# ---- design 1 ----
Fig. 1: design 1, signal metal coverage by tile
30 x 30 tiles, from white (low) to dark blue (high), scaled to the fullest tile. Values are wire area over tile area, all layers added.
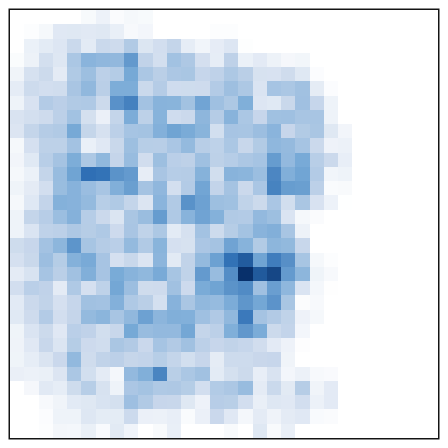
## config.mk

```make
export PLATFORM = sky130hd
export DESIGN_NAME = mipi_idelay_cal_ctrl
export DESIGN_NICKNAME = d
export VERILOG_FILES = /design/src/rtl/mipi_cal_pkg.sv /design/src/rtl/mipi_cal_window_track.sv /design/src/rtl/mipi_idelay_cal_ctrl.sv
export SDC_FILE = /design/constraint.sdc
export NUM_CORES = 1
export LEC_CHECK = 0
export ABC_AREA = 1
export CAP_MARGIN = 20
export CORE_MARGIN = 5
export CORE_UTILIZATION = 45
export DETAILED_ROUTE_END_ITERATION = 7
export GPL_ROUTABILITY_DRIVEN = 0
export HOLD_SLACK_MARGIN = 0.12
export PLACE_DENSITY = 0.74
export SLEW_MARGIN = 20
export SYNTH_ARGS = -nofsm -noshare
export SYNTH_HDL_FRONTEND = slang
export SYNTH_SLANG_ARGS = --single-unit
```

## constraint.sdc

```tcl
create_clock -name mipi_byte_clk -period 8.8 [get_ports mipi_byte_clk]
set_input_delay 1.32 -clock mipi_byte_clk [delete_from_list [all_inputs] [get_ports mipi_byte_clk]]
set_output_delay 1.32 -clock mipi_byte_clk [all_outputs]
set_load 0.03 [all_outputs]
```

## src/rtl/mipi_cal_pkg.sv

```systemverilog
// Shared types and defaults for the MIPI D-PHY IDELAY calibration sequencer.
package mipi_cal_pkg;

  localparam int         DEF_TAP_W = 9;
  localparam logic [7:0] DEF_PAT_A = 8'h55;
  localparam logic [7:0] DEF_PAT_B = 8'hAA;

  typedef enum logic [3:0] {
    ST_IDLE         = 4'd0,
    ST_WAIT_RDY     = 4'd1,
    ST_LOAD         = 4'd2,
    ST_SETTLE       = 4'd3,
    ST_CHECK        = 4'd4,
    ST_NEXT         = 4'd5,
    ST_FINAL_LOAD   = 4'd6,
    ST_FINAL_SETTLE = 4'd7,
    ST_DONE         = 4'd8
  } cal_state_e;

endpackage

```

## src/rtl/mipi_cal_window_track.sv

```systemverilog
// Per-lane longest-passing-window tracker; outputs reflect the update of the current step.
module mipi_cal_window_track
  import mipi_cal_pkg::*;
#(
  parameter int TAP_W    = DEF_TAP_W,
  parameter int MAX_TAP  = 511,
  parameter int TAP_STEP = 8,
  parameter int LEN_W    = 7
) (
  input  logic             clk,
  input  logic             resetn,
  input  logic             clr,
  input  logic             step,
  input  logic             pass,
  input  logic             last,
  input  logic [TAP_W-1:0] tap,
  output logic [LEN_W-1:0] best_len,
  output logic [TAP_W-1:0] centre
);

  localparam logic [LEN_W-1:0] LEN_ONE  = LEN_W'(1);
  localparam logic [TAP_W:0]   ONE_EXT  = (TAP_W+1)'(1);
  localparam logic [TAP_W:0]   STEP_EXT = (TAP_W+1)'(TAP_STEP);
  localparam logic [TAP_W:0]   MAX_EXT  = (TAP_W+1)'(MAX_TAP);

  logic [TAP_W-1:0] cur_start_r, cur_start_nx, best_start_r, best_start_nx;
  logic [LEN_W-1:0] cur_len_r, cur_len_nx, best_len_r, best_len_nx;
  logic [TAP_W:0]   span_s, centre_ext_s;

  // Window update for one sweep step, including closing an open window on the last step
  always_comb begin
    cur_start_nx  = cur_start_r;
    cur_len_nx    = cur_len_r;
    best_start_nx = best_start_r;
    best_len_nx   = best_len_r;
    if (clr) begin
      cur_start_nx  = {TAP_W{1'b0}};
      cur_len_nx    = {LEN_W{1'b0}};
      best_start_nx = {TAP_W{1'b0}};
      best_len_nx   = {LEN_W{1'b0}};
    end else if (step) begin
      if (pass) begin
        if (cur_len_r == {LEN_W{1'b0}}) begin
          cur_start_nx = tap;
        end else begin
          cur_start_nx = cur_start_r;
        end
        cur_len_nx = cur_len_r + LEN_ONE;
      end else begin
        // Strict compare keeps the earliest of equal-length windows
        if (cur_len_r > best_len_r) begin
          best_start_nx = cur_start_r;
          best_len_nx   = cur_len_r;
        end else begin
          best_len_nx = best_len_r;
        end
        cur_len_nx = {LEN_W{1'b0}};
      end
      if (last) begin
        if (cur_len_nx > best_len_nx) begin
          best_start_nx = cur_start_nx;
          best_len_nx   = cur_len_nx;
        end else begin
          best_len_nx = best_len_nx;
        end
        cur_len_nx = {LEN_W{1'b0}};
      end else begin
        cur_len_nx = cur_len_nx;
      end
    end else begin
      cur_len_nx = cur_len_r;
    end
  end

  // Centre tap of the best window, clamped to the sweep range
  always_comb begin
    span_s       = ((TAP_W+1)'(best_len_nx) - ONE_EXT) * STEP_EXT;
    centre_ext_s = (TAP_W+1)'(best_start_nx) + (span_s >> 1);
    if (centre_ext_s > MAX_EXT) begin
      centre = MAX_EXT[TAP_W-1:0];
    end else begin
      centre = centre_ext_s[TAP_W-1:0];
    end
  end

  assign best_len = best_len_nx;

  // Tracker state registers
  always_ff @(posedge clk or negedge resetn) begin
    if (!resetn) begin
      cur_start_r  <= {TAP_W{1'b0}};
      cur_len_r    <= {LEN_W{1'b0}};
      best_start_r <= {TAP_W{1'b0}};
      best_len_r   <= {LEN_W{1'b0}};
    end else begin
      cur_start_r  <= cur_start_nx;
      cur_len_r    <= cur_len_nx;
      best_start_r <= best_start_nx;
      best_len_r   <= best_len_nx;
    end
  end

endmodule

```

## src/rtl/mipi_idelay_cal_ctrl.sv

```systemverilog
// IDELAYE3 tap sweep sequencer: finds the longest deskew-pattern window per lane and
// loads its centre tap before handing the delay line back to VT compensation.
module mipi_idelay_cal_ctrl
  import mipi_cal_pkg::*;
#(
  parameter int         NUM_LANES  = 2,
  parameter int         TAP_W      = DEF_TAP_W,
  parameter int         MAX_TAP    = 511,
  parameter int         TAP_STEP   = 8,
  parameter int         SETTLE_CYC = 16,
  parameter int         DWELL_CYC  = 64,
  parameter int         MIN_WIN    = 4,
  parameter logic [7:0] PAT_A      = DEF_PAT_A,
  parameter logic [7:0] PAT_B      = DEF_PAT_B
) (
  input  logic                       mipi_byte_clk,
  input  logic                       resetn,
  input  logic                       cal_start,
  input  logic                       idelay_rdy,
  input  logic [NUM_LANES*8-1:0]     lane_byte_data,
  output logic [NUM_LANES*TAP_W-1:0] dly_cntvalue,
  output logic                       dly_load,
  output logic                       dly_en_vtc,
  output logic                       cal_busy,
  output logic                       cal_done,
  output logic [NUM_LANES-1:0]       cal_fail,
  output logic [NUM_LANES*TAP_W-1:0] cal_tap
);

  localparam int CNT_MAX = (SETTLE_CYC > DWELL_CYC) ? SETTLE_CYC : DWELL_CYC;
  localparam int CNT_W   = $clog2(CNT_MAX + 1);
  localparam int LEN_W   = $clog2(MAX_TAP / TAP_STEP + 2);
  localparam logic [CNT_W-1:0] SETTLE_LAST = CNT_W'(SETTLE_CYC - 1);
  localparam logic [CNT_W-1:0] DWELL_LAST  = CNT_W'(DWELL_CYC - 1);
  localparam logic [CNT_W-1:0] CNT_ONE     = CNT_W'(1);
  localparam logic [TAP_W:0]   STEP_EXT    = (TAP_W+1)'(TAP_STEP);
  localparam logic [TAP_W:0]   MAX_EXT     = (TAP_W+1)'(MAX_TAP);
  localparam logic [LEN_W-1:0] MIN_LEN     = LEN_W'(MIN_WIN);

  cal_state_e                 state_r, state_nx;
  logic [TAP_W:0]             tap_r, tap_nx, tap_sum_s;
  logic [CNT_W-1:0]           cnt_r, cnt_nx;
  logic [NUM_LANES*8-1:0]     data_r;
  logic [NUM_LANES-1:0]       pass_r, pass_nx, fail_r, fail_nx;
  logic [NUM_LANES*TAP_W-1:0] cntvalue_r, cntvalue_nx, cal_tap_r, cal_tap_nx;
  logic                       load_r, load_nx, en_vtc_r, en_vtc_nx;
  logic                       busy_r, busy_nx, done_r, done_nx;
  logic                       clr_s, step_s, last_s;
  logic [LEN_W-1:0]           best_len_s [NUM_LANES];
  logic [TAP_W-1:0]           centre_s   [NUM_LANES];

  assign tap_sum_s = tap_r + STEP_EXT;
  assign last_s    = (tap_sum_s > MAX_EXT);

  for (genvar g = 0; g < NUM_LANES; g++) begin : g_lane
    mipi_cal_window_track #(
      .TAP_W   (TAP_W),
      .MAX_TAP (MAX_TAP),
      .TAP_STEP(TAP_STEP),
      .LEN_W   (LEN_W)
    ) u_track (
      .clk     (mipi_byte_clk),
      .resetn  (resetn),
      .clr     (clr_s),
      .step    (step_s),
      .pass    (pass_r[g]),
      .last    (last_s),
      .tap     (tap_r[TAP_W-1:0]),
      .best_len(best_len_s[g]),
      .centre  (centre_s[g])
    );
  end

  // Next-state and next-output logic of the sweep sequencer
  always_comb begin
    state_nx    = state_r;
    tap_nx      = tap_r;
    cnt_nx      = cnt_r;
    pass_nx     = pass_r;
    cntvalue_nx = cntvalue_r;
    load_nx     = 1'b0;
    en_vtc_nx   = en_vtc_r;
    busy_nx     = busy_r;
    done_nx     = done_r;
    fail_nx     = fail_r;
    cal_tap_nx  = cal_tap_r;
    clr_s       = 1'b0;
    step_s      = 1'b0;
    case (state_r)
      ST_IDLE, ST_DONE: begin
        if (cal_start) begin
          state_nx  = ST_WAIT_RDY;
          tap_nx    = {(TAP_W+1){1'b0}};
          busy_nx   = 1'b1;
          en_vtc_nx = 1'b0;
          done_nx   = 1'b0;
          fail_nx   = {NUM_LANES{1'b0}};
          clr_s     = 1'b1;
        end else begin
          state_nx = state_r;
        end
      end
      ST_WAIT_RDY: begin
        if (idelay_rdy) begin
          state_nx    = ST_LOAD;
          load_nx     = 1'b1;
          cntvalue_nx = {NUM_LANES{tap_r[TAP_W-1:0]}};
        end else begin
          state_nx = ST_WAIT_RDY;
        end
      end
      ST_LOAD: begin
        state_nx = ST_SETTLE;
        cnt_nx   = {CNT_W{1'b0}};
      end
      ST_SETTLE: begin
        if (cnt_r == SETTLE_LAST) begin
          state_nx = ST_CHECK;
          cnt_nx   = {CNT_W{1'b0}};
          pass_nx  = {NUM_LANES{1'b1}};
        end else begin
          cnt_nx = cnt_r + CNT_ONE;
        end
      end
      ST_CHECK: begin
        for (int i = 0; i < NUM_LANES; i++) begin
          if ((data_r[8*i +: 8] != PAT_A) && (data_r[8*i +: 8] != PAT_B)) begin
            pass_nx[i] = 1'b0;
          end else begin
            pass_nx[i] = pass_r[i];
          end
        end
        if (cnt_r == DWELL_LAST) begin
          state_nx = ST_NEXT;
          cnt_nx   = {CNT_W{1'b0}};
        end else begin
          cnt_nx = cnt_r + CNT_ONE;
        end
      end
      ST_NEXT: begin
        step_s  = 1'b1;
        load_nx = 1'b1;
        if (last_s) begin
          // Tracker outputs already include this final step
          state_nx = ST_FINAL_LOAD;
          for (int i = 0; i < NUM_LANES; i++) begin
            if (best_len_s[i] < MIN_LEN) begin
              fail_nx[i]                     = 1'b1;
              cntvalue_nx[i*TAP_W +: TAP_W]  = {TAP_W{1'b0}};
            end else begin
              fail_nx[i]                     = 1'b0;
              cntvalue_nx[i*TAP_W +: TAP_W]  = centre_s[i];
            end
          end
          cal_tap_nx = cntvalue_nx;
        end else begin
          state_nx    = ST_LOAD;
          tap_nx      = tap_sum_s;
          cntvalue_nx = {NUM_LANES{tap_sum_s[TAP_W-1:0]}};
        end
      end
      ST_FINAL_LOAD: begin
        state_nx = ST_FINAL_SETTLE;
        cnt_nx   = {CNT_W{1'b0}};
      end
      ST_FINAL_SETTLE: begin
        if (cnt_r == SETTLE_LAST) begin
          state_nx  = ST_DONE;
          en_vtc_nx = 1'b1;
          busy_nx   = 1'b0;
          done_nx   = 1'b1;
        end else begin
          cnt_nx = cnt_r + CNT_ONE;
        end
      end
      default: begin
        state_nx = ST_IDLE;
      end
    endcase
  end

  // Sequencer state, input capture and registered outputs
  always_ff @(posedge mipi_byte_clk or negedge resetn) begin
    if (!resetn) begin
      state_r    <= ST_IDLE;
      tap_r      <= {(TAP_W+1){1'b0}};
      cnt_r      <= {CNT_W{1'b0}};
      data_r     <= {(NUM_LANES*8){1'b0}};
      pass_r     <= {NUM_LANES{1'b0}};
      cntvalue_r <= {(NUM_LANES*TAP_W){1'b0}};
      load_r     <= 1'b0;
      en_vtc_r   <= 1'b1;
      busy_r     <= 1'b0;
      done_r     <= 1'b0;
      fail_r     <= {NUM_LANES{1'b0}};
      cal_tap_r  <= {(NUM_LANES*TAP_W){1'b0}};
    end else begin
      state_r    <= state_nx;
      tap_r      <= tap_nx;
      cnt_r      <= cnt_nx;
      data_r     <= lane_byte_data;
      pass_r     <= pass_nx;
      cntvalue_r <= cntvalue_nx;
      load_r     <= load_nx;
      en_vtc_r   <= en_vtc_nx;
      busy_r     <= busy_nx;
      done_r     <= done_nx;
      fail_r     <= fail_nx;
      cal_tap_r  <= cal_tap_nx;
    end
  end

  assign dly_cntvalue = cntvalue_r;
  assign dly_load     = load_r;
  assign dly_en_vtc   = en_vtc_r;
  assign cal_busy     = busy_r;
  assign cal_done     = done_r;
  assign cal_fail     = fail_r;
  assign cal_tap      = cal_tap_r;

endmodule

```

==> GITHUB_STEP_SUMMARY <==
### Yosys + OpenROAD results

| Metric | Value |
|---|---|
| Status | complete, no violations |
| CTS Hold Bufs | 0 |
| Combinational group share of total power | 0.586 |
| Post-Synth AOI/OAI Area | 0.1326 |
| Power Dens Cells | 414.1 nW/um2 |
| Setup TNS after final layout | 0 ns |
| Final Setup Violations | 0 |
| Launching instance or port of the critical path | g_lane[0].u_track.cur_len_r[5] |
| Clock distribution power | 0.754 mW |
| Tool warnings | 28 |
| Count of antenna diodes in the layout | 0 |
| Largest contributor to cell area by class | multi-input combinational cells |
| Number of nets with antenna violations after routing | 0 |
| Number of flops mapped to enable cells by yosys | 0 |
| Worst setup timing slack at the placement stage | around 2.7 ns |
| Share of synthesized registers carrying an async set or reset | 1.000 |
| Total power after layout | roughly 4.2 mW |
| Top metal layer carrying routed signals | met4 |
| Adder Area Share | 0.07621 |
| Tap cell instance count | ~270 |
| Ys flops | approximately 140 |
| Clock Power Share | 0.179 |
| CTS Root Cell | clkbuf_16 |
| Sequential share of the synthesized area | 0.4070 |
| Top power group | combinational logic |
| Multi-input gate area in the final layout | 4367 um2 |
| Maximum number of pins on one net before global-route repair | 76 |
| FF+latch count | 142 |
| Met3 Routed Length | 1095 um |
| Area of the die | between 20000 and 25000 um2 |
| Most used flip-flop cell | dfrtp_1 |
| Clock Skew | 0.01134 ns |
| Total CTS buffers | 17 |
| Setup slack of the most critical reg-to-reg path | 2.60 ns |
| Max-area cell share | 0.4040 |
| Area of all sequential standard cells | 3555 um2 |
| Most common cell after layout, fill and taps aside | nand2_1 |
| Sw frac | 0.4891 |
| Worst path setup slack after routing | around 2.6 ns |
| Final Cycle Share | 0.7046 |
| Critical Path End | dly_cntvalue[4] |
| Combinational cell power | 2.46 mW |
| Net Sw Power | 2.055 mW |
| Fraction of layout instances using a drive strength above 1 | 0.09940 |
| Postcts setup bufs | 0 |
| Number of placed instances with taps included | 1400 |
| Fp_density | 0.4533 |
| Stage delay of the slowest cell on the critical path | 0.45 ns |
## Picture notes: Fig. 1
emptiest ninth of the die = bottom right
nearly empty tiles = 32%
densest ninth of the die = middle
fullest tile = 0.80
tiles over half the peak = 5.9%
wire per inst: 15.04 um
total wirelength of the detailed-routed design: 21540 um
total vias in the final route: 7634
Overall Global Routing Usage: 0.2029


# ---- design 2 ----
[src/rtl/disp_probe_core_if.sv]
// Video slot bus for disp_probe_core: chip select, strobes, word address and data.
// The master drives the request side; the probe (slave) returns combinational read data.
interface disp_probe_core_if;
  logic        cs;
  logic        write;
  logic        read;
  logic [13:0] addr;
  logic [31:0] wr_data;
  logic [31:0] rd_data;

  modport master (
    output cs, write, read, addr, wr_data,
    input  rd_data
  );

  modport slave (
    input  cs, write, read, addr, wr_data,
    output rd_data
  );
endinterface

[src/rtl/disp_probe_core.sv]
// Pass-through video probe that captures a horizontal run of pixels starting at (X0,Y0).
// Optional per-channel pixel sums are built when DISP_PROBE_SUM_EN is defined.
module disp_probe_core #(
  parameter int MAX_LEN = 16
) (
  input  logic                clk,
  input  logic                reset,
  input  logic [10:0]         x,
  input  logic [10:0]         y,
  disp_probe_core_if.slave    bus,
  input  logic [11:0]         si_rgb,
  output logic [11:0]         so_rgb
);

  localparam int         AW        = $clog2(MAX_LEN);
  localparam logic [6:0] MAX_LEN_W = 7'(MAX_LEN);
  localparam logic [7:0] BUF_END   = 8'(16 + MAX_LEN);

  localparam logic [1:0] IDLE    = 2'd0;
  localparam logic [1:0] ARMED   = 2'd1;
  localparam logic [1:0] CAPTURE = 2'd2;
  localparam logic [1:0] DONE    = 2'd3;

  logic [1:0]  state_q, state_d;
  logic [10:0] x0_q, x0_d;
  logic [10:0] y0_q, y0_d;
  logic [6:0]  len_q, len_d;
  logic [6:0]  idx_q, idx_d;
  logic [6:0]  count_q, count_d;
  logic        shortFlag_q, shortFlag_d;

  logic [11:0]   buf_q [MAX_LEN];
  logic          bufWe;
  logic [AW-1:0] bufIdx;
  logic          clearSum;
  logic [31:0]   sumWord;

  logic       wrStrobe, wrCtrl, wrX0, wrY0, wrLen, idleOrDone;
  logic [6:0] lenWr;

  assign so_rgb = si_rgb;

  assign wrStrobe   = bus.cs && bus.write;
  assign wrCtrl     = wrStrobe && (bus.addr[4:0] == 5'd0);
  assign wrX0       = wrStrobe && (bus.addr[4:0] == 5'd1);
  assign wrY0       = wrStrobe && (bus.addr[4:0] == 5'd2);
  assign wrLen      = wrStrobe && (bus.addr[4:0] == 5'd3);
  assign idleOrDone = (state_q == IDLE) || (state_q == DONE);
  assign lenWr      = bus.wr_data[6:0];

  // Abort beats arm, arm beats capture; capture only advances on a fresh coordinate
  // because the target column moves on as soon as a pixel is taken.
  always_comb begin
    state_d     = state_q;
    x0_d        = x0_q;
    y0_d        = y0_q;
    len_d       = len_q;
    idx_d       = idx_q;
    count_d     = count_q;
    shortFlag_d = shortFlag_q;
    bufWe       = 1'b0;
    bufIdx      = '0;
    clearSum    = 1'b0;

    if (idleOrDone) begin
      if (wrX0) x0_d = bus.wr_data[10:0];
      if (wrY0) y0_d = bus.wr_data[10:0];
      if (wrLen) begin
        if (lenWr == 7'd0)           len_d = 7'd1;
        else if (lenWr > MAX_LEN_W)  len_d = MAX_LEN_W;
        else                         len_d = lenWr;
      end
    end

    if (wrCtrl && bus.wr_data[1]) begin
      state_d = IDLE;
    end else if (wrCtrl && bus.wr_data[0] && idleOrDone) begin
      state_d     = ARMED;
      idx_d       = '0;
      count_d     = '0;
      shortFlag_d = 1'b0;
      clearSum    = 1'b1;
    end else begin
      case (state_q)
        ARMED: begin
          if ((x == x0_q) && (y == y0_q)) begin
            bufWe   = 1'b1;
            bufIdx  = '0;
            idx_d   = 7'd1;
            count_d = 7'd1;
            state_d = (len_q == 7'd1) ? DONE : CAPTURE;
          end
        end
        CAPTURE: begin
          if (y != y0_q) begin
            state_d     = DONE;
            shortFlag_d = 1'b1;
            count_d     = idx_q;
          end else if (x == (x0_q + 11'(idx_q))) begin
            bufWe   = 1'b1;
            bufIdx  = idx_q[AW-1:0];
            idx_d   = idx_q + 7'd1;
            count_d = idx_q + 7'd1;
            if ((idx_q + 7'd1) == len_q) state_d = DONE;
          end
        end
        default: ;
      endcase
    end
  end

  always_ff @(posedge clk) begin
    if (reset) begin
      state_q     <= IDLE;
      x0_q        <= '0;
      y0_q        <= '0;
      len_q       <= MAX_LEN_W;
      idx_q       <= '0;
      count_q     <= '0;
      shortFlag_q <= 1'b0;
    end else begin
      state_q     <= state_d;
      x0_q        <= x0_d;
      y0_q        <= y0_d;
      len_q       <= len_d;
      idx_q       <= idx_d;
      count_q     <= count_d;
      shortFlag_q <= shortFlag_d;
    end
  end

  // Capture memory has no reset so it can map onto distributed RAM.
  always_ff @(posedge clk) begin
    if (bufWe && !reset) buf_q[bufIdx] <= si_rgb;
  end

`ifdef DISP_PROBE_SUM_EN
  logic [9:0] sumR_q, sumG_q, sumB_q;

  always_ff @(posedge clk) begin
    if (reset || clearSum) begin
      sumR_q <= '0;
      sumG_q <= '0;
      sumB_q <= '0;
    end else if (bufWe) begin
      sumR_q <= sumR_q + 10'(si_rgb[11:8]);
      sumG_q <= sumG_q + 10'(si_rgb[7:4]);
      sumB_q <= sumB_q + 10'(si_rgb[3:0]);
    end
  end

  assign sumWord = {2'b00, sumR_q, sumG_q, sumB_q};
`else
  logic unusedSum;
  assign unusedSum = clearSum;
  assign sumWord   = '0;
`endif

  logic [6:0]    rdOff;
  logic [AW-1:0] rdIdx;
  logic          unusedBits;

  assign rdOff      = bus.addr[6:0];
  assign rdIdx      = AW'(rdOff - 7'd16);
  assign unusedBits = ^{bus.read, bus.addr[13:7], bus.wr_data[31:11]};

  // Zero-latency read mux; the buffer window sits just above the register block.
  always_comb begin
    bus.rd_data = '0;
    case (rdOff)
      7'd0: bus.rd_data = {23'b0, shortFlag_q, count_q, (state_q == DONE)};
      7'd1: bus.rd_data = {21'b0, x0_q};
      7'd2: bus.rd_data = {21'b0, y0_q};
      7'd3: bus.rd_data = sumWord;
      default: begin
        if ((rdOff >= 7'd16) && ({1'b0, rdOff} < BUF_END))
          bus.rd_data = {20'b0, buf_q[rdIdx]};
      end
    endcase
  end

endmodule

[src/flat_wrapper.sv]
// flat-port wrapper written by rule: the top's interface ports become plain ports
module disp_probe_core_flat 
#(
  parameter int MAX_LEN = 16
)
  (clk, reset, x, y, si_rgb, so_rgb, bus_cs, bus_write, bus_read, bus_addr, bus_wr_data, bus_rd_data);
  disp_probe_core_if bus_i ();
  input  logic clk;
  input  logic reset;
  input  logic [10:0] x;
  input  logic [10:0] y;
  input  logic [11:0] si_rgb;
  output logic [11:0] so_rgb;
  input wire logic [$bits(bus_i.cs)-1:0] bus_cs;
  input wire logic [$bits(bus_i.write)-1:0] bus_write;
  input wire logic [$bits(bus_i.read)-1:0] bus_read;
  input wire logic [$bits(bus_i.addr)-1:0] bus_addr;
  input wire logic [$bits(bus_i.wr_data)-1:0] bus_wr_data;
  output wire logic [$bits(bus_i.rd_data)-1:0] bus_rd_data;
  assign bus_i.cs = bus_cs;
  assign bus_i.write = bus_write;
  assign bus_i.read = bus_read;
  assign bus_i.addr = bus_addr;
  assign bus_i.wr_data = bus_wr_data;
  assign bus_rd_data = bus_i.rd_data;
  disp_probe_core #(.MAX_LEN(MAX_LEN)) u_core (.clk(clk), .reset(reset), .x(x), .y(y), .bus(bus_i), .si_rgb(si_rgb), .so_rgb(so_rgb));
endmodule
[config.mk]
export PLATFORM = sky130hd
export DESIGN_NAME = disp_probe_core_flat
export DESIGN_NICKNAME = d
export VERILOG_FILES = /design/src/rtl/disp_probe_core_if.sv /design/src/rtl/disp_probe_core.sv /design/src/flat_wrapper.sv
export SDC_FILE = /design/constraint.sdc
export NUM_CORES = 1
export LEC_CHECK = 0
export CAP_MARGIN = 5
export CORE_MARGIN = 5
export CORE_UTILIZATION = 55
export DETAILED_ROUTE_END_ITERATION = 10
export GPL_TIMING_DRIVEN = 0
export PLACE_DENSITY = 0.84
export SKIP_CTS_REPAIR_TIMING = 1
export SYNTH_ARGS = -nofsm -noshare
export SYNTH_HDL_FRONTEND = slang
export SYNTH_SLANG_ARGS = --single-unit
[constraint.sdc]
create_clock -name clk -period 4.4 [get_ports clk]
set_input_delay 0.88 -clock clk [delete_from_list [all_inputs] [get_ports clk]]
set_output_delay 0.88 -clock clk [all_outputs]
set_load 0.005 [all_outputs]
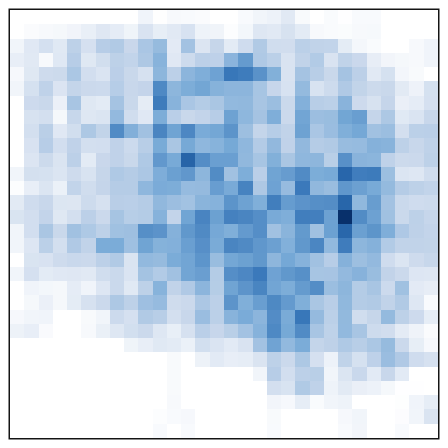
Fig. 2. Signal metal coverage by tile (design 2).
30 x 30 tiles, from white (low) to dark blue (high), scaled to the fullest tile. Values are wire area over tile area, all layers added.
nearly empty tiles = 18%
fullest tile = 0.86
densest ninth of the die = middle
emptiest ninth of the die = bottom left
tiles over half the peak = 13%
mean over tiles = 0.21
total vias in the final route: 7316
wire per inst: 25.03 um
total wirelength of the detailed-routed design: 29160 um
Overall Global Routing Usage: 0.2586

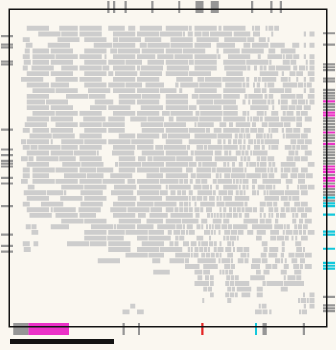
Fig. 3. Ports around the boundary (design 2).
The bar under the picture is 50 um long. Pins as bars across the die edge, other pins in grey.
red -> reset  # pins 1, direction input, edge bottom
cyan -> x  # pins 11, direction input, edge 10 right, 1 bottom
magenta -> bus_wr_data  # pins 32, direction input, edge 21 bottom, 11 right
all pins by edge = 60 right, 36 bottom, 17 left, 16 top

==> GITHUB_STEP_SUMMARY <==
### Yosys + OpenROAD results

| Metric | Value |
|---|---|
| Post-synthesis cell type with the largest instance count | edfxtp_1 |
| Leak pwr | 4.410 nW |
| Clock tree from TritonCTS | built |
| Worst path setup slack after routing | -0.008509 ns |
| HPWL reported at the end of detailed placement | around 19000 um |
| Ratio of routed vias to standard cells | roughly 6.3 |
| Post-route core utilization | 0.6720 |
| Signal arrival time at the worst endpoint | 4.63 ns |
| Fraction of layout instances using a drive strength above 1 | 0.2044 |
| Final cell count without fillers | 1165 |
| Total of plain and repair buffers excluding clock buffers | around 160 |
| Worst setup timing slack at the placement stage | -0.7182 ns |
| Synth-to-Final Area Change | 19.42% |
| Number of standard cells reported by yosys | 749 |
| Synth unique cells | 65 |
| Peak supply drop | 396.3 uV |
| Top cells by count, synth | edfxtp_1 (192), mux4_2 (60), nor2_1 (58), dfxtp_1 (46), buf_4 (32) |
| Levels on crit path | 10 |
| Combinational share of cell area | 0.3101 |
| Final Setup Violations | 6 |
| Grt met3 use | 0.04402 |
| Total power after layout | 4.879 mW |
| Failing checks | negative setup slack |
| Final nets | 980 |
| Top cell type by total area after synthesis | edfxtp_1 |
| Registers with the most flip-flops | u_core.buf_q x192, u_core.x0_q x11, u_core.y0_q x11 |
| Clock-pin transition on the worst setup and hold timing paths | 0.06 ns |
| Class of the most critical hold timing path | reg2reg |
| Length of routed met2 wiring | 14090 um |
| Cell Rows | 51 |
| Status | finished, violations left |
| XOR Share, Synth | 0.03859 |
| R2R cell count | 10 |
| Unrepaired setup endpoints after global routing | yes |
| Global-route met2 utilization | 0.4348 |
| Most used flip-flop cell | edfxtp_1 |
| Post-Synth AOI/OAI Area | 0.05755 |
| Met1 Resource Use GR | 0.3364 |
| Endpoint kind of the worst setup timing path | flop |
| Power Dens Cells | 370.6 nW/um2 |
| Mux share | 0.1511 |
| Number of placed instances with taps included | between 1k and 1.5k |
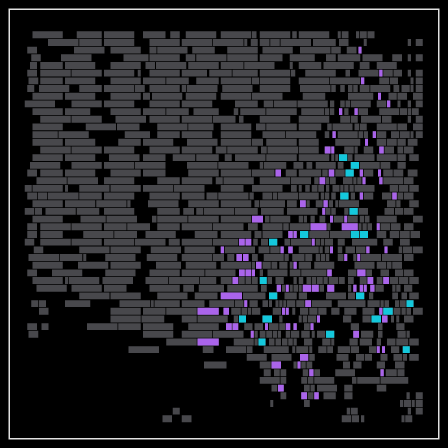
Fig. 4. Gate families picked out (design 2).
purple -> nor cells  # cells 94
cyan -> non-inverting ao/oa cells  # cells 20


# ---- design 3 ----
Fig. 5: design 3, signal metal coverage by tile
19 x 19 tiles, from white (low) to dark blue (high), scaled to the fullest tile. Values are wire area over tile area, all layers added.
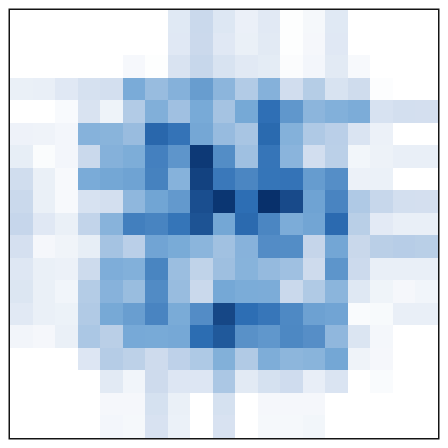
--- config.mk ---
export PLATFORM = sky130hd
export DESIGN_NAME = addr_sequencer
export DESIGN_NICKNAME = d
export VERILOG_FILES = /design/src/rtl/addr_sequencer.sv
export SDC_FILE = /design/constraint.sdc
export NUM_CORES = 1
export LEC_CHECK = 0
export CORE_MARGIN = 10
export CORE_UTILIZATION = 55
export CTS_CLUSTER_SIZE = 12
export DETAILED_ROUTE_END_ITERATION = 16
export GPL_TIMING_DRIVEN = 0
export MAX_ROUTING_LAYER = met4
export PLACE_DENSITY = 0.84
export SLEW_MARGIN = 25
export SYNTH_ARGS = -nofsm -noshare
export SYNTH_HDL_FRONTEND = slang
export SYNTH_SLANG_ARGS = --single-unit
export TNS_END_PERCENT = 5
--- constraint.sdc ---
create_clock -name clk -period 3.1 [get_ports clk]
set_input_delay 0.775 -clock clk [delete_from_list [all_inputs] [get_ports clk]]
set_output_delay 0.775 -clock clk [all_outputs]
set_load 0.02 [all_outputs]
--- src/rtl/addr_sequencer.sv ---
// Address sequencer: counts sclk edges into words and steps memAddr through a loaded range.
// Latency: outputs registered, one clk after the qualifying edge; no backpressure, pcEn pauses counting.
module addr_sequencer #(
  parameter int ADDR_WIDTH    = 16,
  parameter int BITS_PER_WORD = 8,
  parameter int CNT_WIDTH     = 8
) (
  input  logic                  clk,
  input  logic                  reset,
  input  logic                  sclkPosEdge,
  input  logic                  pcEn,
  input  logic                  load,
  input  logic [ADDR_WIDTH-1:0] loadStart,
  input  logic [ADDR_WIDTH-1:0] loadEnd,
  input  logic                  oneShot,
  output logic [ADDR_WIDTH-1:0] memAddr,
  output logic [CNT_WIDTH-1:0]  bitCount,
  output logic                  wordStrobe,
  output logic                  busy,
  output logic                  done
);

  localparam logic [1:0] S_IDLE = 2'd0;
  localparam logic [1:0] S_RUN  = 2'd1;
  localparam logic [1:0] S_DONE = 2'd2;

  localparam logic [CNT_WIDTH-1:0] LAST_BIT = CNT_WIDTH'(BITS_PER_WORD - 1);

  logic [1:0]            state_q,  state_d;
  logic [ADDR_WIDTH-1:0] start_q,  start_d;
  logic [ADDR_WIDTH-1:0] end_q,    end_d;
  logic [ADDR_WIDTH-1:0] addr_q,   addr_d;
  logic [CNT_WIDTH-1:0]  cnt_q,    cnt_d;
  logic                  strobe_q, strobe_d;
  logic                  tick;

  assign tick = (state_q == S_RUN) && pcEn && sclkPosEdge && !load;

  always_comb begin
    state_d  = state_q;
    start_d  = start_q;
    end_d    = end_q;
    addr_d   = addr_q;
    cnt_d    = cnt_q;
    strobe_d = 1'b0;
    if (load) begin
      start_d = loadStart;
      end_d   = loadEnd;
      addr_d  = loadStart;
      cnt_d   = '0;
      state_d = S_IDLE;
    end else begin
      case (state_q)
        S_IDLE: begin
          // The sclk edge in the entry cycle is deliberately not counted.
          if (pcEn) state_d = S_RUN;
        end
        S_RUN: begin
          if (tick) begin
            if (cnt_q == LAST_BIT) begin
              cnt_d    = '0;
              strobe_d = 1'b1;
              if (addr_q != end_q) begin
                addr_d = addr_q + 1'b1;
              end else if (oneShot) begin
                state_d = S_DONE;
              end else begin
                addr_d = start_q;
              end
            end else begin
              cnt_d = cnt_q + 1'b1;
            end
          end
        end
        S_DONE: ;
        default: state_d = S_IDLE;
      endcase
    end
  end

  always_ff @(posedge clk) begin
    if (reset) begin
      state_q  <= S_IDLE;
      start_q  <= '0;
      end_q    <= '1;
      addr_q   <= '0;
      cnt_q    <= '0;
      strobe_q <= 1'b0;
    end else begin
      state_q  <= state_d;
      start_q  <= start_d;
      end_q    <= end_d;
      addr_q   <= addr_d;
      cnt_q    <= cnt_d;
      strobe_q <= strobe_d;
    end
  end

  assign memAddr    = addr_q;
  assign bitCount   = cnt_q;
  assign wordStrobe = strobe_q;
  assign busy       = (state_q == S_RUN);
  assign done       = (state_q == S_DONE);

endmodule
==> GITHUB_STEP_SUMMARY <==
### Yosys + OpenROAD results

| Metric | Value |
|---|---|
| Tool warnings | 26 |
| Length of routed met2 wiring | 4281 um |
| Fp_density | 0.5769 |
| Average cell area after synthesis | just under 9 um2 |
| CTS Root Cell | clkbuf_8 |
| XOR Share, Synth | 0.1057 |
| Global route hottest layer | met2 |
| Proportion of final cell area spent on non-clock buffers | 0.1987 |
| Sw frac | 0.2711 |
| Clock Skew | 0.006546 ns |
| Number of standard cells reported by yosys | ~340 |
| Top power group | sequential cells |
| Reg2Reg Capture Point | memAddr[0] |
| Post-synthesis cell type with the largest instance count | dfxtp_1 |
| Total wirelength of the detailed-routed design | 8549 um |
| Clock buffer and inverter area fraction after layout | 0.04598 |
| Setup slack of the most critical reg-to-reg path | 0.65 ns |
| Clock period minus worst slack | roughly 2.4 ns |
| Power Dens Cells | approximately 460 nW/um2 |
| Source of the worst register-to-register timing path | memAddr[9] |
| Worst skew pair latency | approximately 0.34 ns |
| FF+latch count | approximately 60 |
| Maximum number of pins on one net before global-route repair | 11 |
| Clock-pin transition on the worst setup and hold timing paths | 0.06 ns |
| Sequential share of power | 0.471 |
| Measured slew at the worst slew-check pin | 0.6498 ns |
| Net Sw Power | 0.4827 mW |
| Number of standard cells after synthesis | 337 |
| Launching instance or port of the critical path | memAddr[9] |
| Clock tree from TritonCTS | built |
| Signal arrival time at the worst endpoint | around 2.7 ns |
| Startpoint type of the worst setup path | flop |
| Total CTS buffers | 9 |
| Synth Area in Simple Gates | 0.2503 |
| Final Max-Slew Violation Tally | 0 |
| Share of synthesized registers carrying an async set or reset | 0 |
| Status | complete, no violations |
| Synth unique cells | 44 |
| Clock Sinks | a little under 60 |
| Top comb family, area | simple AND/OR/NAND/NOR gates |
| Number of DRC markers in iteration 0 | 212 |
| Levels on crit path | 8 |
| Final cell count without fillers | 486 |
| Synthesized area | a little under 3000 um2 |
Notes on Fig. 5 above:
mean over tiles = 0.16
fullest tile = 0.60
emptiest ninth of the die = top left
tiles over half the peak = 19%
densest ninth of the die = middle
nearly empty tiles = 22%
wire per inst: 17.59 um
Overall Global Routing Usage: 0.2018
total vias in the final route: 2792


# ---- design 4 ----
Fig. 6: design 4, a small window of the routed layout
The bar under the picture is 5 um long. Window x 29 to 49, y 55 to 75 um. Cells in grey, sequential cells in the stronger grey; small squares are vias.
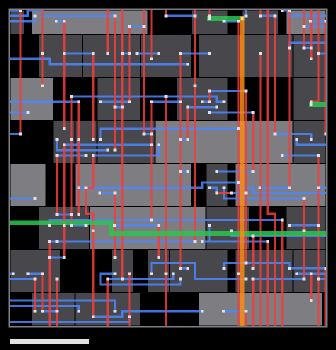
Fig. 7: design 4, clock routing
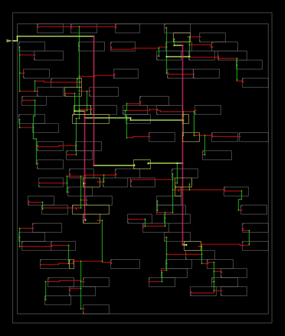
**src/rtl/req_delay_line.sv**
```systemverilog
// rtl/req_delay_line.sv - runtime-programmable multi-channel delay line for 2-phase request signals
// Each channel shifts inR through a MAX_DELAY-deep register and taps it at the programmed delay.
module req_delay_line #(
  parameter int CH            = 4,
  parameter int MAX_DELAY     = 16,
  parameter int DEFAULT_DELAY = 5,
  parameter int CHW           = (CH > 1) ? $clog2(CH) : 1,
  parameter int DW            = $clog2(MAX_DELAY + 1)
) (
  input  logic          clk,
  input  logic          rst,
  input  logic [CH-1:0] inR,
  output logic [CH-1:0] outR,
  input  logic          cfg_valid,
  input  logic [CHW-1:0] cfg_ch,
  input  logic [DW-1:0] cfg_delay,
  output logic          cfg_ready,
  output logic [CH-1:0] busy
);

  localparam int IW = $clog2(MAX_DELAY);

  logic [MAX_DELAY-1:0] sr_q [CH];
  logic [MAX_DELAY-1:0] sr_d [CH];
  logic [DW-1:0]        d_q  [CH];
  logic [DW-1:0]        d_d  [CH];

  logic [DW-1:0] delay_clamped;
  logic [CHW:0]  cfg_ch_ext;
  logic [IW-1:0] tap_idx;
  logic          sel_busy;
  logic          cfg_fire;

  always_comb begin
    delay_clamped = cfg_delay;
    cfg_ch_ext    = {1'b0, cfg_ch};
    tap_idx       = '0;
    sel_busy      = 1'b0;
    outR          = '0;
    busy          = '0;

    if (cfg_delay == '0) begin
      delay_clamped = DW'(1);
    end else if (cfg_delay > DW'(MAX_DELAY)) begin
      delay_clamped = DW'(MAX_DELAY);
    end

    for (int c = 0; c < CH; c++) begin
      // a channel is idle only when every stage holds the same level
      busy[c]    = !((&sr_q[c]) || !(|sr_q[c]));
      tap_idx    = IW'(d_q[c] - DW'(1));
      outR[c]    = sr_q[c][tap_idx];
      sr_d[c]    = {sr_q[c][MAX_DELAY-2:0], inR[c]};
      if (cfg_ch_ext == (CHW+1)'(c)) begin
        sel_busy = busy[c];
      end
    end

    // out-of-range channels never match, so their writes are accepted and dropped
    cfg_ready = !rst && !sel_busy;
    cfg_fire  = cfg_valid && cfg_ready;

    for (int c = 0; c < CH; c++) begin
      d_d[c] = d_q[c];
      if (cfg_fire && (cfg_ch_ext == (CHW+1)'(c))) begin
        d_d[c] = delay_clamped;
      end
    end
  end

  always_ff @(posedge clk) begin
    if (rst) begin
      for (int c = 0; c < CH; c++) begin
        sr_q[c] <= '0;
        d_q[c]  <= DW'(DEFAULT_DELAY);
      end
    end else begin
      for (int c = 0; c < CH; c++) begin
        sr_q[c] <= sr_d[c];
        d_q[c]  <= d_d[c];
      end
    end
  end

endmodule

```
**config.mk**
```make
export PLATFORM = sky130hd
export DESIGN_NAME = req_delay_line
export DESIGN_NICKNAME = d
export VERILOG_FILES = /design/src/rtl/req_delay_line.sv
export SDC_FILE = /design/constraint.sdc
export NUM_CORES = 1
export LEC_CHECK = 0
export ABC_CLOCK_PERIOD_IN_PS = 1970
export CAP_MARGIN = 20
export CORE_ASPECT_RATIO = 1.2
export CORE_UTILIZATION = 49
export DETAILED_ROUTE_END_ITERATION = 8
export PLACE_DENSITY = 0.71
export SETUP_SLACK_MARGIN = 0.1
export SLEW_MARGIN = 15
export SYNTH_ARGS = -nofsm -noshare
export SYNTH_HDL_FRONTEND = slang
export SYNTH_SLANG_ARGS = --single-unit
```
**constraint.sdc**
```tcl
create_clock -name clk -period 1.97 [get_ports clk]
set_input_delay 0.394 -clock clk [delete_from_list [all_inputs] [get_ports clk]]
set_output_delay 0.394 -clock clk [all_outputs]
set_load 0.005 [all_outputs]
```
==> GITHUB_STEP_SUMMARY <==
### Yosys + OpenROAD results

| Metric | Value |
|---|---|
| Status | finished, violations left |
| Final Cycle Share | 1.203 |
| Synth unique cells | 26 |
| Total wirelength of the detailed-routed design | 7769 um |
| Startpoint type of the worst setup path | flop |
| Synthesized area | 3388 um2 |
| Number of cells on the worst hold path | 2 |
| Failing checks | negative setup slack |
| Class of the most critical hold timing path | in2reg |
| Leak pwr | 1.950 nW |
| Buffers & Inverters on Critical Path | 2 |
| Top cells by area in the synthesized netlist | dfxtp_1 (47%), mux4_1 (12%), nor2b_1 (12%) |
| Synth-to-Final Area Change | 35.75% |
| Met1 Resource Use GR | 0.2818 |
| First drt pass iteration count | 4 |
| Highest achievable clock rate | around 420 MHz |
| Number of flops mapped to enable cells by yosys | 0 |
| Final Setup Violations | 7 |
| Count of antenna diodes in the layout | 0 |
| Ys flops | ~80 |
| Clock-pin transition on the worst setup and hold timing paths | 0.07 ns |
| Yosys stat chip area | 3388 um2 |
| Synth Area in Simple Gates | 0.2456 |
| Sw frac | 0.2196 |
| Worst path setup slack after routing | -0.4006 ns |
| Launch instance of the worst min-delay path | rst |
| Stage delay of the slowest cell on the critical path | 0.47 ns |
About Fig. 6:
orange -> M4
green -> M3
blue -> M1
red -> M2
cells with their middle in the window = 30
netlist names of flops here include = d_q (5), sr_q (1)
sequential cells in the window = 6
most frequent = buf_4 (6), nand2_1 (4)

About Fig. 7:
clock distribution power: 1.26 mW
worst skew pair latency: 0.34 ns


# ---- design 5 ----
`src/rtl/hex_mon_pkg.sv`:
```
// Shared constants, state encoding and time payload for hex_time_monitor.
// Seven-segment patterns are active-low with bit0 = segment a.
package hex_mon_pkg;

  localparam int unsigned SEG_W      = 7;
  localparam int unsigned BCD_W      = 4;
  localparam int unsigned NUM_DIGITS = 6;
  localparam int unsigned SNAP_W     = SEG_W * NUM_DIGITS;
  localparam int unsigned SEC_W      = 6;
  localparam int unsigned MIN_W      = 6;
  localparam int unsigned HOUR_W     = 5;
  localparam int unsigned HOUR_RAW_W = 7;
  localparam int unsigned ERR_CNT_W  = 16;

  localparam logic [SEG_W-1:0] SEG_0     = 7'b1000000;
  localparam logic [SEG_W-1:0] SEG_1     = 7'b1111001;
  localparam logic [SEG_W-1:0] SEG_2     = 7'b0100100;
  localparam logic [SEG_W-1:0] SEG_3     = 7'b0110000;
  localparam logic [SEG_W-1:0] SEG_4     = 7'b0011001;
  localparam logic [SEG_W-1:0] SEG_5     = 7'b0010010;
  localparam logic [SEG_W-1:0] SEG_6     = 7'b0000010;
  localparam logic [SEG_W-1:0] SEG_7     = 7'b1111000;
  localparam logic [SEG_W-1:0] SEG_8     = 7'b0000000;
  localparam logic [SEG_W-1:0] SEG_9     = 7'b0010000;
  localparam logic [SEG_W-1:0] SEG_BLANK = 7'b1111111;

  typedef enum logic {
    ST_IDLE  = 1'b0,
    ST_TRACK = 1'b1
  } state_e;

  typedef struct packed {
    logic [HOUR_W-1:0] hour;
    logic [MIN_W-1:0]  min;
    logic [SEC_W-1:0]  sec;
  } hms_t;

  // Time one second after t, wrapping hour_max back to zero.
  function automatic hms_t next_second(input hms_t t, input logic [HOUR_W-1:0] hour_max);
    hms_t nxt;
    nxt = t;
    if (t.sec == SEC_W'(59)) begin
      nxt.sec = '0;
      if (t.min == MIN_W'(59)) begin
        nxt.min = '0;
        if (t.hour == hour_max) begin
          nxt.hour = '0;
        end else begin
          nxt.hour = t.hour + HOUR_W'(1);
        end
      end else begin
        nxt.min = t.min + MIN_W'(1);
      end
    end else begin
      nxt.sec = t.sec + SEC_W'(1);
    end
    return nxt;
  endfunction

endpackage

```
`src/rtl/seg7_to_bcd.sv`:
```
// Combinational decode of one active-low 7-segment glyph into a BCD digit.
// o_legal_c is low for any pattern other than the ten digit glyphs.
module seg7_to_bcd
  import hex_mon_pkg::*;
(
  input  logic [SEG_W-1:0] i_seg,
  output logic [BCD_W-1:0] o_bcd_c,
  output logic             o_legal_c
);

  always_comb begin
    o_bcd_c   = '0;
    o_legal_c = 1'b1;
    case (i_seg)
      SEG_0:   o_bcd_c = BCD_W'(0);
      SEG_1:   o_bcd_c = BCD_W'(1);
      SEG_2:   o_bcd_c = BCD_W'(2);
      SEG_3:   o_bcd_c = BCD_W'(3);
      SEG_4:   o_bcd_c = BCD_W'(4);
      SEG_5:   o_bcd_c = BCD_W'(5);
      SEG_6:   o_bcd_c = BCD_W'(6);
      SEG_7:   o_bcd_c = BCD_W'(7);
      SEG_8:   o_bcd_c = BCD_W'(8);
      SEG_9:   o_bcd_c = BCD_W'(9);
      default: o_legal_c = 1'b0;
    endcase
  end

endmodule

```
`src/rtl/hex_time_monitor.sv`:
```
// Recovers and checks HH:MM:SS from six 7-segment buses driven by a BCD timer.
// Define HEX_MON_ERR_CNT_EN to build the saturating error counter on o_err_cnt.
module hex_time_monitor
  import hex_mon_pkg::*;
#(
  parameter int unsigned STABLE_CYCLES = 4,
  parameter int unsigned HOUR_MAX      = 23
) (
  input  logic                 clk,
  input  logic                 rst,
  input  logic [SEG_W-1:0]     i_HEX0,
  input  logic [SEG_W-1:0]     i_HEX1,
  input  logic [SEG_W-1:0]     i_HEX2,
  input  logic [SEG_W-1:0]     i_HEX3,
  input  logic [SEG_W-1:0]     i_HEX4,
  input  logic [SEG_W-1:0]     i_HEX5,
  output logic [SEC_W-1:0]     o_sec,
  output logic [MIN_W-1:0]     o_min,
  output logic [HOUR_W-1:0]    o_hour,
  output logic                 o_valid,
  output logic                 o_tick,
  output logic                 o_err_glyph,
  output logic                 o_err_seq,
  output logic [ERR_CNT_W-1:0] o_err_cnt
);

  localparam int unsigned CNT_W = (STABLE_CYCLES > 2) ? $clog2(STABLE_CYCLES) : 1;
  localparam logic [CNT_W-1:0] CNT_STABLE = CNT_W'(STABLE_CYCLES - 1);
  localparam logic [SNAP_W-1:0] SNAP_BLANK = {NUM_DIGITS{SEG_BLANK}};

  logic [SNAP_W-1:0] snap_c;
  logic [SNAP_W-1:0] snap_q, snap_d;
  logic [SNAP_W-1:0] last_q, last_d;
  logic [CNT_W-1:0]  cnt_q, cnt_d;
  state_e            state_q, state_d;
  hms_t              time_q, time_d;
  logic              valid_q, valid_d;
  logic              tick_q, tick_d;
  logic              err_glyph_q, err_glyph_d;
  logic              err_seq_q, err_seq_d;

  logic                  stable_c;
  logic                  eval_c;
  logic [BCD_W-1:0]      bcd_c [NUM_DIGITS];
  logic [NUM_DIGITS-1:0] glyph_ok_c;
  logic [SEC_W-1:0]      sec_raw_c;
  logic [MIN_W-1:0]      min_raw_c;
  logic [HOUR_RAW_W-1:0] hour_raw_c;
  logic                  range_ok_c;
  logic                  legal_c;
  hms_t                  snap_time_c;
  hms_t                  next_time_c;

  assign snap_c = {i_HEX5, i_HEX4, i_HEX3, i_HEX2, i_HEX1, i_HEX0};

  for (genvar gi = 0; gi < NUM_DIGITS; gi++) begin : g_dec
    seg7_to_bcd u_dec (
      .i_seg     (snap_q[gi*SEG_W +: SEG_W]),
      .o_bcd_c   (bcd_c[gi]),
      .o_legal_c (glyph_ok_c[gi])
    );
  end

  // Field values are only meaningful when every glyph decoded legally.
  always_comb begin
    sec_raw_c  = SEC_W'(bcd_c[1]) * SEC_W'(10) + SEC_W'(bcd_c[0]);
    min_raw_c  = MIN_W'(bcd_c[3]) * MIN_W'(10) + MIN_W'(bcd_c[2]);
    hour_raw_c = HOUR_RAW_W'(bcd_c[5]) * HOUR_RAW_W'(10) + HOUR_RAW_W'(bcd_c[4]);
    range_ok_c = (bcd_c[1] <= BCD_W'(5)) && (bcd_c[3] <= BCD_W'(5)) &&
                 (hour_raw_c <= HOUR_RAW_W'(HOUR_MAX));
    legal_c    = (&glyph_ok_c) && range_ok_c;
    snap_time_c.hour = HOUR_W'(hour_raw_c);
    snap_time_c.min  = min_raw_c;
    snap_time_c.sec  = sec_raw_c;
    next_time_c      = next_second(time_q, HOUR_W'(HOUR_MAX));
  end

  // Stability filter: evaluate a snapshot once it has been held long enough and is new.
  always_comb begin
    snap_d   = snap_c;
    cnt_d    = cnt_q;
    stable_c = (cnt_q == CNT_STABLE);
    if (snap_c != snap_q) begin
      cnt_d = '0;
    end else if (!stable_c) begin
      cnt_d = cnt_q + CNT_W'(1);
    end
    eval_c = stable_c && (snap_q != last_q);
    last_d = eval_c ? snap_q : last_q;
  end

  // Next-state and output logic for the tracking FSM.
  always_comb begin
    state_d     = state_q;
    time_d      = time_q;
    valid_d     = valid_q;
    tick_d      = 1'b0;
    err_glyph_d = 1'b0;
    err_seq_d   = 1'b0;
    if (eval_c) begin
      case (state_q)
        ST_IDLE: begin
          if (legal_c) begin
            time_d  = snap_time_c;
            valid_d = 1'b1;
            state_d = ST_TRACK;
          end else begin
            err_glyph_d = 1'b1;
          end
        end
        ST_TRACK: begin
          if (!legal_c) begin
            err_glyph_d = 1'b1;
            valid_d     = 1'b0;
            state_d     = ST_IDLE;
          end else begin
            time_d = snap_time_c;
            if (snap_time_c == next_time_c) begin
              tick_d = 1'b1;
            end else begin
              err_seq_d = 1'b1;
            end
          end
        end
      endcase
    end
  end

  always_ff @(posedge clk or posedge rst) begin
    if (rst) begin
      snap_q      <= SNAP_BLANK;
      last_q      <= SNAP_BLANK;
      cnt_q       <= '0;
      state_q     <= ST_IDLE;
      time_q      <= '0;
      valid_q     <= 1'b0;
      tick_q      <= 1'b0;
      err_glyph_q <= 1'b0;
      err_seq_q   <= 1'b0;
    end else begin
      snap_q      <= snap_d;
      last_q      <= last_d;
      cnt_q       <= cnt_d;
      state_q     <= state_d;
      time_q      <= time_d;
      valid_q     <= valid_d;
      tick_q      <= tick_d;
      err_glyph_q <= err_glyph_d;
      err_seq_q   <= err_seq_d;
    end
  end

  assign o_sec       = time_q.sec;
  assign o_min       = time_q.min;
  assign o_hour      = time_q.hour;
  assign o_valid     = valid_q;
  assign o_tick      = tick_q;
  assign o_err_glyph = err_glyph_q;
  assign o_err_seq   = err_seq_q;

`ifdef HEX_MON_ERR_CNT_EN
  logic [ERR_CNT_W-1:0] err_cnt_q, err_cnt_d;

  // Counts with the pulse it accompanies; sticks at all-ones.
  always_comb begin
    err_cnt_d = err_cnt_q;
    if ((err_glyph_d || err_seq_d) && (err_cnt_q != '1)) begin
      err_cnt_d = err_cnt_q + ERR_CNT_W'(1);
    end
  end

  always_ff @(posedge clk or posedge rst) begin
    if (rst) begin
      err_cnt_q <= '0;
    end else begin
      err_cnt_q <= err_cnt_d;
    end
  end

  assign o_err_cnt = err_cnt_q;
`else
  assign o_err_cnt = '0;
`endif

endmodule

```
`config.mk`:
```
export PLATFORM = sky130hd
export DESIGN_NAME = hex_time_monitor
export DESIGN_NICKNAME = d
export VERILOG_FILES = /design/src/rtl/hex_mon_pkg.sv /design/src/rtl/seg7_to_bcd.sv /design/src/rtl/hex_time_monitor.sv
export SDC_FILE = /design/constraint.sdc
export NUM_CORES = 1
export LEC_CHECK = 0
export ABC_AREA = 1
export CORE_MARGIN = 1
export CORE_UTILIZATION = 40
export CTS_BUF_LIST = sky130_fd_sc_hd__clkbuf_4 sky130_fd_sc_hd__clkbuf_8
export CTS_CLUSTER_SIZE = 12
export DETAILED_ROUTE_END_ITERATION = 12
export SLEW_MARGIN = 0
export SYNTH_ARGS = -nofsm -noshare
export SYNTH_HDL_FRONTEND = slang
export SYNTH_SLANG_ARGS = --single-unit
```
`constraint.sdc`:
```
create_clock -name clk -period 7.4 [get_ports clk]
set_clock_uncertainty 0.05 [all_clocks]
set_input_delay 1.85 -clock clk [delete_from_list [all_inputs] [get_ports clk]]
set_output_delay 1.85 -clock clk [all_outputs]
set_load 0.03 [all_outputs]
```
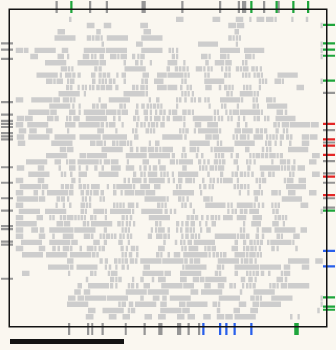
Fig. 8. Ports around the boundary (design 5).
The bar under the picture is 50 um long. Pins as bars across the die edge, other pins in grey.
red -> o_min  # pins 6, direction output, edge right
blue -> i_HEX3  # pins 7, direction input, edge 5 bottom, 2 right
green -> o_err_cnt  # pins 16, direction output, edge 9 right, 5 top, 2 bottom
all pins by edge = 25 right, 20 left, 19 bottom, 17 top
die y size: 138.8 um
Chip Width: 138.8 um
port buffer count: 64

==> GITHUB_STEP_SUMMARY <==
### Yosys + OpenROAD results

| Metric | Value |
|---|---|
| Number of design rule violations left after detail routing | 6 |
| Clock tree from TritonCTS | built |
| Most common cell after layout, fill and taps aside | nand2_1 |
| Fill cell instance count of the final layout | 1847 |
| Worst rel slew slack | 0.5013 |
| Reg2Reg Capture Point | o_tick |
| Length of routed met2 wiring | between 7000 and 8000 um |
| Source of the worst register-to-register timing path | snap_q[41] |
| Worst setup timing slack at the placement stage | 3.626 ns |
| Number of nets with antenna violations after routing | 0 |
| Post-synthesis cell type with the largest instance count | nand2_1 |
| Comb_multi_in | roughly 730 |
| Setup slack of the most critical reg-to-reg path | approximately 3.6 ns |
| Status | finished, violations left |
| Area of the die | between 15000 and 20000 um2 |
| Final Cycle Share | 0.5123 |
| Top cells by count, synth | nand2_1 (255), inv_1 (110), nor2_1 (97), nand3_1 (93), dfstp_2 (84) |
| Cells along the critical path | inv_1, nand3_1, o22ai_1, nor2_1, inv_1, ha_1, ha_1, fa_1, inv_1, nor2_1, nor2_1, nor2_1, nand3_1, nor2_2, nand3_4, inv_1, nand2_1, nor2_1 |
| Combinational cell power | between 0.1 and 0.15 mW |
| Adder Area Share | 0.04750 |
| Number of cells on the worst hold path | 2 |
| Slowest cell on the critical path | dfstp_2 |
| Launch instance of the worst min-delay path | last_q[39] |
| Yosys Warn Count | 0 |
| Internal power of the cells | 0.9349 mW |
| XOR Share, Synth | 0.09483 |
| Clock Sinks | 108 |
| Highest net fanout along the worst path | 34 |
| Wire per inst | roughly 13 um |
| CTS Hold Bufs | 0 |
| Clock distribution power | roughly 0.49 mW |
| Number of standard cells reported by yosys | 987 |
| HPWL reported at the end of detailed placement | about 13000 um |
| Fraction of layout instances using a drive strength above 1 | 0.1540 |
| Fin Hold WS | 0.4256 ns |
| Unrepaired setup endpoints after global routing | no |
| Req. time, crit path | 7.69 ns |
| Vias in the first global route | 5779 |
| Final Setup Violations | 0 |
| Family of cells with the greatest summed delay on the critical path | simple AND/OR/NAND/NOR gates |
| Maximum number of pins on one net before global-route repair | 79 |
| Global route hottest layer | met2 |
| Most used flip-flop cell | dfstp_2 |
| Clock Power Share | 0.385 |
| Global-route wire length before repair | between 20000 and 30000 um |
| Max-area cell share | 0.2950 |
| Tap cell instance count | 229 |
| Failing checks | design-rule violations |
| Startpoint type of the worst setup path | flop |
| Number of DRC markers in iteration 0 | 344 |
| Most frequent cells in the layout | nand2_1 (255), inv_1 (109), nor2_1 (97) |
| Post-route core utilization | 0.4647 |
| Sequential share of cell area | 0.3329 |
| Synth Area in Simple Gates | 0.3098 |
| Peak supply drop | 106.6 uV |
| Ratio of routed vias to standard cells | around 4.8 |
| Post-Synth AOI/OAI Area | 0.06908 |
| First drt pass iteration count | 9 |
| Signal arrival time at the worst endpoint | 4.08 ns |
| Worst skew pair latency | roughly 0.40 ns |

# ---- design 6 ----
--- config.mk ---
export PLATFORM = sky130hd
export DESIGN_NAME = bus_strobe_seq
export DESIGN_NICKNAME = d
export VERILOG_FILES = /design/src/rtl/bus_seq_pkg.sv /design/src/rtl/strobe_sync.sv /design/src/rtl/bus_strobe_seq.sv
export SDC_FILE = /design/constraint.sdc
export NUM_CORES = 1
export LEC_CHECK = 0
export CAP_MARGIN = 20
export CELL_PAD_IN_SITES_DETAIL_PLACEMENT = 1
export CELL_PAD_IN_SITES_GLOBAL_PLACEMENT = 1
export CORE_MARGIN = 1.5
export CORE_UTILIZATION = 42
export DETAILED_ROUTE_END_ITERATION = 8
export PLACE_DENSITY = 0.78
export RECOVER_POWER = 100
export SLEW_MARGIN = 20
export SYNTH_ARGS = -nofsm -noshare
export SYNTH_HDL_FRONTEND = slang
export SYNTH_SLANG_ARGS = --single-unit
--- constraint.sdc ---
create_clock -name fclk -period 2.2 [get_ports fclk]
set_clock_uncertainty 0.2 [all_clocks]
set_input_delay 0.22 -clock fclk [delete_from_list [all_inputs] [get_ports fclk]]
set_output_delay 0.22 -clock fclk [all_outputs]
set_load 0.005 [all_outputs]
--- src/rtl/bus_seq_pkg.sv ---
// Shared types and defaults for the bd-bus strobe sequencer.
package bus_seq_pkg;

  typedef enum logic [2:0] {
    IDLE    = 3'd0,
    READ    = 3'd1,
    WSETUP  = 3'd2,
    WPULSE  = 3'd3,
    WWAIT   = 3'd4,
    RECOVER = 3'd5
  } state_t;

  localparam int unsigned DEF_WR_SETUP = 1;
  localparam int unsigned DEF_WR_PULSE = 6;
  localparam int unsigned DEF_RECOVERY = 3;

  // True when every timing value fits in a w-bit timer.
  function automatic bit cnt_fits(int unsigned setup, int unsigned pulse,
                                  int unsigned rec, int unsigned w);
    longint unsigned lim;
    lim = longint'(1) << w;
    return (setup < lim) && (pulse < lim) && (rec < lim);
  endfunction

endpackage

--- src/rtl/strobe_sync.sv ---
// N-stage synchronizer for active-low strobes; resets to the inactive level.
module strobe_sync #(
  parameter int unsigned STAGES = 2
) (
  input  logic clk,
  input  logic rst_n,
  input  logic d,
  output logic q
);

  logic [STAGES-1:0] sr;

  always_ff @(posedge clk or negedge rst_n) begin
    if (!rst_n) sr <= '1;
    else        sr <= {sr[STAGES-2:0], d};
  end

  assign q = sr[STAGES-1];

endmodule

--- src/rtl/bus_strobe_seq.sv ---
// Sequences the buffered chip strobes brd_n/bwr_n on the shared bd bus:
// resynced reads, timed write pulses and a recovery gap after every access.
module bus_strobe_seq
  import bus_seq_pkg::*;
#(
  parameter int unsigned SYNC_STAGES = 2,
  parameter int unsigned WR_SETUP    = DEF_WR_SETUP,
  parameter int unsigned WR_PULSE    = DEF_WR_PULSE,
  parameter int unsigned RECOVERY    = DEF_RECOVERY,
  parameter int unsigned CNT_W       = 4
) (
  input  logic fclk,
  input  logic rst_n,
  input  logic zrd_n,
  input  logic zwr_n,
  input  logic sel_w5300,
  input  logic sel_sl811,
  input  logic ovr_clr,
  output logic brd_n,
  output logic bwr_n,
  output logic busy,
  output logic overrun
);

  if (!cnt_fits(WR_SETUP, WR_PULSE, RECOVERY, CNT_W) ||
      SYNC_STAGES < 2 || SYNC_STAGES > 3) begin : g_bad_cfg
    $error("bus_strobe_seq: illegal SYNC_STAGES or CNT_W too small");
  end

  localparam logic [CNT_W-1:0] T_SETUP = CNT_W'(WR_SETUP);
  localparam logic [CNT_W-1:0] T_PULSE = CNT_W'(WR_PULSE);
  localparam logic [CNT_W-1:0] T_REC   = CNT_W'(RECOVERY);

  logic rd_s, wr_s, sel_r;
  state_t state, next;
  logic [CNT_W-1:0] timer, timer_nx;
  logic blocked, blocked_nx;
  logic seen, seen_nx;
  logic set_ovr;

  strobe_sync #(.STAGES(SYNC_STAGES)) u_rd_sync (
    .clk(fclk), .rst_n(rst_n), .d(zrd_n), .q(rd_s)
  );
  strobe_sync #(.STAGES(SYNC_STAGES)) u_wr_sync (
    .clk(fclk), .rst_n(rst_n), .d(zwr_n), .q(wr_s)
  );

  always_comb begin
    next       = state;
    timer_nx   = timer;
    blocked_nx = blocked;
    seen_nx    = seen;
    set_ovr    = 1'b0;
    case (state)
      IDLE: begin
        seen_nx = 1'b0;
        // After an illegal rd+wr overlap, nothing is served until both release.
        if (blocked) begin
          if (rd_s && wr_s) blocked_nx = 1'b0;
        end else if (sel_r) begin
          if (!rd_s && !wr_s) begin
            set_ovr    = 1'b1;
            blocked_nx = 1'b1;
          end else if (!rd_s) begin
            next = READ;
          end else if (!wr_s) begin
            if (WR_SETUP == 0) begin
              next     = WPULSE;
              timer_nx = T_PULSE;
            end else begin
              next     = WSETUP;
              timer_nx = T_SETUP;
            end
          end
        end
      end
      READ: begin
        if (rd_s) begin
          next     = RECOVER;
          timer_nx = T_REC;
        end
      end
      WSETUP, WPULSE: begin
        if (wr_s) begin
          set_ovr  = 1'b1;
          next     = RECOVER;
          timer_nx = T_REC;
        end else if (timer <= 1) begin
          next     = (state == WSETUP) ? WPULSE : WWAIT;
          timer_nx = (state == WSETUP) ? T_PULSE : '0;
        end else begin
          timer_nx = timer - 1'b1;
        end
      end
      WWAIT: begin
        if (wr_s) begin
          next     = RECOVER;
          timer_nx = T_REC;
        end
      end
      RECOVER: begin
        if (sel_r && (!rd_s || !wr_s)) seen_nx = 1'b1;
        if (timer <= 1) begin
          next     = IDLE;
          timer_nx = '0;
          seen_nx  = 1'b0;
          // A strobe that came and went entirely inside the gap was dropped.
          if (seen && rd_s && wr_s) set_ovr = 1'b1;
        end else begin
          timer_nx = timer - 1'b1;
        end
      end
      default: begin
        next     = IDLE;
        timer_nx = '0;
      end
    endcase
  end

  always_ff @(posedge fclk or negedge rst_n) begin
    if (!rst_n) begin
      state   <= IDLE;
      timer   <= '0;
      blocked <= 1'b0;
      seen    <= 1'b0;
      sel_r   <= 1'b0;
      brd_n   <= 1'b1;
      bwr_n   <= 1'b1;
      overrun <= 1'b0;
    end else begin
      state   <= next;
      timer   <= timer_nx;
      blocked <= blocked_nx;
      seen    <= seen_nx;
      sel_r   <= sel_w5300 | sel_sl811;
      brd_n   <= (next != READ);
      bwr_n   <= (next != WPULSE);
      if (set_ovr)      overrun <= 1'b1;
      else if (ovr_clr) overrun <= 1'b0;
    end
  end

  assign busy = (state != IDLE);

endmodule

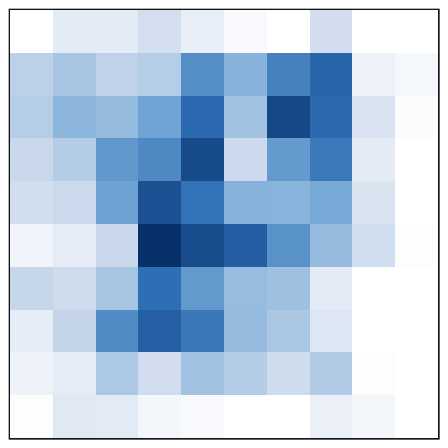
Fig. 9. Signal metal coverage by tile (design 6).
10 x 10 tiles, from white (low) to dark blue (high), scaled to the fullest tile. Values are wire area over tile area, all layers added.
nearly empty tiles = 18%
densest ninth of the die = middle
mean over tiles = 0.13
fullest tile = 0.43
emptiest ninth of the die = bottom right
tiles over half the peak = 24%
wire per inst: 16.16 um
Overall Global Routing Usage: 0.2023
total vias in the final route: 787
total wirelength of the detailed-routed design: 2279 um

==> GITHUB_STEP_SUMMARY <==
### Yosys + OpenROAD results

| Metric | Value |
|---|---|
| Req. time, crit path | around 1.8 ns |
| Levels on crit path | 2 |
| Final nets | 123 |
| Met3 Routed Length | 36 um |
| Source of the worst register-to-register timing path | timer[0] |
| Launch instance of the worst min-delay path | u_wr_sync.sr[0] |
| Comb_multi_in | 73 |
| Sw frac | 0.4229 |
| Global-route wire length before repair | roughly 3800 um |
| Average cell area after synthesis | 9.684 um2 |
| Final Setup Violations | 0 |
| Clock Sinks | 17 |
| Top comb family, area | simple AND/OR/NAND/NOR gates |
| Clock Power Share | 0.106 |
| Fill cell instance count of the final layout | 262 |
| Final global-route overflow total | 0 |
| Buffer levels on the longest clock path | 2 |
| Port buffer count | 10 |
| Startpoint type of the worst setup path | flop |
| Global route hottest layer | met2 |
| Area of the die | roughly 2600 um2 |
| Cell Rows | 17 |
| Power Sequential | 0.528 mW |
| Maximum capacitance violations | 0 |
| Die y size | ~51 um |
| Total of plain and repair buffers excluding clock buffers | 15 |
| Registers with the most flip-flops | timer x4, state x3 |
| Family of cells with the greatest summed delay on the critical path | simple AND/OR/NAND/NOR gates |
| Clock buffer and inverter area fraction after layout | 0.02313 |
| Most used flip-flop cell | dfrtp_1 |
| Number of cells on the worst hold path | 0 |
| Peak supply drop | 782.1 uV |
| Worst skew pair latency | 0.29 ns |
| Leak pwr | 0.4679 nW |
| Worst Hold Path EP | u_wr_sync.sr[1] |
| Tool warnings | 27 |
| Synth-to-Final Area Change | 17.31% |
| Measured slew at the worst slew-check pin | roughly 0.94 ns |
| Number of design rule violations left after detail routing | 0 |
| Adder Area Share | 0.02584 |
| Status | complete, no violations |
| Top cells by count, synth | nand2_1 (12), dfrtp_1 (11), nor2_1 (8), dfstp_2 (6) |
| Signal arrival time at the worst endpoint | 1.74 ns |
| Ys flops | 17 |
| Count of antenna diodes in the layout | 0 |
| Length of routed met2 wiring | approximately 1200 um |
| Setup TNS after final layout | 0 ns |
| Fraction of layout instances using a drive strength above 1 | 0.2212 |
| Final Max-Slew Violation Tally | 0 |
| Number of placed instances with taps included | 137 |
| Critical Path End | busy |
| Synthesized area | 968.4 um2 |
| Tap cell instance count | 28 |
| Net Sw Power | 0.6698 mW |
| Chip Width | 51.02 um |
| HPWL reported at the end of detailed placement | roughly 1700 um |
| Sequential share of the synthesized area | 0.4470 |
| Core Box Area | ~2200 um2 |
| Final Cycle Share | 0.9796 |
| Post-synthesis cell type with the largest instance count | nand2_1 |
| Maximum number of pins on one net before global-route repair | 18 |
| Top power group | combinational logic |
| Number of failing hold endpoints at the final stage | 0 |
| Slowest cell on the critical path | or3_1 |
| Top cells by area in the synthesized netlist | dfrtp_1 (28%), dfstp_2 (16%), nand2_1 (4.7%) |
| Launching instance or port of the critical path | state[2] |
| Number of top-level design ports | 11 |

# ---- design 7 ----
Fig. 10: design 7, a small window of the routed layout
The bar under the picture is 5 um long. Window x 46 to 66, y 69 to 89 um. Cells in grey, sequential cells in the stronger grey; small squares are vias.
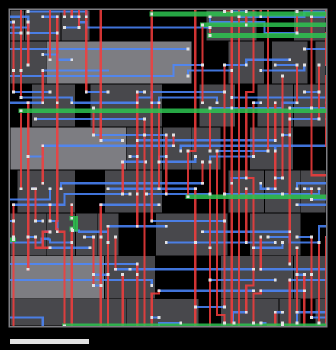
Fig. 11: design 7, clock routing
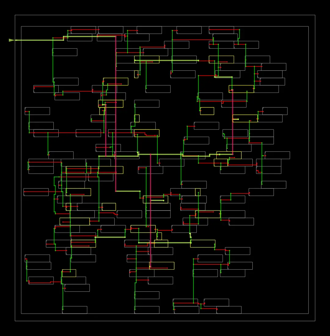
===== src/rtl/uart_imem_loader_pkg.sv =====
// Shared types and constants for the UART-to-imem program loader.
package uart_imem_loader_pkg;

    typedef enum logic [1:0] {
        IDLE    = 2'd0,
        COLLECT = 2'd1,
        DONE    = 2'd2,
        ERR     = 2'd3
    } load_state_t;

    localparam logic [31:0] TERM_WORD_DEFAULT = 32'hFFFF_FFFF;
    localparam int          BYTES_PER_WORD    = 4;

    // Place byte b into lane idx of a little-endian word.
    function automatic logic [31:0] insert_byte(input logic [31:0] word,
                                                input logic [1:0]  idx,
                                                input logic [7:0]  b);
        logic [31:0] w;
        w = word;
        w[{idx, 3'b000} +: 8] = b;
        return w;
    endfunction

endpackage


===== src/rtl/uart_imem_loader_gap_timer.sv =====
// Inter-byte gap timer: reloads on every byte, counts down while a partial
// word is held, and flags expiry on the last idle cycle. LOAD=0 disables it.
module loader_gap_timer #(
    parameter int LOAD = 1_000_000
) (
    input  logic clk,
    input  logic rst,
    input  logic clear,
    input  logic restart,
    input  logic enable,
    output logic expired
);
    localparam int                CNT_W    = (LOAD > 1) ? $clog2(LOAD + 1) : 1;
    localparam logic [CNT_W-1:0]  LOAD_VAL = CNT_W'(LOAD);
    localparam logic [CNT_W-1:0]  ONE      = CNT_W'(1);

    logic [CNT_W-1:0] count;

    // Down-counter: clear wins, then reload on a byte, then decrement while armed.
    always_ff @(posedge clk or posedge rst) begin
        if (rst) begin
            count <= {CNT_W{1'b0}};
        end else if (clear) begin
            count <= {CNT_W{1'b0}};
        end else if (restart) begin
            count <= LOAD_VAL;
        end else if (enable && (count != {CNT_W{1'b0}})) begin
            count <= count - ONE;
        end else begin
            count <= count;
        end
    end

    assign expired = (LOAD != 0) && enable && !restart && (count == ONE);

endmodule


===== src/rtl/uart_imem_loader.sv =====
// Packs UART bytes into little-endian words, writes them to imem, holds the
// core in reset until a terminator word arrives.
module uart_imem_loader
    import uart_imem_loader_pkg::*;
#(
    parameter int          ADDR_W      = 10,
    parameter logic [31:0] TERM_WORD   = TERM_WORD_DEFAULT,
    parameter int          GAP_TIMEOUT = 1_000_000
) (
    input  logic              clk,
    input  logic              rst,
    input  logic              load_en,
    input  logic              uart_rx_valid,
    input  logic [7:0]        uart_rx_data,
    input  logic              uart_rx_break,
    output logic              imem_we,
    input  logic              imem_wready,
    output logic [ADDR_W-1:0] imem_addr,
    output logic [31:0]       imem_wdata,
    output logic              core_rst,
    output logic              write_done,
    output logic [ADDR_W:0]   word_count,
    output logic              load_err
);
    localparam logic [ADDR_W:0]   CAPACITY = {1'b1, {ADDR_W{1'b0}}};
    localparam logic [ADDR_W:0]   CNT_ONE  = {{ADDR_W{1'b0}}, 1'b1};
    localparam logic [ADDR_W-1:0] ADDR_MAX = {ADDR_W{1'b1}};
    localparam logic [ADDR_W-1:0] ADDR_ONE = {{(ADDR_W-1){1'b0}}, 1'b1};
    localparam logic [1:0]        LAST_IDX = 2'(BYTES_PER_WORD - 1);

    load_state_t       state, state_nxt;
    logic [31:0]       shift, shift_nxt;
    logic [1:0]        byte_idx, byte_idx_nxt;
    logic              term_pending, term_pending_nxt;
    logic              we_nxt, err_nxt, core_rst_nxt, done_nxt;
    logic [ADDR_W-1:0] addr_nxt;
    logic [31:0]       wdata_nxt;
    logic [ADDR_W:0]   count_nxt;

    logic              accept;
    logic              still_pending;
    logic [31:0]       word_full;
    logic [ADDR_W:0]   count_after;
    logic              gap_expired;

    assign accept        = imem_we & imem_wready;
    assign still_pending = imem_we & ~imem_wready;
    assign word_full     = insert_byte(shift, byte_idx, uart_rx_data);
    assign count_after   = accept ? (word_count + CNT_ONE) : word_count;

    loader_gap_timer #(.LOAD(GAP_TIMEOUT)) u_gap_timer (
        .clk     (clk),
        .rst     (rst),
        .clear   (uart_rx_break),
        .restart (uart_rx_valid),
        .enable  ((state == COLLECT) && (byte_idx != 2'd0) && !term_pending),
        .expired (gap_expired)
    );

    // Next-state logic: break, then write acceptance, then byte strobe, then gap timeout.
    always_comb begin
        state_nxt        = state;
        shift_nxt        = shift;
        byte_idx_nxt     = byte_idx;
        term_pending_nxt = term_pending;
        we_nxt           = imem_we;
        addr_nxt         = imem_addr;
        wdata_nxt        = imem_wdata;
        count_nxt        = word_count;
        err_nxt          = load_err;
        if (uart_rx_break) begin
            state_nxt        = IDLE;
            shift_nxt        = 32'h0000_0000;
            byte_idx_nxt     = 2'd0;
            term_pending_nxt = 1'b0;
            we_nxt           = 1'b0;
            addr_nxt         = {ADDR_W{1'b0}};
            count_nxt        = {(ADDR_W+1){1'b0}};
            err_nxt          = 1'b0;
        end else begin
            if (accept) begin
                we_nxt    = 1'b0;
                count_nxt = word_count + CNT_ONE;
                // Saturate so the address never wraps back over word 0.
                if (imem_addr != ADDR_MAX) begin
                    addr_nxt = imem_addr + ADDR_ONE;
                end else begin
                    addr_nxt = imem_addr;
                end
            end else begin
                we_nxt = imem_we;
            end
            case (state)
                IDLE: begin
                    if (uart_rx_valid && load_en) begin
                        shift_nxt    = {24'h00_0000, uart_rx_data};
                        byte_idx_nxt = 2'd1;
                        state_nxt    = COLLECT;
                    end else begin
                        state_nxt = IDLE;
                    end
                end
                COLLECT: begin
                    if (term_pending) begin
                        // Terminator seen; finish only once the last data word lands.
                        if (accept) begin
                            term_pending_nxt = 1'b0;
                            state_nxt        = DONE;
                        end else begin
                            state_nxt = COLLECT;
                        end
                    end else if (uart_rx_valid) begin
                        if (byte_idx == LAST_IDX) begin
                            byte_idx_nxt = 2'd0;
                            shift_nxt    = word_full;
                            if (word_full == TERM_WORD) begin
                                if (still_pending) begin
                                    term_pending_nxt = 1'b1;
                                end else begin
                                    state_nxt = DONE;
                                end
                            end else if (still_pending || (count_after == CAPACITY)) begin
                                err_nxt   = 1'b1;
                                state_nxt = ERR;
                            end else begin
                                wdata_nxt = word_full;
                                we_nxt    = 1'b1;
                            end
                        end else begin
                            shift_nxt    = word_full;
                            byte_idx_nxt = byte_idx + 2'd1;
                        end
                    end else if (gap_expired) begin
                        byte_idx_nxt = 2'd0;
                    end else begin
                        state_nxt = COLLECT;
                    end
                end
                DONE:    state_nxt = DONE;
                ERR:     state_nxt = ERR;
                default: state_nxt = IDLE;
            endcase
        end
        core_rst_nxt = (state_nxt != DONE);
        done_nxt     = (state_nxt == DONE);
    end

    // State and output registers; core_rst/write_done are registered so they never glitch.
    always_ff @(posedge clk or posedge rst) begin
        if (rst) begin
            state        <= IDLE;
            shift        <= 32'h0000_0000;
            byte_idx     <= 2'd0;
            term_pending <= 1'b0;
            imem_we      <= 1'b0;
            imem_addr    <= {ADDR_W{1'b0}};
            imem_wdata   <= 32'h0000_0000;
            word_count   <= {(ADDR_W+1){1'b0}};
            load_err     <= 1'b0;
            core_rst     <= 1'b1;
            write_done   <= 1'b0;
        end else begin
            state        <= state_nxt;
            shift        <= shift_nxt;
            byte_idx     <= byte_idx_nxt;
            term_pending <= term_pending_nxt;
            imem_we      <= we_nxt;
            imem_addr    <= addr_nxt;
            imem_wdata   <= wdata_nxt;
            word_count   <= count_nxt;
            load_err     <= err_nxt;
            core_rst     <= core_rst_nxt;
            write_done   <= done_nxt;
        end
    end

endmodule


===== config.mk =====
export PLATFORM = sky130hd
export DESIGN_NAME = uart_imem_loader
export DESIGN_NICKNAME = d
export VERILOG_FILES = /design/src/rtl/uart_imem_loader_pkg.sv /design/src/rtl/uart_imem_loader_gap_timer.sv /design/src/rtl/uart_imem_loader.sv
export SDC_FILE = /design/constraint.sdc
export NUM_CORES = 1
export LEC_CHECK = 0
export CELL_PAD_IN_SITES_DETAIL_PLACEMENT = 0
export CELL_PAD_IN_SITES_GLOBAL_PLACEMENT = 1
export CORE_AREA = 2 2 109 111
export DETAILED_ROUTE_END_ITERATION = 10
export DIE_AREA = 0 0 111 113
export DONT_BUFFER_PORTS = 1
export PLACE_DENSITY = 0.94
export SLEW_MARGIN = 20
export SYNTH_ARGS = -nofsm -noshare
export SYNTH_HDL_FRONTEND = slang
export SYNTH_SLANG_ARGS = --single-unit

===== constraint.sdc =====
create_clock -name clk -period 13.4 [get_ports clk]
set_input_delay 4.02 -clock clk [delete_from_list [all_inputs] [get_ports clk]]
set_output_delay 4.02 -clock clk [all_outputs]
set_load 0.01 [all_outputs]

==> GITHUB_STEP_SUMMARY <==
### Yosys + OpenROAD results

| Metric | Value |
|---|---|
| Status | complete, no violations |
| Clock buffer and inverter area fraction after layout | 0.08451 |
| Area of all sequential standard cells | 2854 um2 |
| Final Setup Violations | 0 |
| Postcts setup bufs | 0 |
| Top power group | the clock network |
| Highest achievable clock rate | approximately 160 MHz |
| Sequential share of the synthesized area | 0.4773 |
| Type of the worst setup path | in2reg |
| Total vias in the final route | around 4.5k |
| Synth Area in Simple Gates | 0.1749 |
| XOR Share, Synth | 0.05859 |
| FF+latch count | 114 |
| Worst skew pair latency | approximately 0.41 ns |
| Largest contributor to cell area by class | sequential cells |
| Final nets | roughly 600 |
| Met3 Routed Length | approximately 990 um |
| Core Box Area | between 10000 and 15000 um2 |
| Fp_density | 0.5305 |
| Reg2Reg Capture Point | imem_wdata[8] |
| Proportion of final cell area spent on non-clock buffers | 0.001721 |
| Fill cell instance count of the final layout | 940 |
| Global-route wire length before repair | 22330 um |
| Peak supply drop | 79.97 uV |
| Startpoint type of the worst setup path | input port |
| Slowest cell on the critical path | and3_2 |
| CTS Root Cell | clkbuf_16 |
| Worst path setup slack after routing | 7.063 ns |
| Clock Skew | 0.007024 ns |
| Number of top-level design ports | slightly above 70 |
| Most frequent cells in the layout | dfrtp_1 (113), nor2_1 (55), inv_1 (42) |
| Launching instance or port of the critical path | uart_rx_valid |
| First drt pass iteration count | 5 |
| Top cell type by total area after synthesis | dfrtp_1 |
| Count of antenna diodes in the layout | 0 |
| Sequential share of cell area | 0.4361 |
| Endpoint kind of the worst setup timing path | flop |
| Total of plain and repair buffers excluding clock buffers | 1 |
| Chip Width | 111 um |
| Number of design rule violations left after detail routing | 0 |
| Global-route met2 utilization | 0.3440 |
| Unrepaired setup endpoints after global routing | no |
## Picture notes: Fig. 10
green -> M3
red -> M2
blue -> M1
sequential cells in the window = 3
cells with their middle in the window = 37
most frequent = nor2b_1 (8)
netlist names of flops here include = shift (3)

## Picture notes: Fig. 11
final-layout clock buffer total: 23
clock distribution power: 0.419 mW
total CTS buffers: 17


# ---- design 8 ----
Fig. 12: design 8, ports around the boundary
The bar under the picture is 20 um long. Pins as bars across the die edge, other pins in grey.
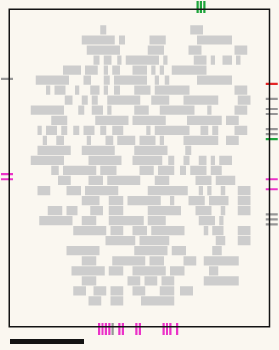
File: config.mk
export PLATFORM = sky130hd
export DESIGN_NAME = seg7_scan_driver
export DESIGN_NICKNAME = d
export VERILOG_FILES = /design/src/rtl/seg7_pkg.sv /design/src/rtl/seg7_decode.sv /design/src/rtl/seg7_scan_driver.sv
export SDC_FILE = /design/constraint.sdc
export NUM_CORES = 1
export LEC_CHECK = 0
export CAP_MARGIN = 20
export CELL_PAD_IN_SITES_DETAIL_PLACEMENT = 1
export CELL_PAD_IN_SITES_GLOBAL_PLACEMENT = 2
export CORE_ASPECT_RATIO = 1.25
export CORE_MARGIN = 4
export CORE_UTILIZATION = 38
export DETAILED_ROUTE_END_ITERATION = 10
export PLACE_DENSITY = 0.83
export REMOVE_ABC_BUFFERS = 1
export SYNTH_ARGS = -nofsm -noshare
export SYNTH_HDL_FRONTEND = slang
export SYNTH_SLANG_ARGS = --single-unit
File: constraint.sdc
create_clock -name clock -period 5.97 [get_ports clock]
set_input_delay 1.194 -clock clock [delete_from_list [all_inputs] [get_ports clock]]
set_output_delay 1.194 -clock clock [all_outputs]
set_load 0.02 [all_outputs]
File: src/rtl/seg7_pkg.sv
// Shared types, active-low 7-segment codes and the BCD decode function for the scan driver.
// Leading-zero suppression in the top is enabled by SEG7_LEADING_ZERO_BLANK_EN.
package seg7_pkg;

    localparam int unsigned BCD_W = 4;
    localparam int unsigned SEG_W = 7;

    typedef logic [BCD_W-1:0] bcd_t;
    typedef logic [SEG_W-1:0] seg_t;

    // Segment order {g,f,e,d,c,b,a}; a cleared bit lights the segment.
    localparam seg_t SEG_0    = 7'h40;
    localparam seg_t SEG_1    = 7'h79;
    localparam seg_t SEG_2    = 7'h24;
    localparam seg_t SEG_3    = 7'h30;
    localparam seg_t SEG_4    = 7'h19;
    localparam seg_t SEG_5    = 7'h12;
    localparam seg_t SEG_6    = 7'h02;
    localparam seg_t SEG_7    = 7'h78;
    localparam seg_t SEG_8    = 7'h00;
    localparam seg_t SEG_9    = 7'h10;
    localparam seg_t SEG_DASH = 7'h3F;
    localparam seg_t SEG_OFF  = 7'h7F;

    // Codes 10..15 are not BCD and render as a dash.
    function automatic seg_t bcd_to_seg7(input bcd_t bcd);
        seg_t seg;
        case (bcd)
            4'd0:    seg = SEG_0;
            4'd1:    seg = SEG_1;
            4'd2:    seg = SEG_2;
            4'd3:    seg = SEG_3;
            4'd4:    seg = SEG_4;
            4'd5:    seg = SEG_5;
            4'd6:    seg = SEG_6;
            4'd7:    seg = SEG_7;
            4'd8:    seg = SEG_8;
            4'd9:    seg = SEG_9;
            default: seg = SEG_DASH;
        endcase
        return seg;
    endfunction

endpackage

File: src/rtl/seg7_decode.sv
// Combinational BCD to active-low 7-segment decoder on the muxed digit path.
module seg7_decode
    import seg7_pkg::*;
(
    input  bcd_t bcd_i,
    output seg_t seg_n_c_o
);

    assign seg_n_c_o = bcd_to_seg7(bcd_i);

endmodule

File: src/rtl/seg7_scan_driver.sv
// Time-multiplexed common-anode 7-segment driver fed by a packed BCD digit bus.
// Define SEG7_LEADING_ZERO_BLANK_EN to darken leading zero digits (digit 0 always shown).
module seg7_scan_driver
    import seg7_pkg::*;
#(
    parameter int unsigned NUM_DIGITS = 4,
    parameter int unsigned SCAN_DIV   = 1000
) (
    input  logic                        clock,
    input  logic                        reset,
    input  logic [BCD_W*NUM_DIGITS-1:0] digits_in,
    input  logic                        update,
    input  logic                        blank,
    output logic [NUM_DIGITS-1:0]       an_n,
    output logic [SEG_W-1:0]            seg_n
);

    localparam int unsigned DIV_W = $clog2(SCAN_DIV);
    localparam int unsigned IDX_W = (NUM_DIGITS > 1) ? $clog2(NUM_DIGITS) : 1;

    localparam logic [DIV_W-1:0] DIV_LAST = DIV_W'(SCAN_DIV - 1);
    localparam logic [IDX_W-1:0] IDX_LAST = IDX_W'(NUM_DIGITS - 1);

    logic [DIV_W-1:0]                 pre_q, pre_d;
    logic [IDX_W-1:0]                 idx_q, idx_d;
    logic [NUM_DIGITS-1:0][BCD_W-1:0] shadow_q, shadow_d;
    logic [NUM_DIGITS-1:0]            an_q, an_d;
    seg_t                             seg_q, seg_d;

    bcd_t sel_bcd_c;
    seg_t sel_seg_c;
    logic dark_c;

    // Prescaler and digit index; each digit holds for SCAN_DIV cycles.
    always_comb begin
        pre_d = pre_q + DIV_W'(1);
        idx_d = idx_q;
        if (pre_q == DIV_LAST) begin
            pre_d = '0;
            idx_d = (idx_q == IDX_LAST) ? '0 : idx_q + IDX_W'(1);
        end
    end

    assign shadow_d  = update ? digits_in : shadow_q;
    assign sel_bcd_c = shadow_q[idx_q];

    seg7_decode u_decode (
        .bcd_i     (sel_bcd_c),
        .seg_n_c_o (sel_seg_c)
    );

`ifdef SEG7_LEADING_ZERO_BLANK_EN
    logic [NUM_DIGITS-1:0] lead_zero_c;

    // A digit is a leading zero when it and every higher digit are zero.
    always_comb begin
        logic run;
        run         = 1'b1;
        lead_zero_c = '0;
        for (int i = int'(NUM_DIGITS) - 1; i >= 1; i--) begin
            run            = run & (shadow_q[i] == '0);
            lead_zero_c[i] = run;
        end
    end

    assign dark_c = lead_zero_c[idx_q];
`else
    assign dark_c = 1'b0;
`endif

    // Output next state from the current index and shadow contents.
    always_comb begin
        an_d  = '1;
        seg_d = SEG_OFF;
        if (!blank && !dark_c) begin
            an_d  = ~(NUM_DIGITS'(1) << idx_q);
            seg_d = sel_seg_c;
        end
    end

    always_ff @(posedge clock or posedge reset) begin
        if (reset) begin
            pre_q    <= '0;
            idx_q    <= '0;
            shadow_q <= '0;
            an_q     <= '1;
            seg_q    <= SEG_OFF;
        end else begin
            pre_q    <= pre_d;
            idx_q    <= idx_d;
            shadow_q <= shadow_d;
            an_q     <= an_d;
            seg_q    <= seg_d;
        end
    end

    assign an_n  = an_q;
    assign seg_n = seg_q;

endmodule

==> GITHUB_STEP_SUMMARY <==
### Yosys + OpenROAD results

| Metric | Value |
|---|---|
| Class of the most critical hold timing path | reg2reg |
| Final Setup Violations | 0 |
| Clock-pin transition on the worst setup and hold timing paths | 0.08 ns |
| Clock tree from TritonCTS | built |
| Final Cycle Share | 0.4379 |
| Global-route wire length before repair | 6410 um |
| Reg2Reg Capture Point | seg_n[4] |
| Number of flops mapped to enable cells by yosys | 0 |
| Tool warnings | 33 |
| Wire per inst | 15.82 um |
| Worst setup timing slack at the placement stage | 3.273 ns |
| Number of levels the H-tree was split into | 2 |
| Source of the worst register-to-register timing path | idx_q[0] |
| Max-area cell share | 0.3823 |
| Number of nets with antenna violations after routing | 0 |
| Startpoint type of the worst setup path | flop |
| Comb_multi_in | 91 |
| Top cells by count, synth | dfrtp_1 (28), mux2_2 (18), dfstp_2 (11), ha_1 (11) |
| Met3 Routed Length | 131 um |
| Number of design rule violations left after detail routing | 0 |
| Top power group | sequential cells |
| Largest register by flop count | shadow_q |
| Final-layout clock buffer total | 5 |
| Highest net fanout along the worst path | 1 |
| Multi-input gate area in the final layout | 787.0 um2 |
| Top cell type by total area after synthesis | dfrtp_1 |
| Status | complete, no violations |
| Worst rel slew slack | 0.5171 |
| Worst Hold Path EP | pre_q[0] |
| Sw frac | 0.2377 |
| Core Box Area | between 4000 and 5000 um2 |
| Type of the worst setup path | reg2out |
| Final Max-Slew Violation Tally | 0 |
| Share of synthesized registers carrying an async set or reset | 1.000 |
| Number of standard cells after synthesis | around 140 |
| Sequential share of cell area | 0.4292 |
| CTS resizes | 0 |
| Levels on crit path | 1 |
| Clock Skew | 0.01044 ns |
| Number of top-level design ports | 31 |
| Largest contributor to cell area by class | sequential cells |
| Most used flip-flop cell | dfrtp_1 |
| XOR Share, Synth | 0.02389 |
| Number of placed instances with taps included | 230 |
| Ys flops | 39 |
| Area post-placement | roughly 2200 um2 |
| Power Sequential | 0.292 mW |
| Maximum capacitance violations | 0 |
| Yosys stat chip area | between 1500 and 2000 um2 |
| Clock distribution power | approximately 0.22 mW |
| Area of all sequential standard cells | 989.7 um2 |
| Net Sw Power | 0.1413 mW |
| Setup TNS after final layout | 0 ns |
| Tap cell instance count | 60 |
| Post-synthesis cell type with the largest instance count | dfrtp_1 |
| Peak supply drop | around 150 uV |
| Clock period minus worst slack | about 2.6 ns |
| Number of standard cells reported by yosys | 143 |
Notes on Fig. 12 above:
red -> reset  # pins 1, direction input, edge right
green -> an_n  # pins 4, direction output, edge 3 top, 1 right
magenta -> digits_in  # pins 16, direction input, edge 12 bottom, 2 left, 2 right
port buffer count: 30
Chip Width: 70.12 um


# ---- design 9 ----
Fig. 13: design 9, clock routing
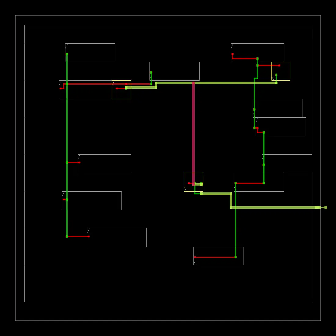
Fig. 14: design 9, ports around the boundary
The bar under the picture is 10 um long. Pins as bars across the die edge, other pins in grey.
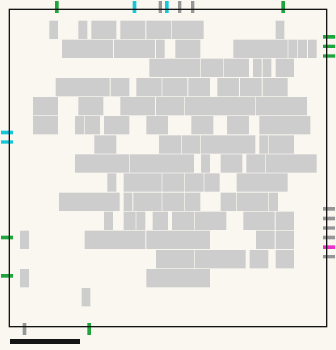
### config.mk
export PLATFORM = sky130hd
export DESIGN_NAME = seq_detect_param_flat
export DESIGN_NICKNAME = d
export VERILOG_FILES = /design/src/rtl/seq_detect_param_if.sv /design/src/rtl/seq_detect_param.sv /design/src/flat_wrapper.sv
export SDC_FILE = /design/constraint.sdc
export NUM_CORES = 1
export LEC_CHECK = 0
export CORE_UTILIZATION = 40
export CTS_BUF_LIST = sky130_fd_sc_hd__clkbuf_2 sky130_fd_sc_hd__clkbuf_4 sky130_fd_sc_hd__clkbuf_8
export CTS_CLUSTER_DIAMETER = 60
export DETAILED_ROUTE_END_ITERATION = 16
export GPL_TIMING_DRIVEN = 0
export PLACE_DENSITY = 0.77
export REMOVE_ABC_BUFFERS = 1
export SKIP_CTS_REPAIR_TIMING = 1
export SYNTH_ARGS = -nofsm -noshare
export SYNTH_HDL_FRONTEND = slang
export SYNTH_SLANG_ARGS = --single-unit
export TNS_END_PERCENT = 1
### constraint.sdc
create_clock -name clk -period 1.12 [get_ports clk]
set_input_delay 0.224 -clock clk [delete_from_list [all_inputs] [get_ports clk]]
set_output_delay 0.224 -clock clk [all_outputs]
set_load 0.05 [all_outputs]
### src/rtl/seq_detect_param_if.sv
// rtl/seq_detect_param_if.sv - serial-in / match-out bundle for seq_detect_param
interface seq_detect_param_if #(
  parameter int PAT_W = 4,
  parameter int CNT_W = 8
);
  localparam int ST_W = $clog2(PAT_W + 1);

  logic             in;
  logic             in_valid;
  logic             pat_load;
  logic [PAT_W-1:0] pat_in;
  logic             cnt_clr;
  logic             out;
  logic [ST_W-1:0]  state;
  logic [CNT_W-1:0] match_cnt;

  modport master (
    output in, in_valid, pat_load, pat_in, cnt_clr,
    input  out, state, match_cnt
  );

  modport slave (
    input  in, in_valid, pat_load, pat_in, cnt_clr,
    output out, state, match_cnt
  );
endinterface

### src/rtl/seq_detect_param.sv
// rtl/seq_detect_param.sv - parametrised Moore serial pattern detector
// Optional saturating match counter enabled by defining SEQDET_CNT_EN.
module seq_detect_param #(
  parameter int               PAT_W   = 4,
  parameter logic [PAT_W-1:0] PATTERN = PAT_W'(4'b1011),
  parameter int               OVERLAP = 1,
  parameter int               CNT_W   = 8
) (
  input  logic              clk,
  input  logic              rst,
  seq_detect_param_if.slave bus
);
  localparam int ST_W   = $clog2(PAT_W + 1);
  localparam int FILL_W = $clog2(PAT_W);
  localparam logic [ST_W-1:0] FULL = ST_W'(PAT_W);

  logic [PAT_W-1:0]  pat_q, pat_d;
  logic [PAT_W-2:0]  hist_q, hist_d;
  logic [FILL_W-1:0] fill_q, fill_d;
  logic [ST_W-1:0]   state_q, state_d;
  logic [PAT_W-1:0]  win;
  logic [ST_W-1:0]   best;
  logic              accept;

  assign accept = bus.in_valid & ~bus.pat_load;

  // Longest pattern prefix that is a suffix of the accepted bits plus the new one.
  always_comb begin
    logic hit;
    win  = {hist_q, bus.in};
    best = '0;
    for (int j = 1; j <= PAT_W; j++) begin
      hit = (j <= int'(fill_q) + 1);
      for (int i = 0; i < j; i++) begin
        if (win[i] != pat_q[PAT_W-j+i]) hit = 1'b0;
      end
      if (hit) best = ST_W'(j);
    end
  end

  always_comb begin
    pat_d   = pat_q;
    hist_d  = hist_q;
    fill_d  = fill_q;
    state_d = state_q;
    if (bus.pat_load) begin
      pat_d   = bus.pat_in;
      hist_d  = '0;
      fill_d  = '0;
      state_d = '0;
    end else if (bus.in_valid) begin
      if (OVERLAP == 0 && state_q == FULL) begin
        // Non-overlap: the completed match is forgotten before this bit is used.
        hist_d  = (PAT_W-1)'(bus.in);
        fill_d  = FILL_W'(1);
        state_d = ST_W'(bus.in == pat_q[PAT_W-1]);
      end else begin
        hist_d  = win[PAT_W-2:0];
        fill_d  = (fill_q == FILL_W'(PAT_W-1)) ? fill_q : fill_q + 1'b1;
        state_d = best;
      end
    end
  end

  always_ff @(posedge clk) begin
    if (!rst) begin
      pat_q   <= PATTERN;
      hist_q  <= '0;
      fill_q  <= '0;
      state_q <= '0;
    end else begin
      pat_q   <= pat_d;
      hist_q  <= hist_d;
      fill_q  <= fill_d;
      state_q <= state_d;
    end
  end

  assign bus.out   = (state_q == FULL);
  assign bus.state = state_q;

`ifdef SEQDET_CNT_EN
  logic [CNT_W-1:0] cnt_q, cnt_d;

  always_comb begin
    cnt_d = cnt_q;
    if (bus.cnt_clr) begin
      cnt_d = '0;
    end else if (accept && state_d == FULL && cnt_q != '1) begin
      cnt_d = cnt_q + 1'b1;
    end
  end

  always_ff @(posedge clk) begin
    if (!rst) cnt_q <= '0;
    else      cnt_q <= cnt_d;
  end

  assign bus.match_cnt = cnt_q;
`else
  logic unused_cnt;
  assign unused_cnt    = bus.cnt_clr ^ accept;
  assign bus.match_cnt = CNT_W'(0);
`endif
endmodule

### src/flat_wrapper.sv
// flat-port wrapper written by rule: the top's interface ports become plain ports
module seq_detect_param_flat 
#(
  parameter int               PAT_W   = 4,
  parameter logic [PAT_W-1:0] PATTERN = PAT_W'(4'b1011),
  parameter int               OVERLAP = 1,
  parameter int               CNT_W   = 8
)
  (clk, rst, bus_in, bus_in_valid, bus_pat_load, bus_pat_in, bus_cnt_clr, bus_out, bus_state, bus_match_cnt);
  seq_detect_param_if #(.PAT_W(PAT_W), .CNT_W(CNT_W)) bus_i ();
  input  logic clk;
  input  logic rst;
  input wire logic [$bits(bus_i.in)-1:0] bus_in;
  input wire logic [$bits(bus_i.in_valid)-1:0] bus_in_valid;
  input wire logic [$bits(bus_i.pat_load)-1:0] bus_pat_load;
  input wire logic [$bits(bus_i.pat_in)-1:0] bus_pat_in;
  input wire logic [$bits(bus_i.cnt_clr)-1:0] bus_cnt_clr;
  output wire logic [$bits(bus_i.out)-1:0] bus_out;
  output wire logic [$bits(bus_i.state)-1:0] bus_state;
  output wire logic [$bits(bus_i.match_cnt)-1:0] bus_match_cnt;
  assign bus_i.in = bus_in;
  assign bus_i.in_valid = bus_in_valid;
  assign bus_i.pat_load = bus_pat_load;
  assign bus_i.pat_in = bus_pat_in;
  assign bus_i.cnt_clr = bus_cnt_clr;
  assign bus_out = bus_i.out;
  assign bus_state = bus_i.state;
  assign bus_match_cnt = bus_i.match_cnt;
  seq_detect_param #(.PAT_W(PAT_W), .PATTERN(PATTERN), .OVERLAP(OVERLAP), .CNT_W(CNT_W)) u_core (.clk(clk), .rst(rst), .bus(bus_i));
endmodule
==> GITHUB_STEP_SUMMARY <==
### Yosys + OpenROAD results

| Metric | Value |
|---|---|
| Status | finished, violations left |
| Failing checks | negative setup slack |
| Final RePlAce weighted congestion | roughly 0.76 |
| Req. time, crit path | 1.33 ns |
| Worst path setup slack after routing | -0.1933 ns |
| Cells along the critical path | buf_6, ha_4, nand2_4, o41ai_4, nor3b_2 |
| Slowest cell on the critical path | dfxtp_4 |
| Type of the worst setup path | reg2reg |
| Final Setup Violations | 4 |
| Number of levels the H-tree was split into | 1 |
| Synth Area in Simple Gates | 0.1712 |
| Top power group | sequential cells |
| Endpoint kind of the worst setup timing path | flop |
| Number of failing hold endpoints at the final stage | 0 |
| R2R cell count | 5 |
| Post-Synth AOI/OAI Area | 0.07119 |
| Clock distribution power | 0.261 mW |
| Highest net fanout along the worst path | 4 |
| Largest contributor to cell area by class | multi-input combinational cells |
| HPWL reported at the end of detailed placement | between 900 and 1000 um |
| Ratio of routed vias to standard cells | 4.482 |
| Reg2Reg Capture Point | u_core.bus.state[2] |
| Synth-to-Final Area Change | 31.36% |
| Total CTS buffers | 3 |
| Power Dens Cells | slightly below 1000 nW/um2 |
| Setup slack of the most critical reg-to-reg path | -0.19 ns |
| Wire per inst | 11.81 um |
| Stage delay of the slowest cell on the critical path | roughly 0.39 ns |
| Area of all sequential standard cells | around 250 um2 |
| Length of routed met2 wiring | roughly 650 um |
| Top cell type by total area after synthesis | dfxtp_1 |
Notes on Fig. 13 above:
final-layout clock buffer total: 3
Clock Sinks: 12

Notes on Fig. 14 above:
green -> bus_match_cnt  # pins 8, direction output, edge 3 right, 2 top, 2 left, 1 bottom
magenta -> bus_out  # pins 1, direction output, edge right
cyan -> bus_pat_in  # pins 4, direction input, edge 2 top, 2 left
all pins by edge = 9 right, 7 top, 4 left, 2 bottom


# ---- design 10 ----
Fig. 15: design 10, ports around the boundary
The bar under the picture is 20 um long. Pins as bars across the die edge, other pins in grey.
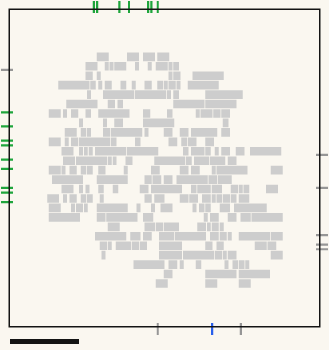
File: src/rtl/pd_serial_transmitter_pkg.sv
// Shared types and constants for the PD serial transmitter.
package pd_tx_pkg;

   typedef enum logic [2:0] {
      IDLE,
      LOAD,
      SHIFT,
      EOP_LOW,
      EOP_HIGH,
      DONE
   } pd_tx_state_t;

   localparam int         PD_STUFF_RUN     = 6;
   localparam logic [7:0] PD_SYNC_BYTE     = 8'h80;
   localparam int         PD_EOP_LOW_BITS  = 2;
   localparam int         PD_EOP_HIGH_BITS = 1;

endpackage

File: src/rtl/pd_serial_transmitter_if.sv
// Word-fetch / bit-pacing handshake plus serial line between upstream and the transmitter.
interface pd_serial_transmitter_if #(parameter int WORD_W = 16) ();
   logic              tx_start;
   logic [WORD_W-1:0] tx_data;
   logic              bit_strobe;
   logic              read_enable;
   logic              data_sent;
   logic              tx_busy;
   logic              d_out;
   logic              d_oe;

   modport master (
      output tx_start, tx_data, bit_strobe,
      input  read_enable, data_sent, tx_busy, d_out, d_oe
   );

   modport slave (
      input  tx_start, tx_data, bit_strobe,
      output read_enable, data_sent, tx_busy, d_out, d_oe
   );
endinterface

File: src/rtl/pd_serial_transmitter_nrzi.sv
// NRZI line level register with optional bit stuffing (macro PD_BIT_STUFF_EN).
module pd_nrzi_encoder
   import pd_tx_pkg::*;
(
   input  logic clk,
   input  logic n_rst,
   input  logic shift_en,
   input  logic data_bit,
   input  logic eop_low,
   input  logic eop_high,
   input  logic run_clr,
   output logic level,
   output logic stall
);

`ifdef PD_BIT_STUFF_EN
   localparam int RUN_W = $clog2(PD_STUFF_RUN + 1);
   localparam logic [RUN_W-1:0] RUN_MAX = RUN_W'(PD_STUFF_RUN);

   logic [RUN_W-1:0] run;

   // A full run of ones turns the next data strobe into a stuffed toggle.
   assign stall = (run == RUN_MAX);

   always_ff @(posedge clk or negedge n_rst) begin
      if (!n_rst) begin
         level <= 1'b1;
         run   <= '0;
      end else begin
         if (run_clr) run <= '0;
         if (eop_low) begin
            level <= 1'b0;
         end else if (eop_high) begin
            level <= 1'b1;
         end else if (shift_en) begin
            if (stall || !data_bit) begin
               level <= ~level;
               run   <= '0;
            end else begin
               run <= run + 1'b1;
            end
         end
      end
   end
`else
   logic unused_run_clr;
   assign unused_run_clr = run_clr;
   assign stall = 1'b0;

   always_ff @(posedge clk or negedge n_rst) begin
      if (!n_rst) begin
         level <= 1'b1;
      end else if (eop_low) begin
         level <= 1'b0;
      end else if (eop_high) begin
         level <= 1'b1;
      end else if (shift_en && !data_bit) begin
         level <= ~level;
      end
   end
`endif

endmodule

File: src/rtl/pd_serial_transmitter.sv
// Packet serialiser: fetches words, shifts MSB-first through the NRZI encoder, appends EOP.
// Optional bit stuffing is enabled by defining PD_BIT_STUFF_EN.
module pd_serial_transmitter
   import pd_tx_pkg::*;
#(
   parameter int NUM_WORDS    = 20,
   parameter int WORD_W       = 16,
   parameter int EOP_LOW_BITS = PD_EOP_LOW_BITS
) (
   input logic                    clk,
   input logic                    n_rst,
   pd_serial_transmitter_if.slave bus
);

   localparam int WC_W = (NUM_WORDS > 1) ? $clog2(NUM_WORDS) : 1;
   localparam int BC_W = (WORD_W > 1) ? $clog2(WORD_W) : 1;
   localparam int EC_W = (EOP_LOW_BITS > 1) ? $clog2(EOP_LOW_BITS) : 1;
   localparam logic [WC_W-1:0] LAST_WORD = WC_W'(NUM_WORDS - 1);
   localparam logic [BC_W-1:0] LAST_BIT  = BC_W'(WORD_W - 1);
   localparam logic [EC_W-1:0] LAST_EOP  = EC_W'(EOP_LOW_BITS - 1);

   pd_tx_state_t      state;
   logic [WC_W-1:0]   word_cnt;
   logic [BC_W-1:0]   bit_cnt;
   logic [EC_W-1:0]   eop_cnt;
   logic [WORD_W-1:0] shreg;
   logic              stall;
   logic              shift_en;

   assign shift_en = (state == SHIFT) && bus.bit_strobe;

   pd_nrzi_encoder u_nrzi (
      .clk      (clk),
      .n_rst    (n_rst),
      .shift_en (shift_en),
      .data_bit (shreg[WORD_W-1]),
      .eop_low  ((state == EOP_LOW) && bus.bit_strobe),
      .eop_high ((state == EOP_HIGH) && bus.bit_strobe),
      .run_clr  ((state == LOAD) && (word_cnt == '0)),
      .level    (bus.d_out),
      .stall    (stall)
   );

   always_ff @(posedge clk or negedge n_rst) begin
      if (!n_rst) begin
         state           <= IDLE;
         word_cnt        <= '0;
         bit_cnt         <= '0;
         eop_cnt         <= '0;
         shreg           <= '0;
         bus.read_enable <= 1'b0;
         bus.data_sent   <= 1'b0;
         bus.tx_busy     <= 1'b0;
         bus.d_oe        <= 1'b0;
      end else begin
         bus.read_enable <= 1'b0;
         bus.data_sent   <= 1'b0;
         case (state)
            IDLE: begin
               if (bus.tx_start) begin
                  state       <= LOAD;
                  bus.tx_busy <= 1'b1;
               end
            end
            LOAD: begin
               shreg           <= bus.tx_data;
               bit_cnt         <= '0;
               bus.d_oe        <= 1'b1;
               // The final word needs no fetch; upstream is rewound by data_sent instead.
               bus.read_enable <= (word_cnt != LAST_WORD);
               state           <= SHIFT;
            end
            SHIFT: begin
               if (shift_en && !stall) begin
                  shreg <= {shreg[WORD_W-2:0], 1'b0};
                  if (bit_cnt != LAST_BIT) begin
                     bit_cnt <= bit_cnt + 1'b1;
                  end else if (word_cnt != LAST_WORD) begin
                     word_cnt <= word_cnt + 1'b1;
                     state    <= LOAD;
                  end else begin
                     eop_cnt <= '0;
                     state   <= EOP_LOW;
                  end
               end
            end
            EOP_LOW: begin
               if (bus.bit_strobe) begin
                  if (eop_cnt == LAST_EOP) state <= EOP_HIGH;
                  else                     eop_cnt <= eop_cnt + 1'b1;
               end
            end
            EOP_HIGH: begin
               if (bus.bit_strobe) begin
                  bus.data_sent <= 1'b1;
                  state         <= DONE;
               end
            end
            DONE: begin
               bus.d_oe    <= 1'b0;
               bus.tx_busy <= 1'b0;
               word_cnt    <= '0;
               state       <= IDLE;
            end
            default: state <= IDLE;
         endcase
      end
   end

endmodule
File: src/flat_wrapper.sv
// flat-port wrapper written by rule: the top's interface ports become plain ports
module pd_serial_transmitter_flat import pd_tx_pkg::*;
#(
   parameter int NUM_WORDS    = 20,
   parameter int WORD_W       = 16,
   parameter int EOP_LOW_BITS = PD_EOP_LOW_BITS
)
  (clk, n_rst, bus_tx_start, bus_tx_data, bus_bit_strobe, bus_read_enable, bus_data_sent, bus_tx_busy, bus_d_out, bus_d_oe);
  pd_serial_transmitter_if #(.WORD_W(WORD_W)) bus_i ();
  input logic clk;
  input logic n_rst;
  input wire logic [$bits(bus_i.tx_start)-1:0] bus_tx_start;
  input wire logic [$bits(bus_i.tx_data)-1:0] bus_tx_data;
  input wire logic [$bits(bus_i.bit_strobe)-1:0] bus_bit_strobe;
  output wire logic [$bits(bus_i.read_enable)-1:0] bus_read_enable;
  output wire logic [$bits(bus_i.data_sent)-1:0] bus_data_sent;
  output wire logic [$bits(bus_i.tx_busy)-1:0] bus_tx_busy;
  output wire logic [$bits(bus_i.d_out)-1:0] bus_d_out;
  output wire logic [$bits(bus_i.d_oe)-1:0] bus_d_oe;
  assign bus_i.tx_start = bus_tx_start;
  assign bus_i.tx_data = bus_tx_data;
  assign bus_i.bit_strobe = bus_bit_strobe;
  assign bus_read_enable = bus_i.read_enable;
  assign bus_data_sent = bus_i.data_sent;
  assign bus_tx_busy = bus_i.tx_busy;
  assign bus_d_out = bus_i.d_out;
  assign bus_d_oe = bus_i.d_oe;
  pd_serial_transmitter #(.NUM_WORDS(NUM_WORDS), .WORD_W(WORD_W), .EOP_LOW_BITS(EOP_LOW_BITS)) u_core (.clk(clk), .n_rst(n_rst), .bus(bus_i));
endmodule
File: config.mk
export PLATFORM = sky130hd
export DESIGN_NAME = pd_serial_transmitter_flat
export DESIGN_NICKNAME = d
export VERILOG_FILES = /design/src/rtl/pd_serial_transmitter_pkg.sv /design/src/rtl/pd_serial_transmitter_if.sv /design/src/rtl/pd_serial_transmitter_nrzi.sv /design/src/rtl/pd_serial_transmitter.sv /design/src/flat_wrapper.sv
export SDC_FILE = /design/constraint.sdc
export NUM_CORES = 1
export LEC_CHECK = 0
export CAP_MARGIN = 20
export CORE_AREA = 10 10 79 81
export CTS_BUF_LIST = sky130_fd_sc_hd__clkbuf_4
export DETAILED_ROUTE_END_ITERATION = 12
export DIE_AREA = 0 0 89 91
export SETUP_SLACK_MARGIN = 0.05
export SYNTH_ARGS = -nofsm -noshare
export SYNTH_HDL_FRONTEND = slang
export SYNTH_SLANG_ARGS = --single-unit
File: constraint.sdc
create_clock -name clk -period 1.95 [get_ports clk]
set_input_delay 0.195 -clock clk [delete_from_list [all_inputs] [get_ports clk]]
set_output_delay 0.195 -clock clk [all_outputs]
set_load 0.02 [all_outputs]
==> GITHUB_STEP_SUMMARY <==
### Yosys + OpenROAD results

| Metric | Value |
|---|---|
| Top comb family, area | simple AND/OR/NAND/NOR gates |
| Type of the worst setup path | reg2reg |
| Registers with the most flip-flops | u_core.shreg x16, u_core.word_cnt x5, u_core.bit_cnt x4 |
| Number of standard cells reported by yosys | ~190 |
| Clock distribution power | 0.518 mW |
| Grt met3 use | 0.03575 |
| Clock Skew | 0.01154 ns |
| Post-route core utilization | 0.4725 |
| Number of failing hold endpoints at the final stage | 0 |
| Startpoint type of the worst setup path | flop |
| Req. time, crit path | 2.22 ns |
| Clock-pin transition on the worst setup and hold timing paths | roughly 0.12 ns |
| R2R cell count | 4 |
| Area of all sequential standard cells | 852.1 um2 |
| Buffers & Inverters on Critical Path | 0 |
| Comb_multi_in | 138 |
| Status | complete, no violations |
| Largest register by flop count | u_core.shreg |
| Number of top-level design ports | 25 |
| Tap cell instance count | 54 |
| Share of synthesized registers carrying an async set or reset | 1.000 |
| Most used flip-flop cell | dfrtp_1 |
| Worst skew pair latency | roughly 0.34 ns |
| Combinational cell power | 1.46 mW |
| Reg2Reg Capture Point | u_core.word_cnt[2] |
| Total vias in the final route | about 1.5k |
| Number of flip-flops in the largest register | 16 |
| Leak pwr | 0.9357 nW |
| Number of antenna violations at the first check in global routing | 0 |
| Global route hottest layer | met2 |
| Peak supply drop | 511.0 uV |
| Critical Path End | u_core.word_cnt[2] |
| Final Max-Slew Violation Tally | 0 |
| Average cell area after synthesis | 9.455 um2 |
| Tool warnings | 26 |
| Synth unique cells | 45 |
| Final Setup Violations | 0 |
| Number of DRC markers in iteration 0 | 52 |
| Met1 Resource Use GR | 0.1314 |
| Measured slew at the worst slew-check pin | 0.4428 ns |
| Clock period minus worst slack | 1.724 ns |
| Multi-input gate area in the final layout | 852.1 um2 |
| Fin Hold WS | 0.2420 ns |
| Yosys Warn Count | 0 |
| Yosys stat chip area | 1834 um2 |
| Class of the most critical hold timing path | in2async |
| Cells along the critical path | ha_1, and4bb_1, or4_1, a21boi_1 |
| Final nets | 243 |
| Total wirelength of the detailed-routed design | just over 4000 um |
| Ys flops | 34 |
| Number of logic inverters in the finished layout | 6 |
| Setup TNS after final layout | 0 ns |
| Highest achievable clock rate | between 500 and 600 MHz |
| Fp_density | 0.3936 |
| Fraction of layout instances using a drive strength above 1 | 0.1261 |
| Total power after layout | 3.190 mW |
| Largest contributor to cell area by class | sequential cells |
| Count of antenna diodes in the layout | 0 |
| Global-route met2 utilization | 0.1653 |
| Combinational group share of total power | 0.458 |
| Top cell type by total area after synthesis | dfrtp_1 |
| Number of nets with antenna violations after routing | 0 |
| Core Box Area | 4661 um2 |
| Family of cells with the greatest summed delay on the critical path | simple AND/OR/NAND/NOR gates |
| Proportion of final cell area spent on non-clock buffers | 0.1500 |
| Clock Power Share | 0.162 |
| Launching instance or port of the critical path | u_core.word_cnt[0] |
| Maximum capacitance violations | 0 |
| Synth Area in Simple Gates | 0.2810 |
## Picture notes: Fig. 15
green -> bus_tx_data  # pins 16, direction input, edge 9 left, 7 top
blue -> bus_d_oe  # pins 1, direction output, edge bottom
all pins by edge = 10 left, 7 top, 5 right, 3 bottom
Chip Width: 89 um
die y size: 91 um
port buffer count: 24


# ---- design 11 ----
Fig. 16: design 11, ports around the boundary
The bar under the picture is 20 um long. Pins as bars across the die edge, other pins in grey.
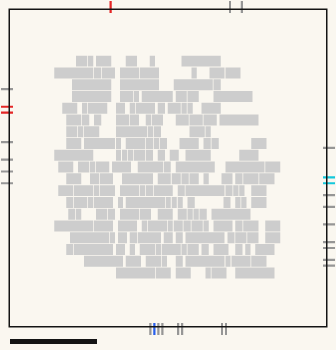
Fig. 17: design 11, a small window of the routed layout
The bar under the picture is 5 um long. Window x 27 to 47, y 41 to 61 um. Cells in grey, sequential cells in the stronger grey; small squares are vias.
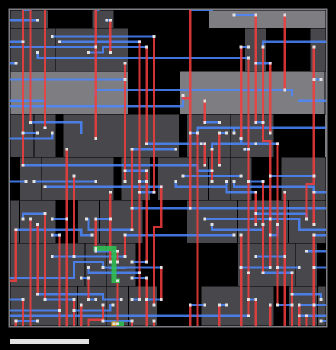
`config.mk`:
```
export PLATFORM = sky130hd
export DESIGN_NAME = morra_match_tracker
export DESIGN_NICKNAME = d
export VERILOG_FILES = /design/src/rtl/morra_match_tracker.sv
export SDC_FILE = /design/constraint.sdc
export NUM_CORES = 1
export LEC_CHECK = 0
export CORE_MARGIN = 10
export CORE_UTILIZATION = 56
export CTS_CLUSTER_DIAMETER = 100
export DETAILED_ROUTE_END_ITERATION = 8
export PLACE_DENSITY = 0.95
export SLEW_MARGIN = 10
export SYNTH_ARGS = -nofsm -noshare
export SYNTH_HDL_FRONTEND = slang
export SYNTH_SLANG_ARGS = --single-unit
```
`constraint.sdc`:
```
create_clock -name clk -period 4.7 [get_ports clk]
set_input_delay 0.705 -clock clk [delete_from_list [all_inputs] [get_ports clk]]
set_output_delay 0.705 -clock clk [all_outputs]
set_load 0.05 [all_outputs]
```
`src/rtl/morra_match_tracker.sv`:
```
// ---------------------------------------------------------------------------
// morra_match_tracker
//   Follows the MorraCinese game FSMD from the outside: counts the rounds
//   won by each player in the current game, the game results of the match,
//   and declares a match winner once one player reaches WIN_GAMES game wins
//   or MAX_GAMES games have been played.
//
// Ports
//   clk           in   rising-edge clock
//   rst_n         in   asynchronous active-low reset
//   START         in   start/restart a game (shared with the FSMD)
//   ROUND[1:0]    in   round result: 00 none, 01 P1, 10 P2, 11 invalid
//   GAME[1:0]     in   game result: 00 running, 01 P1, 10 P2, 11 draw
//   MATCH_CLEAR   in   clears a finished match (only honoured in MATCH_OVER)
//   P1_ROUNDS     out  P1 rounds in current game, saturating at 7
//   P2_ROUNDS     out  P2 rounds in current game, saturating at 7
//   P1_GAMES      out  P1 game wins this match
//   P2_GAMES      out  P2 game wins this match
//   DRAWS         out  drawn games this match
//   BUSY          out  high while a game is in progress
//   MATCH_OVER    out  high while the match result is held
//   MATCH_DONE    out  one-cycle pulse in the first MATCH_OVER cycle
//   MATCH_WINNER  out  00 none, 01 P1, 10 P2, 11 tie
// ---------------------------------------------------------------------------
module morra_match_tracker #(
  parameter int WIN_GAMES = 2,
  parameter int MAX_GAMES = 5,
  parameter int CW        = $clog2(MAX_GAMES + 1)
) (
  input  logic          clk,
  input  logic          rst_n,
  input  logic          START,
  input  logic [1:0]    ROUND,
  input  logic [1:0]    GAME,
  input  logic          MATCH_CLEAR,
  output logic [2:0]    P1_ROUNDS,
  output logic [2:0]    P2_ROUNDS,
  output logic [CW-1:0] P1_GAMES,
  output logic [CW-1:0] P2_GAMES,
  output logic [CW-1:0] DRAWS,
  output logic          BUSY,
  output logic          MATCH_OVER,
  output logic          MATCH_DONE,
  output logic [1:0]    MATCH_WINNER
);

  localparam logic [1:0] S_IDLE    = 2'd0;
  localparam logic [1:0] S_IN_GAME = 2'd1;
  localparam logic [1:0] S_OVER    = 2'd2;

  // Two extra bits so the three-counter sum can never wrap.
  localparam int            SW    = CW + 2;
  localparam logic [SW-1:0] WIN_C = SW'(WIN_GAMES);
  localparam logic [SW-1:0] MAX_C = SW'(MAX_GAMES);

  logic [1:0]    r_state;
  logic [2:0]    r_p1_rounds;
  logic [2:0]    r_p2_rounds;
  logic [CW-1:0] r_p1_games;
  logic [CW-1:0] r_p2_games;
  logic [CW-1:0] r_draws;
  logic          r_busy;
  logic          r_over;
  logic          r_done;
  logic [1:0]    r_winner;

  logic [1:0]    w_state_nxt;
  logic [2:0]    w_p1_rounds_nxt;
  logic [2:0]    w_p2_rounds_nxt;
  logic [CW-1:0] w_p1_games_nxt;
  logic [CW-1:0] w_p2_games_nxt;
  logic [CW-1:0] w_draws_nxt;
  logic [1:0]    w_winner_nxt;
  logic [SW-1:0] w_p1_ext;
  logic [SW-1:0] w_p2_ext;
  logic [SW-1:0] w_total;

  function automatic logic [2:0] sat_inc3(input logic [2:0] v);
    return (v == 3'd7) ? v : v + 3'd1;
  endfunction

  // Next-state and next-counter computation for all three states.
  always_comb begin
    w_state_nxt     = r_state;
    w_p1_rounds_nxt = r_p1_rounds;
    w_p2_rounds_nxt = r_p2_rounds;
    w_p1_games_nxt  = r_p1_games;
    w_p2_games_nxt  = r_p2_games;
    w_draws_nxt     = r_draws;
    w_winner_nxt    = r_winner;
    w_p1_ext        = {SW{1'b0}};
    w_p2_ext        = {SW{1'b0}};
    w_total         = {SW{1'b0}};

    case (r_state)
      S_IDLE: begin
        if (START) begin
          w_state_nxt     = S_IN_GAME;
          w_p1_rounds_nxt = 3'd0;
          w_p2_rounds_nxt = 3'd0;
        end else begin
          w_state_nxt = S_IDLE;
        end
      end

      S_IN_GAME: begin
        if (START && (GAME == 2'b00)) begin
          // Restart of a running game: nothing recorded, rounds wiped.
          w_p1_rounds_nxt = 3'd0;
          w_p2_rounds_nxt = 3'd0;
        end else begin
          // The round of this cycle counts, including a final round.
          if (ROUND == 2'b01) begin
            w_p1_rounds_nxt = sat_inc3(r_p1_rounds);
          end else if (ROUND == 2'b10) begin
            w_p2_rounds_nxt = sat_inc3(r_p2_rounds);
          end else begin
            w_p1_rounds_nxt = r_p1_rounds;
          end

          if (GAME != 2'b00) begin
            case (GAME)
              2'b01:   w_p1_games_nxt = r_p1_games + CW'(1'b1);
              2'b10:   w_p2_games_nxt = r_p2_games + CW'(1'b1);
              default: w_draws_nxt    = r_draws + CW'(1'b1);
            endcase

            // Match decision is taken on the counts including this game.
            w_p1_ext = SW'(w_p1_games_nxt);
            w_p2_ext = SW'(w_p2_games_nxt);
            w_total  = w_p1_ext + w_p2_ext + SW'(w_draws_nxt);

            if (w_p1_ext == WIN_C) begin
              w_state_nxt  = S_OVER;
              w_winner_nxt = 2'b01;
            end else if (w_p2_ext == WIN_C) begin
              w_state_nxt  = S_OVER;
              w_winner_nxt = 2'b10;
            end else if (w_total == MAX_C) begin
              w_state_nxt = S_OVER;
              if (w_p1_ext > w_p2_ext) begin
                w_winner_nxt = 2'b01;
              end else if (w_p2_ext > w_p1_ext) begin
                w_winner_nxt = 2'b10;
              end else begin
                w_winner_nxt = 2'b11;
              end
            end else begin
              w_state_nxt = S_IDLE;
            end
          end else begin
            w_state_nxt = S_IN_GAME;
          end
        end
      end

      S_OVER: begin
        if (MATCH_CLEAR) begin
          w_state_nxt     = S_IDLE;
          w_p1_rounds_nxt = 3'd0;
          w_p2_rounds_nxt = 3'd0;
          w_p1_games_nxt  = {CW{1'b0}};
          w_p2_games_nxt  = {CW{1'b0}};
          w_draws_nxt     = {CW{1'b0}};
          w_winner_nxt    = 2'b00;
        end else begin
          w_state_nxt = S_OVER;
        end
      end

      default: begin
        // Unreachable encoding: fall back to a safe idle state.
        w_state_nxt = S_IDLE;
      end
    endcase
  end

  // State and output registers; flags are decoded from the next state so
  // they line up with the state register.
  always_ff @(posedge clk or negedge rst_n) begin
    if (!rst_n) begin
      r_state     <= S_IDLE;
      r_p1_rounds <= 3'd0;
      r_p2_rounds <= 3'd0;
      r_p1_games  <= {CW{1'b0}};
      r_p2_games  <= {CW{1'b0}};
      r_draws     <= {CW{1'b0}};
      r_busy      <= 1'b0;
      r_over      <= 1'b0;
      r_done      <= 1'b0;
      r_winner    <= 2'b00;
    end else begin
      r_state     <= w_state_nxt;
      r_p1_rounds <= w_p1_rounds_nxt;
      r_p2_rounds <= w_p2_rounds_nxt;
      r_p1_games  <= w_p1_games_nxt;
      r_p2_games  <= w_p2_games_nxt;
      r_draws     <= w_draws_nxt;
      r_busy      <= (w_state_nxt == S_IN_GAME);
      r_over      <= (w_state_nxt == S_OVER);
      r_done      <= (w_state_nxt == S_OVER) && (r_state != S_OVER);
      r_winner    <= w_winner_nxt;
    end
  end

  assign P1_ROUNDS    = r_p1_rounds;
  assign P2_ROUNDS    = r_p2_rounds;
  assign P1_GAMES     = r_p1_games;
  assign P2_GAMES     = r_p2_games;
  assign DRAWS        = r_draws;
  assign BUSY         = r_busy;
  assign MATCH_OVER   = r_over;
  assign MATCH_DONE   = r_done;
  assign MATCH_WINNER = r_winner;

endmodule

```
==> GITHUB_STEP_SUMMARY <==
### Yosys + OpenROAD results

| Metric | Value |
|---|---|
| Total vias in the final route | between 1k and 1.5k |
| Number of standard cells reported by yosys | 168 |
| Area of all sequential standard cells | 550.5 um2 |
| Top cells by area in the synthesized netlist | dfrtp_1 (35%), ha_1 (15%), nand2_1 (6.7%) |
| Final cell count without fillers | 225 |
| Number of levels the H-tree was split into | 1 |
| Synth unique cells | 35 |
| Clock tree from TritonCTS | built |
| Chip Width | ~73 um |
| First drt pass iteration count | 5 |
| Vias in the first global route | 1328 |
| Levels on crit path | 14 |
| Worst path setup slack after routing | a little under 0.9 ns |
| Total wirelength of the detailed-routed design | 3649 um |
| Post-Synth AOI/OAI Area | 0.1741 |
| Count of antenna diodes in the layout | 0 |
| Setup TNS after final layout | 0 ns |
| Status | complete, no violations |
| Average cell area after synthesis | approximately 9.4 um2 |
| Yosys Warn Count | 0 |
| Type of the worst setup path | in2reg |
| Measured slew at the worst slew-check pin | roughly 1.0 ns |
| Setup slack of the most critical reg-to-reg path | around 1.5 ns |
| Most used flip-flop cell | dfrtp_1 |
| Sequential share of the synthesized area | 0.3498 |
| Clock-pin transition on the worst setup and hold timing paths | 0.12 ns |
| Number of flops mapped to enable cells by yosys | 0 |
| Global-route met2 utilization | 0.2560 |
| Worst skew pair latency | 0.31 ns |
| Synth-to-Final Area Change | 19.95% |
| Number of placed instances with taps included | about 220 |
## Picture notes: Fig. 16
blue -> BUSY  # pins 1, direction output, edge bottom
cyan -> MATCH_WINNER  # pins 2, direction output, edge right
red -> DRAWS  # pins 3, direction output, edge 2 left, 1 top

## Picture notes: Fig. 17
red -> M2
orange -> M4
green -> M3
blue -> M1
netlist names of flops here include = DRAWS (1), P1_GAMES (1)
sequential cells in the window = 2
most frequent = nand2_1 (6), ha_1 (5), inv_1 (3)
cells with their middle in the window = 33



==> layout pictures side by side <==
Ports around the boundary.
panel A
The bar under the picture is 20 um long. Pins as bars across the die edge, other pins in grey.
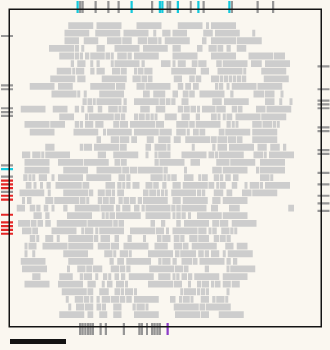
panel B
The bar under the picture is 20 um long. Pins as bars across the die edge, other pins in grey.
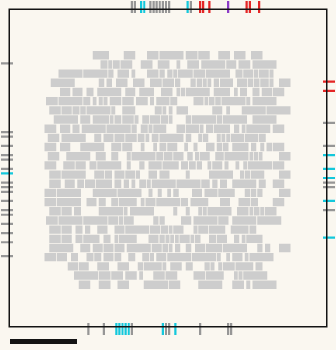
panel C
The bar under the picture is 20 um long. Pins as bars across the die edge, other pins in grey.
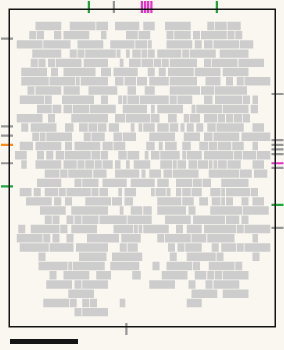
panel D
The bar under the picture is 50 um long. Pins as bars across the die edge, other pins in grey.
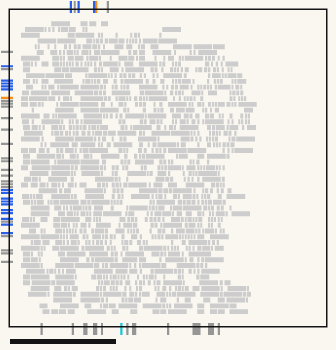
Of these, largest die: panel D
Of these, smallest die: panel C
panel B: design 3
panel A: design 7
panel C: design 4
panel D: design 1


==> gallery <==
Clock routing.
Plate I
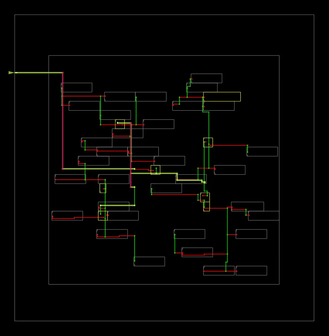
Plate II
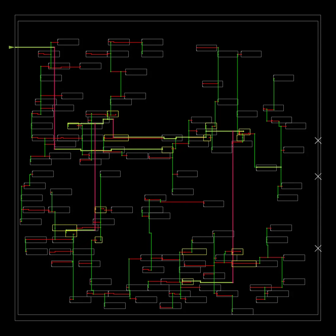
Plate III
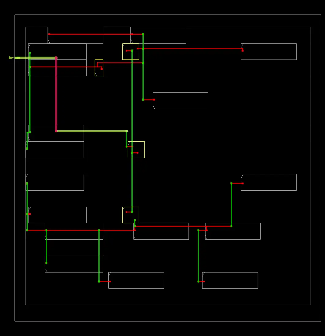
Plate IV
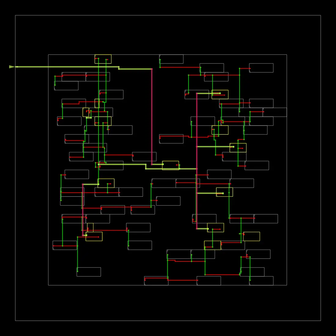
Plate V
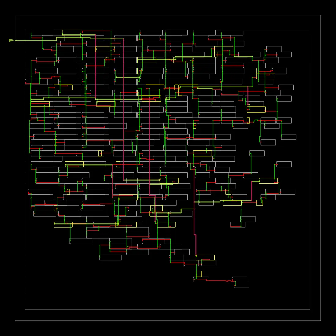
Plate VI
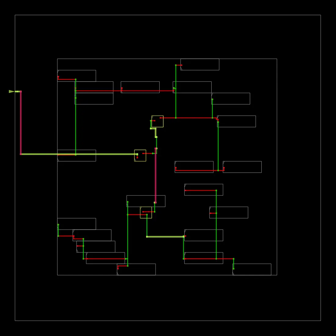
Of these, most clock buffers: Plate V
Of these, fewest sequential cells: Plate III
- Plate IV = design 3
- Plate III = design 6
- Plate V = design 2
- Plate I = design 10
- Plate VI = design 11
- Plate II = design 5

Power figures rest on the tool's default switching activity, not on a simulated workload.
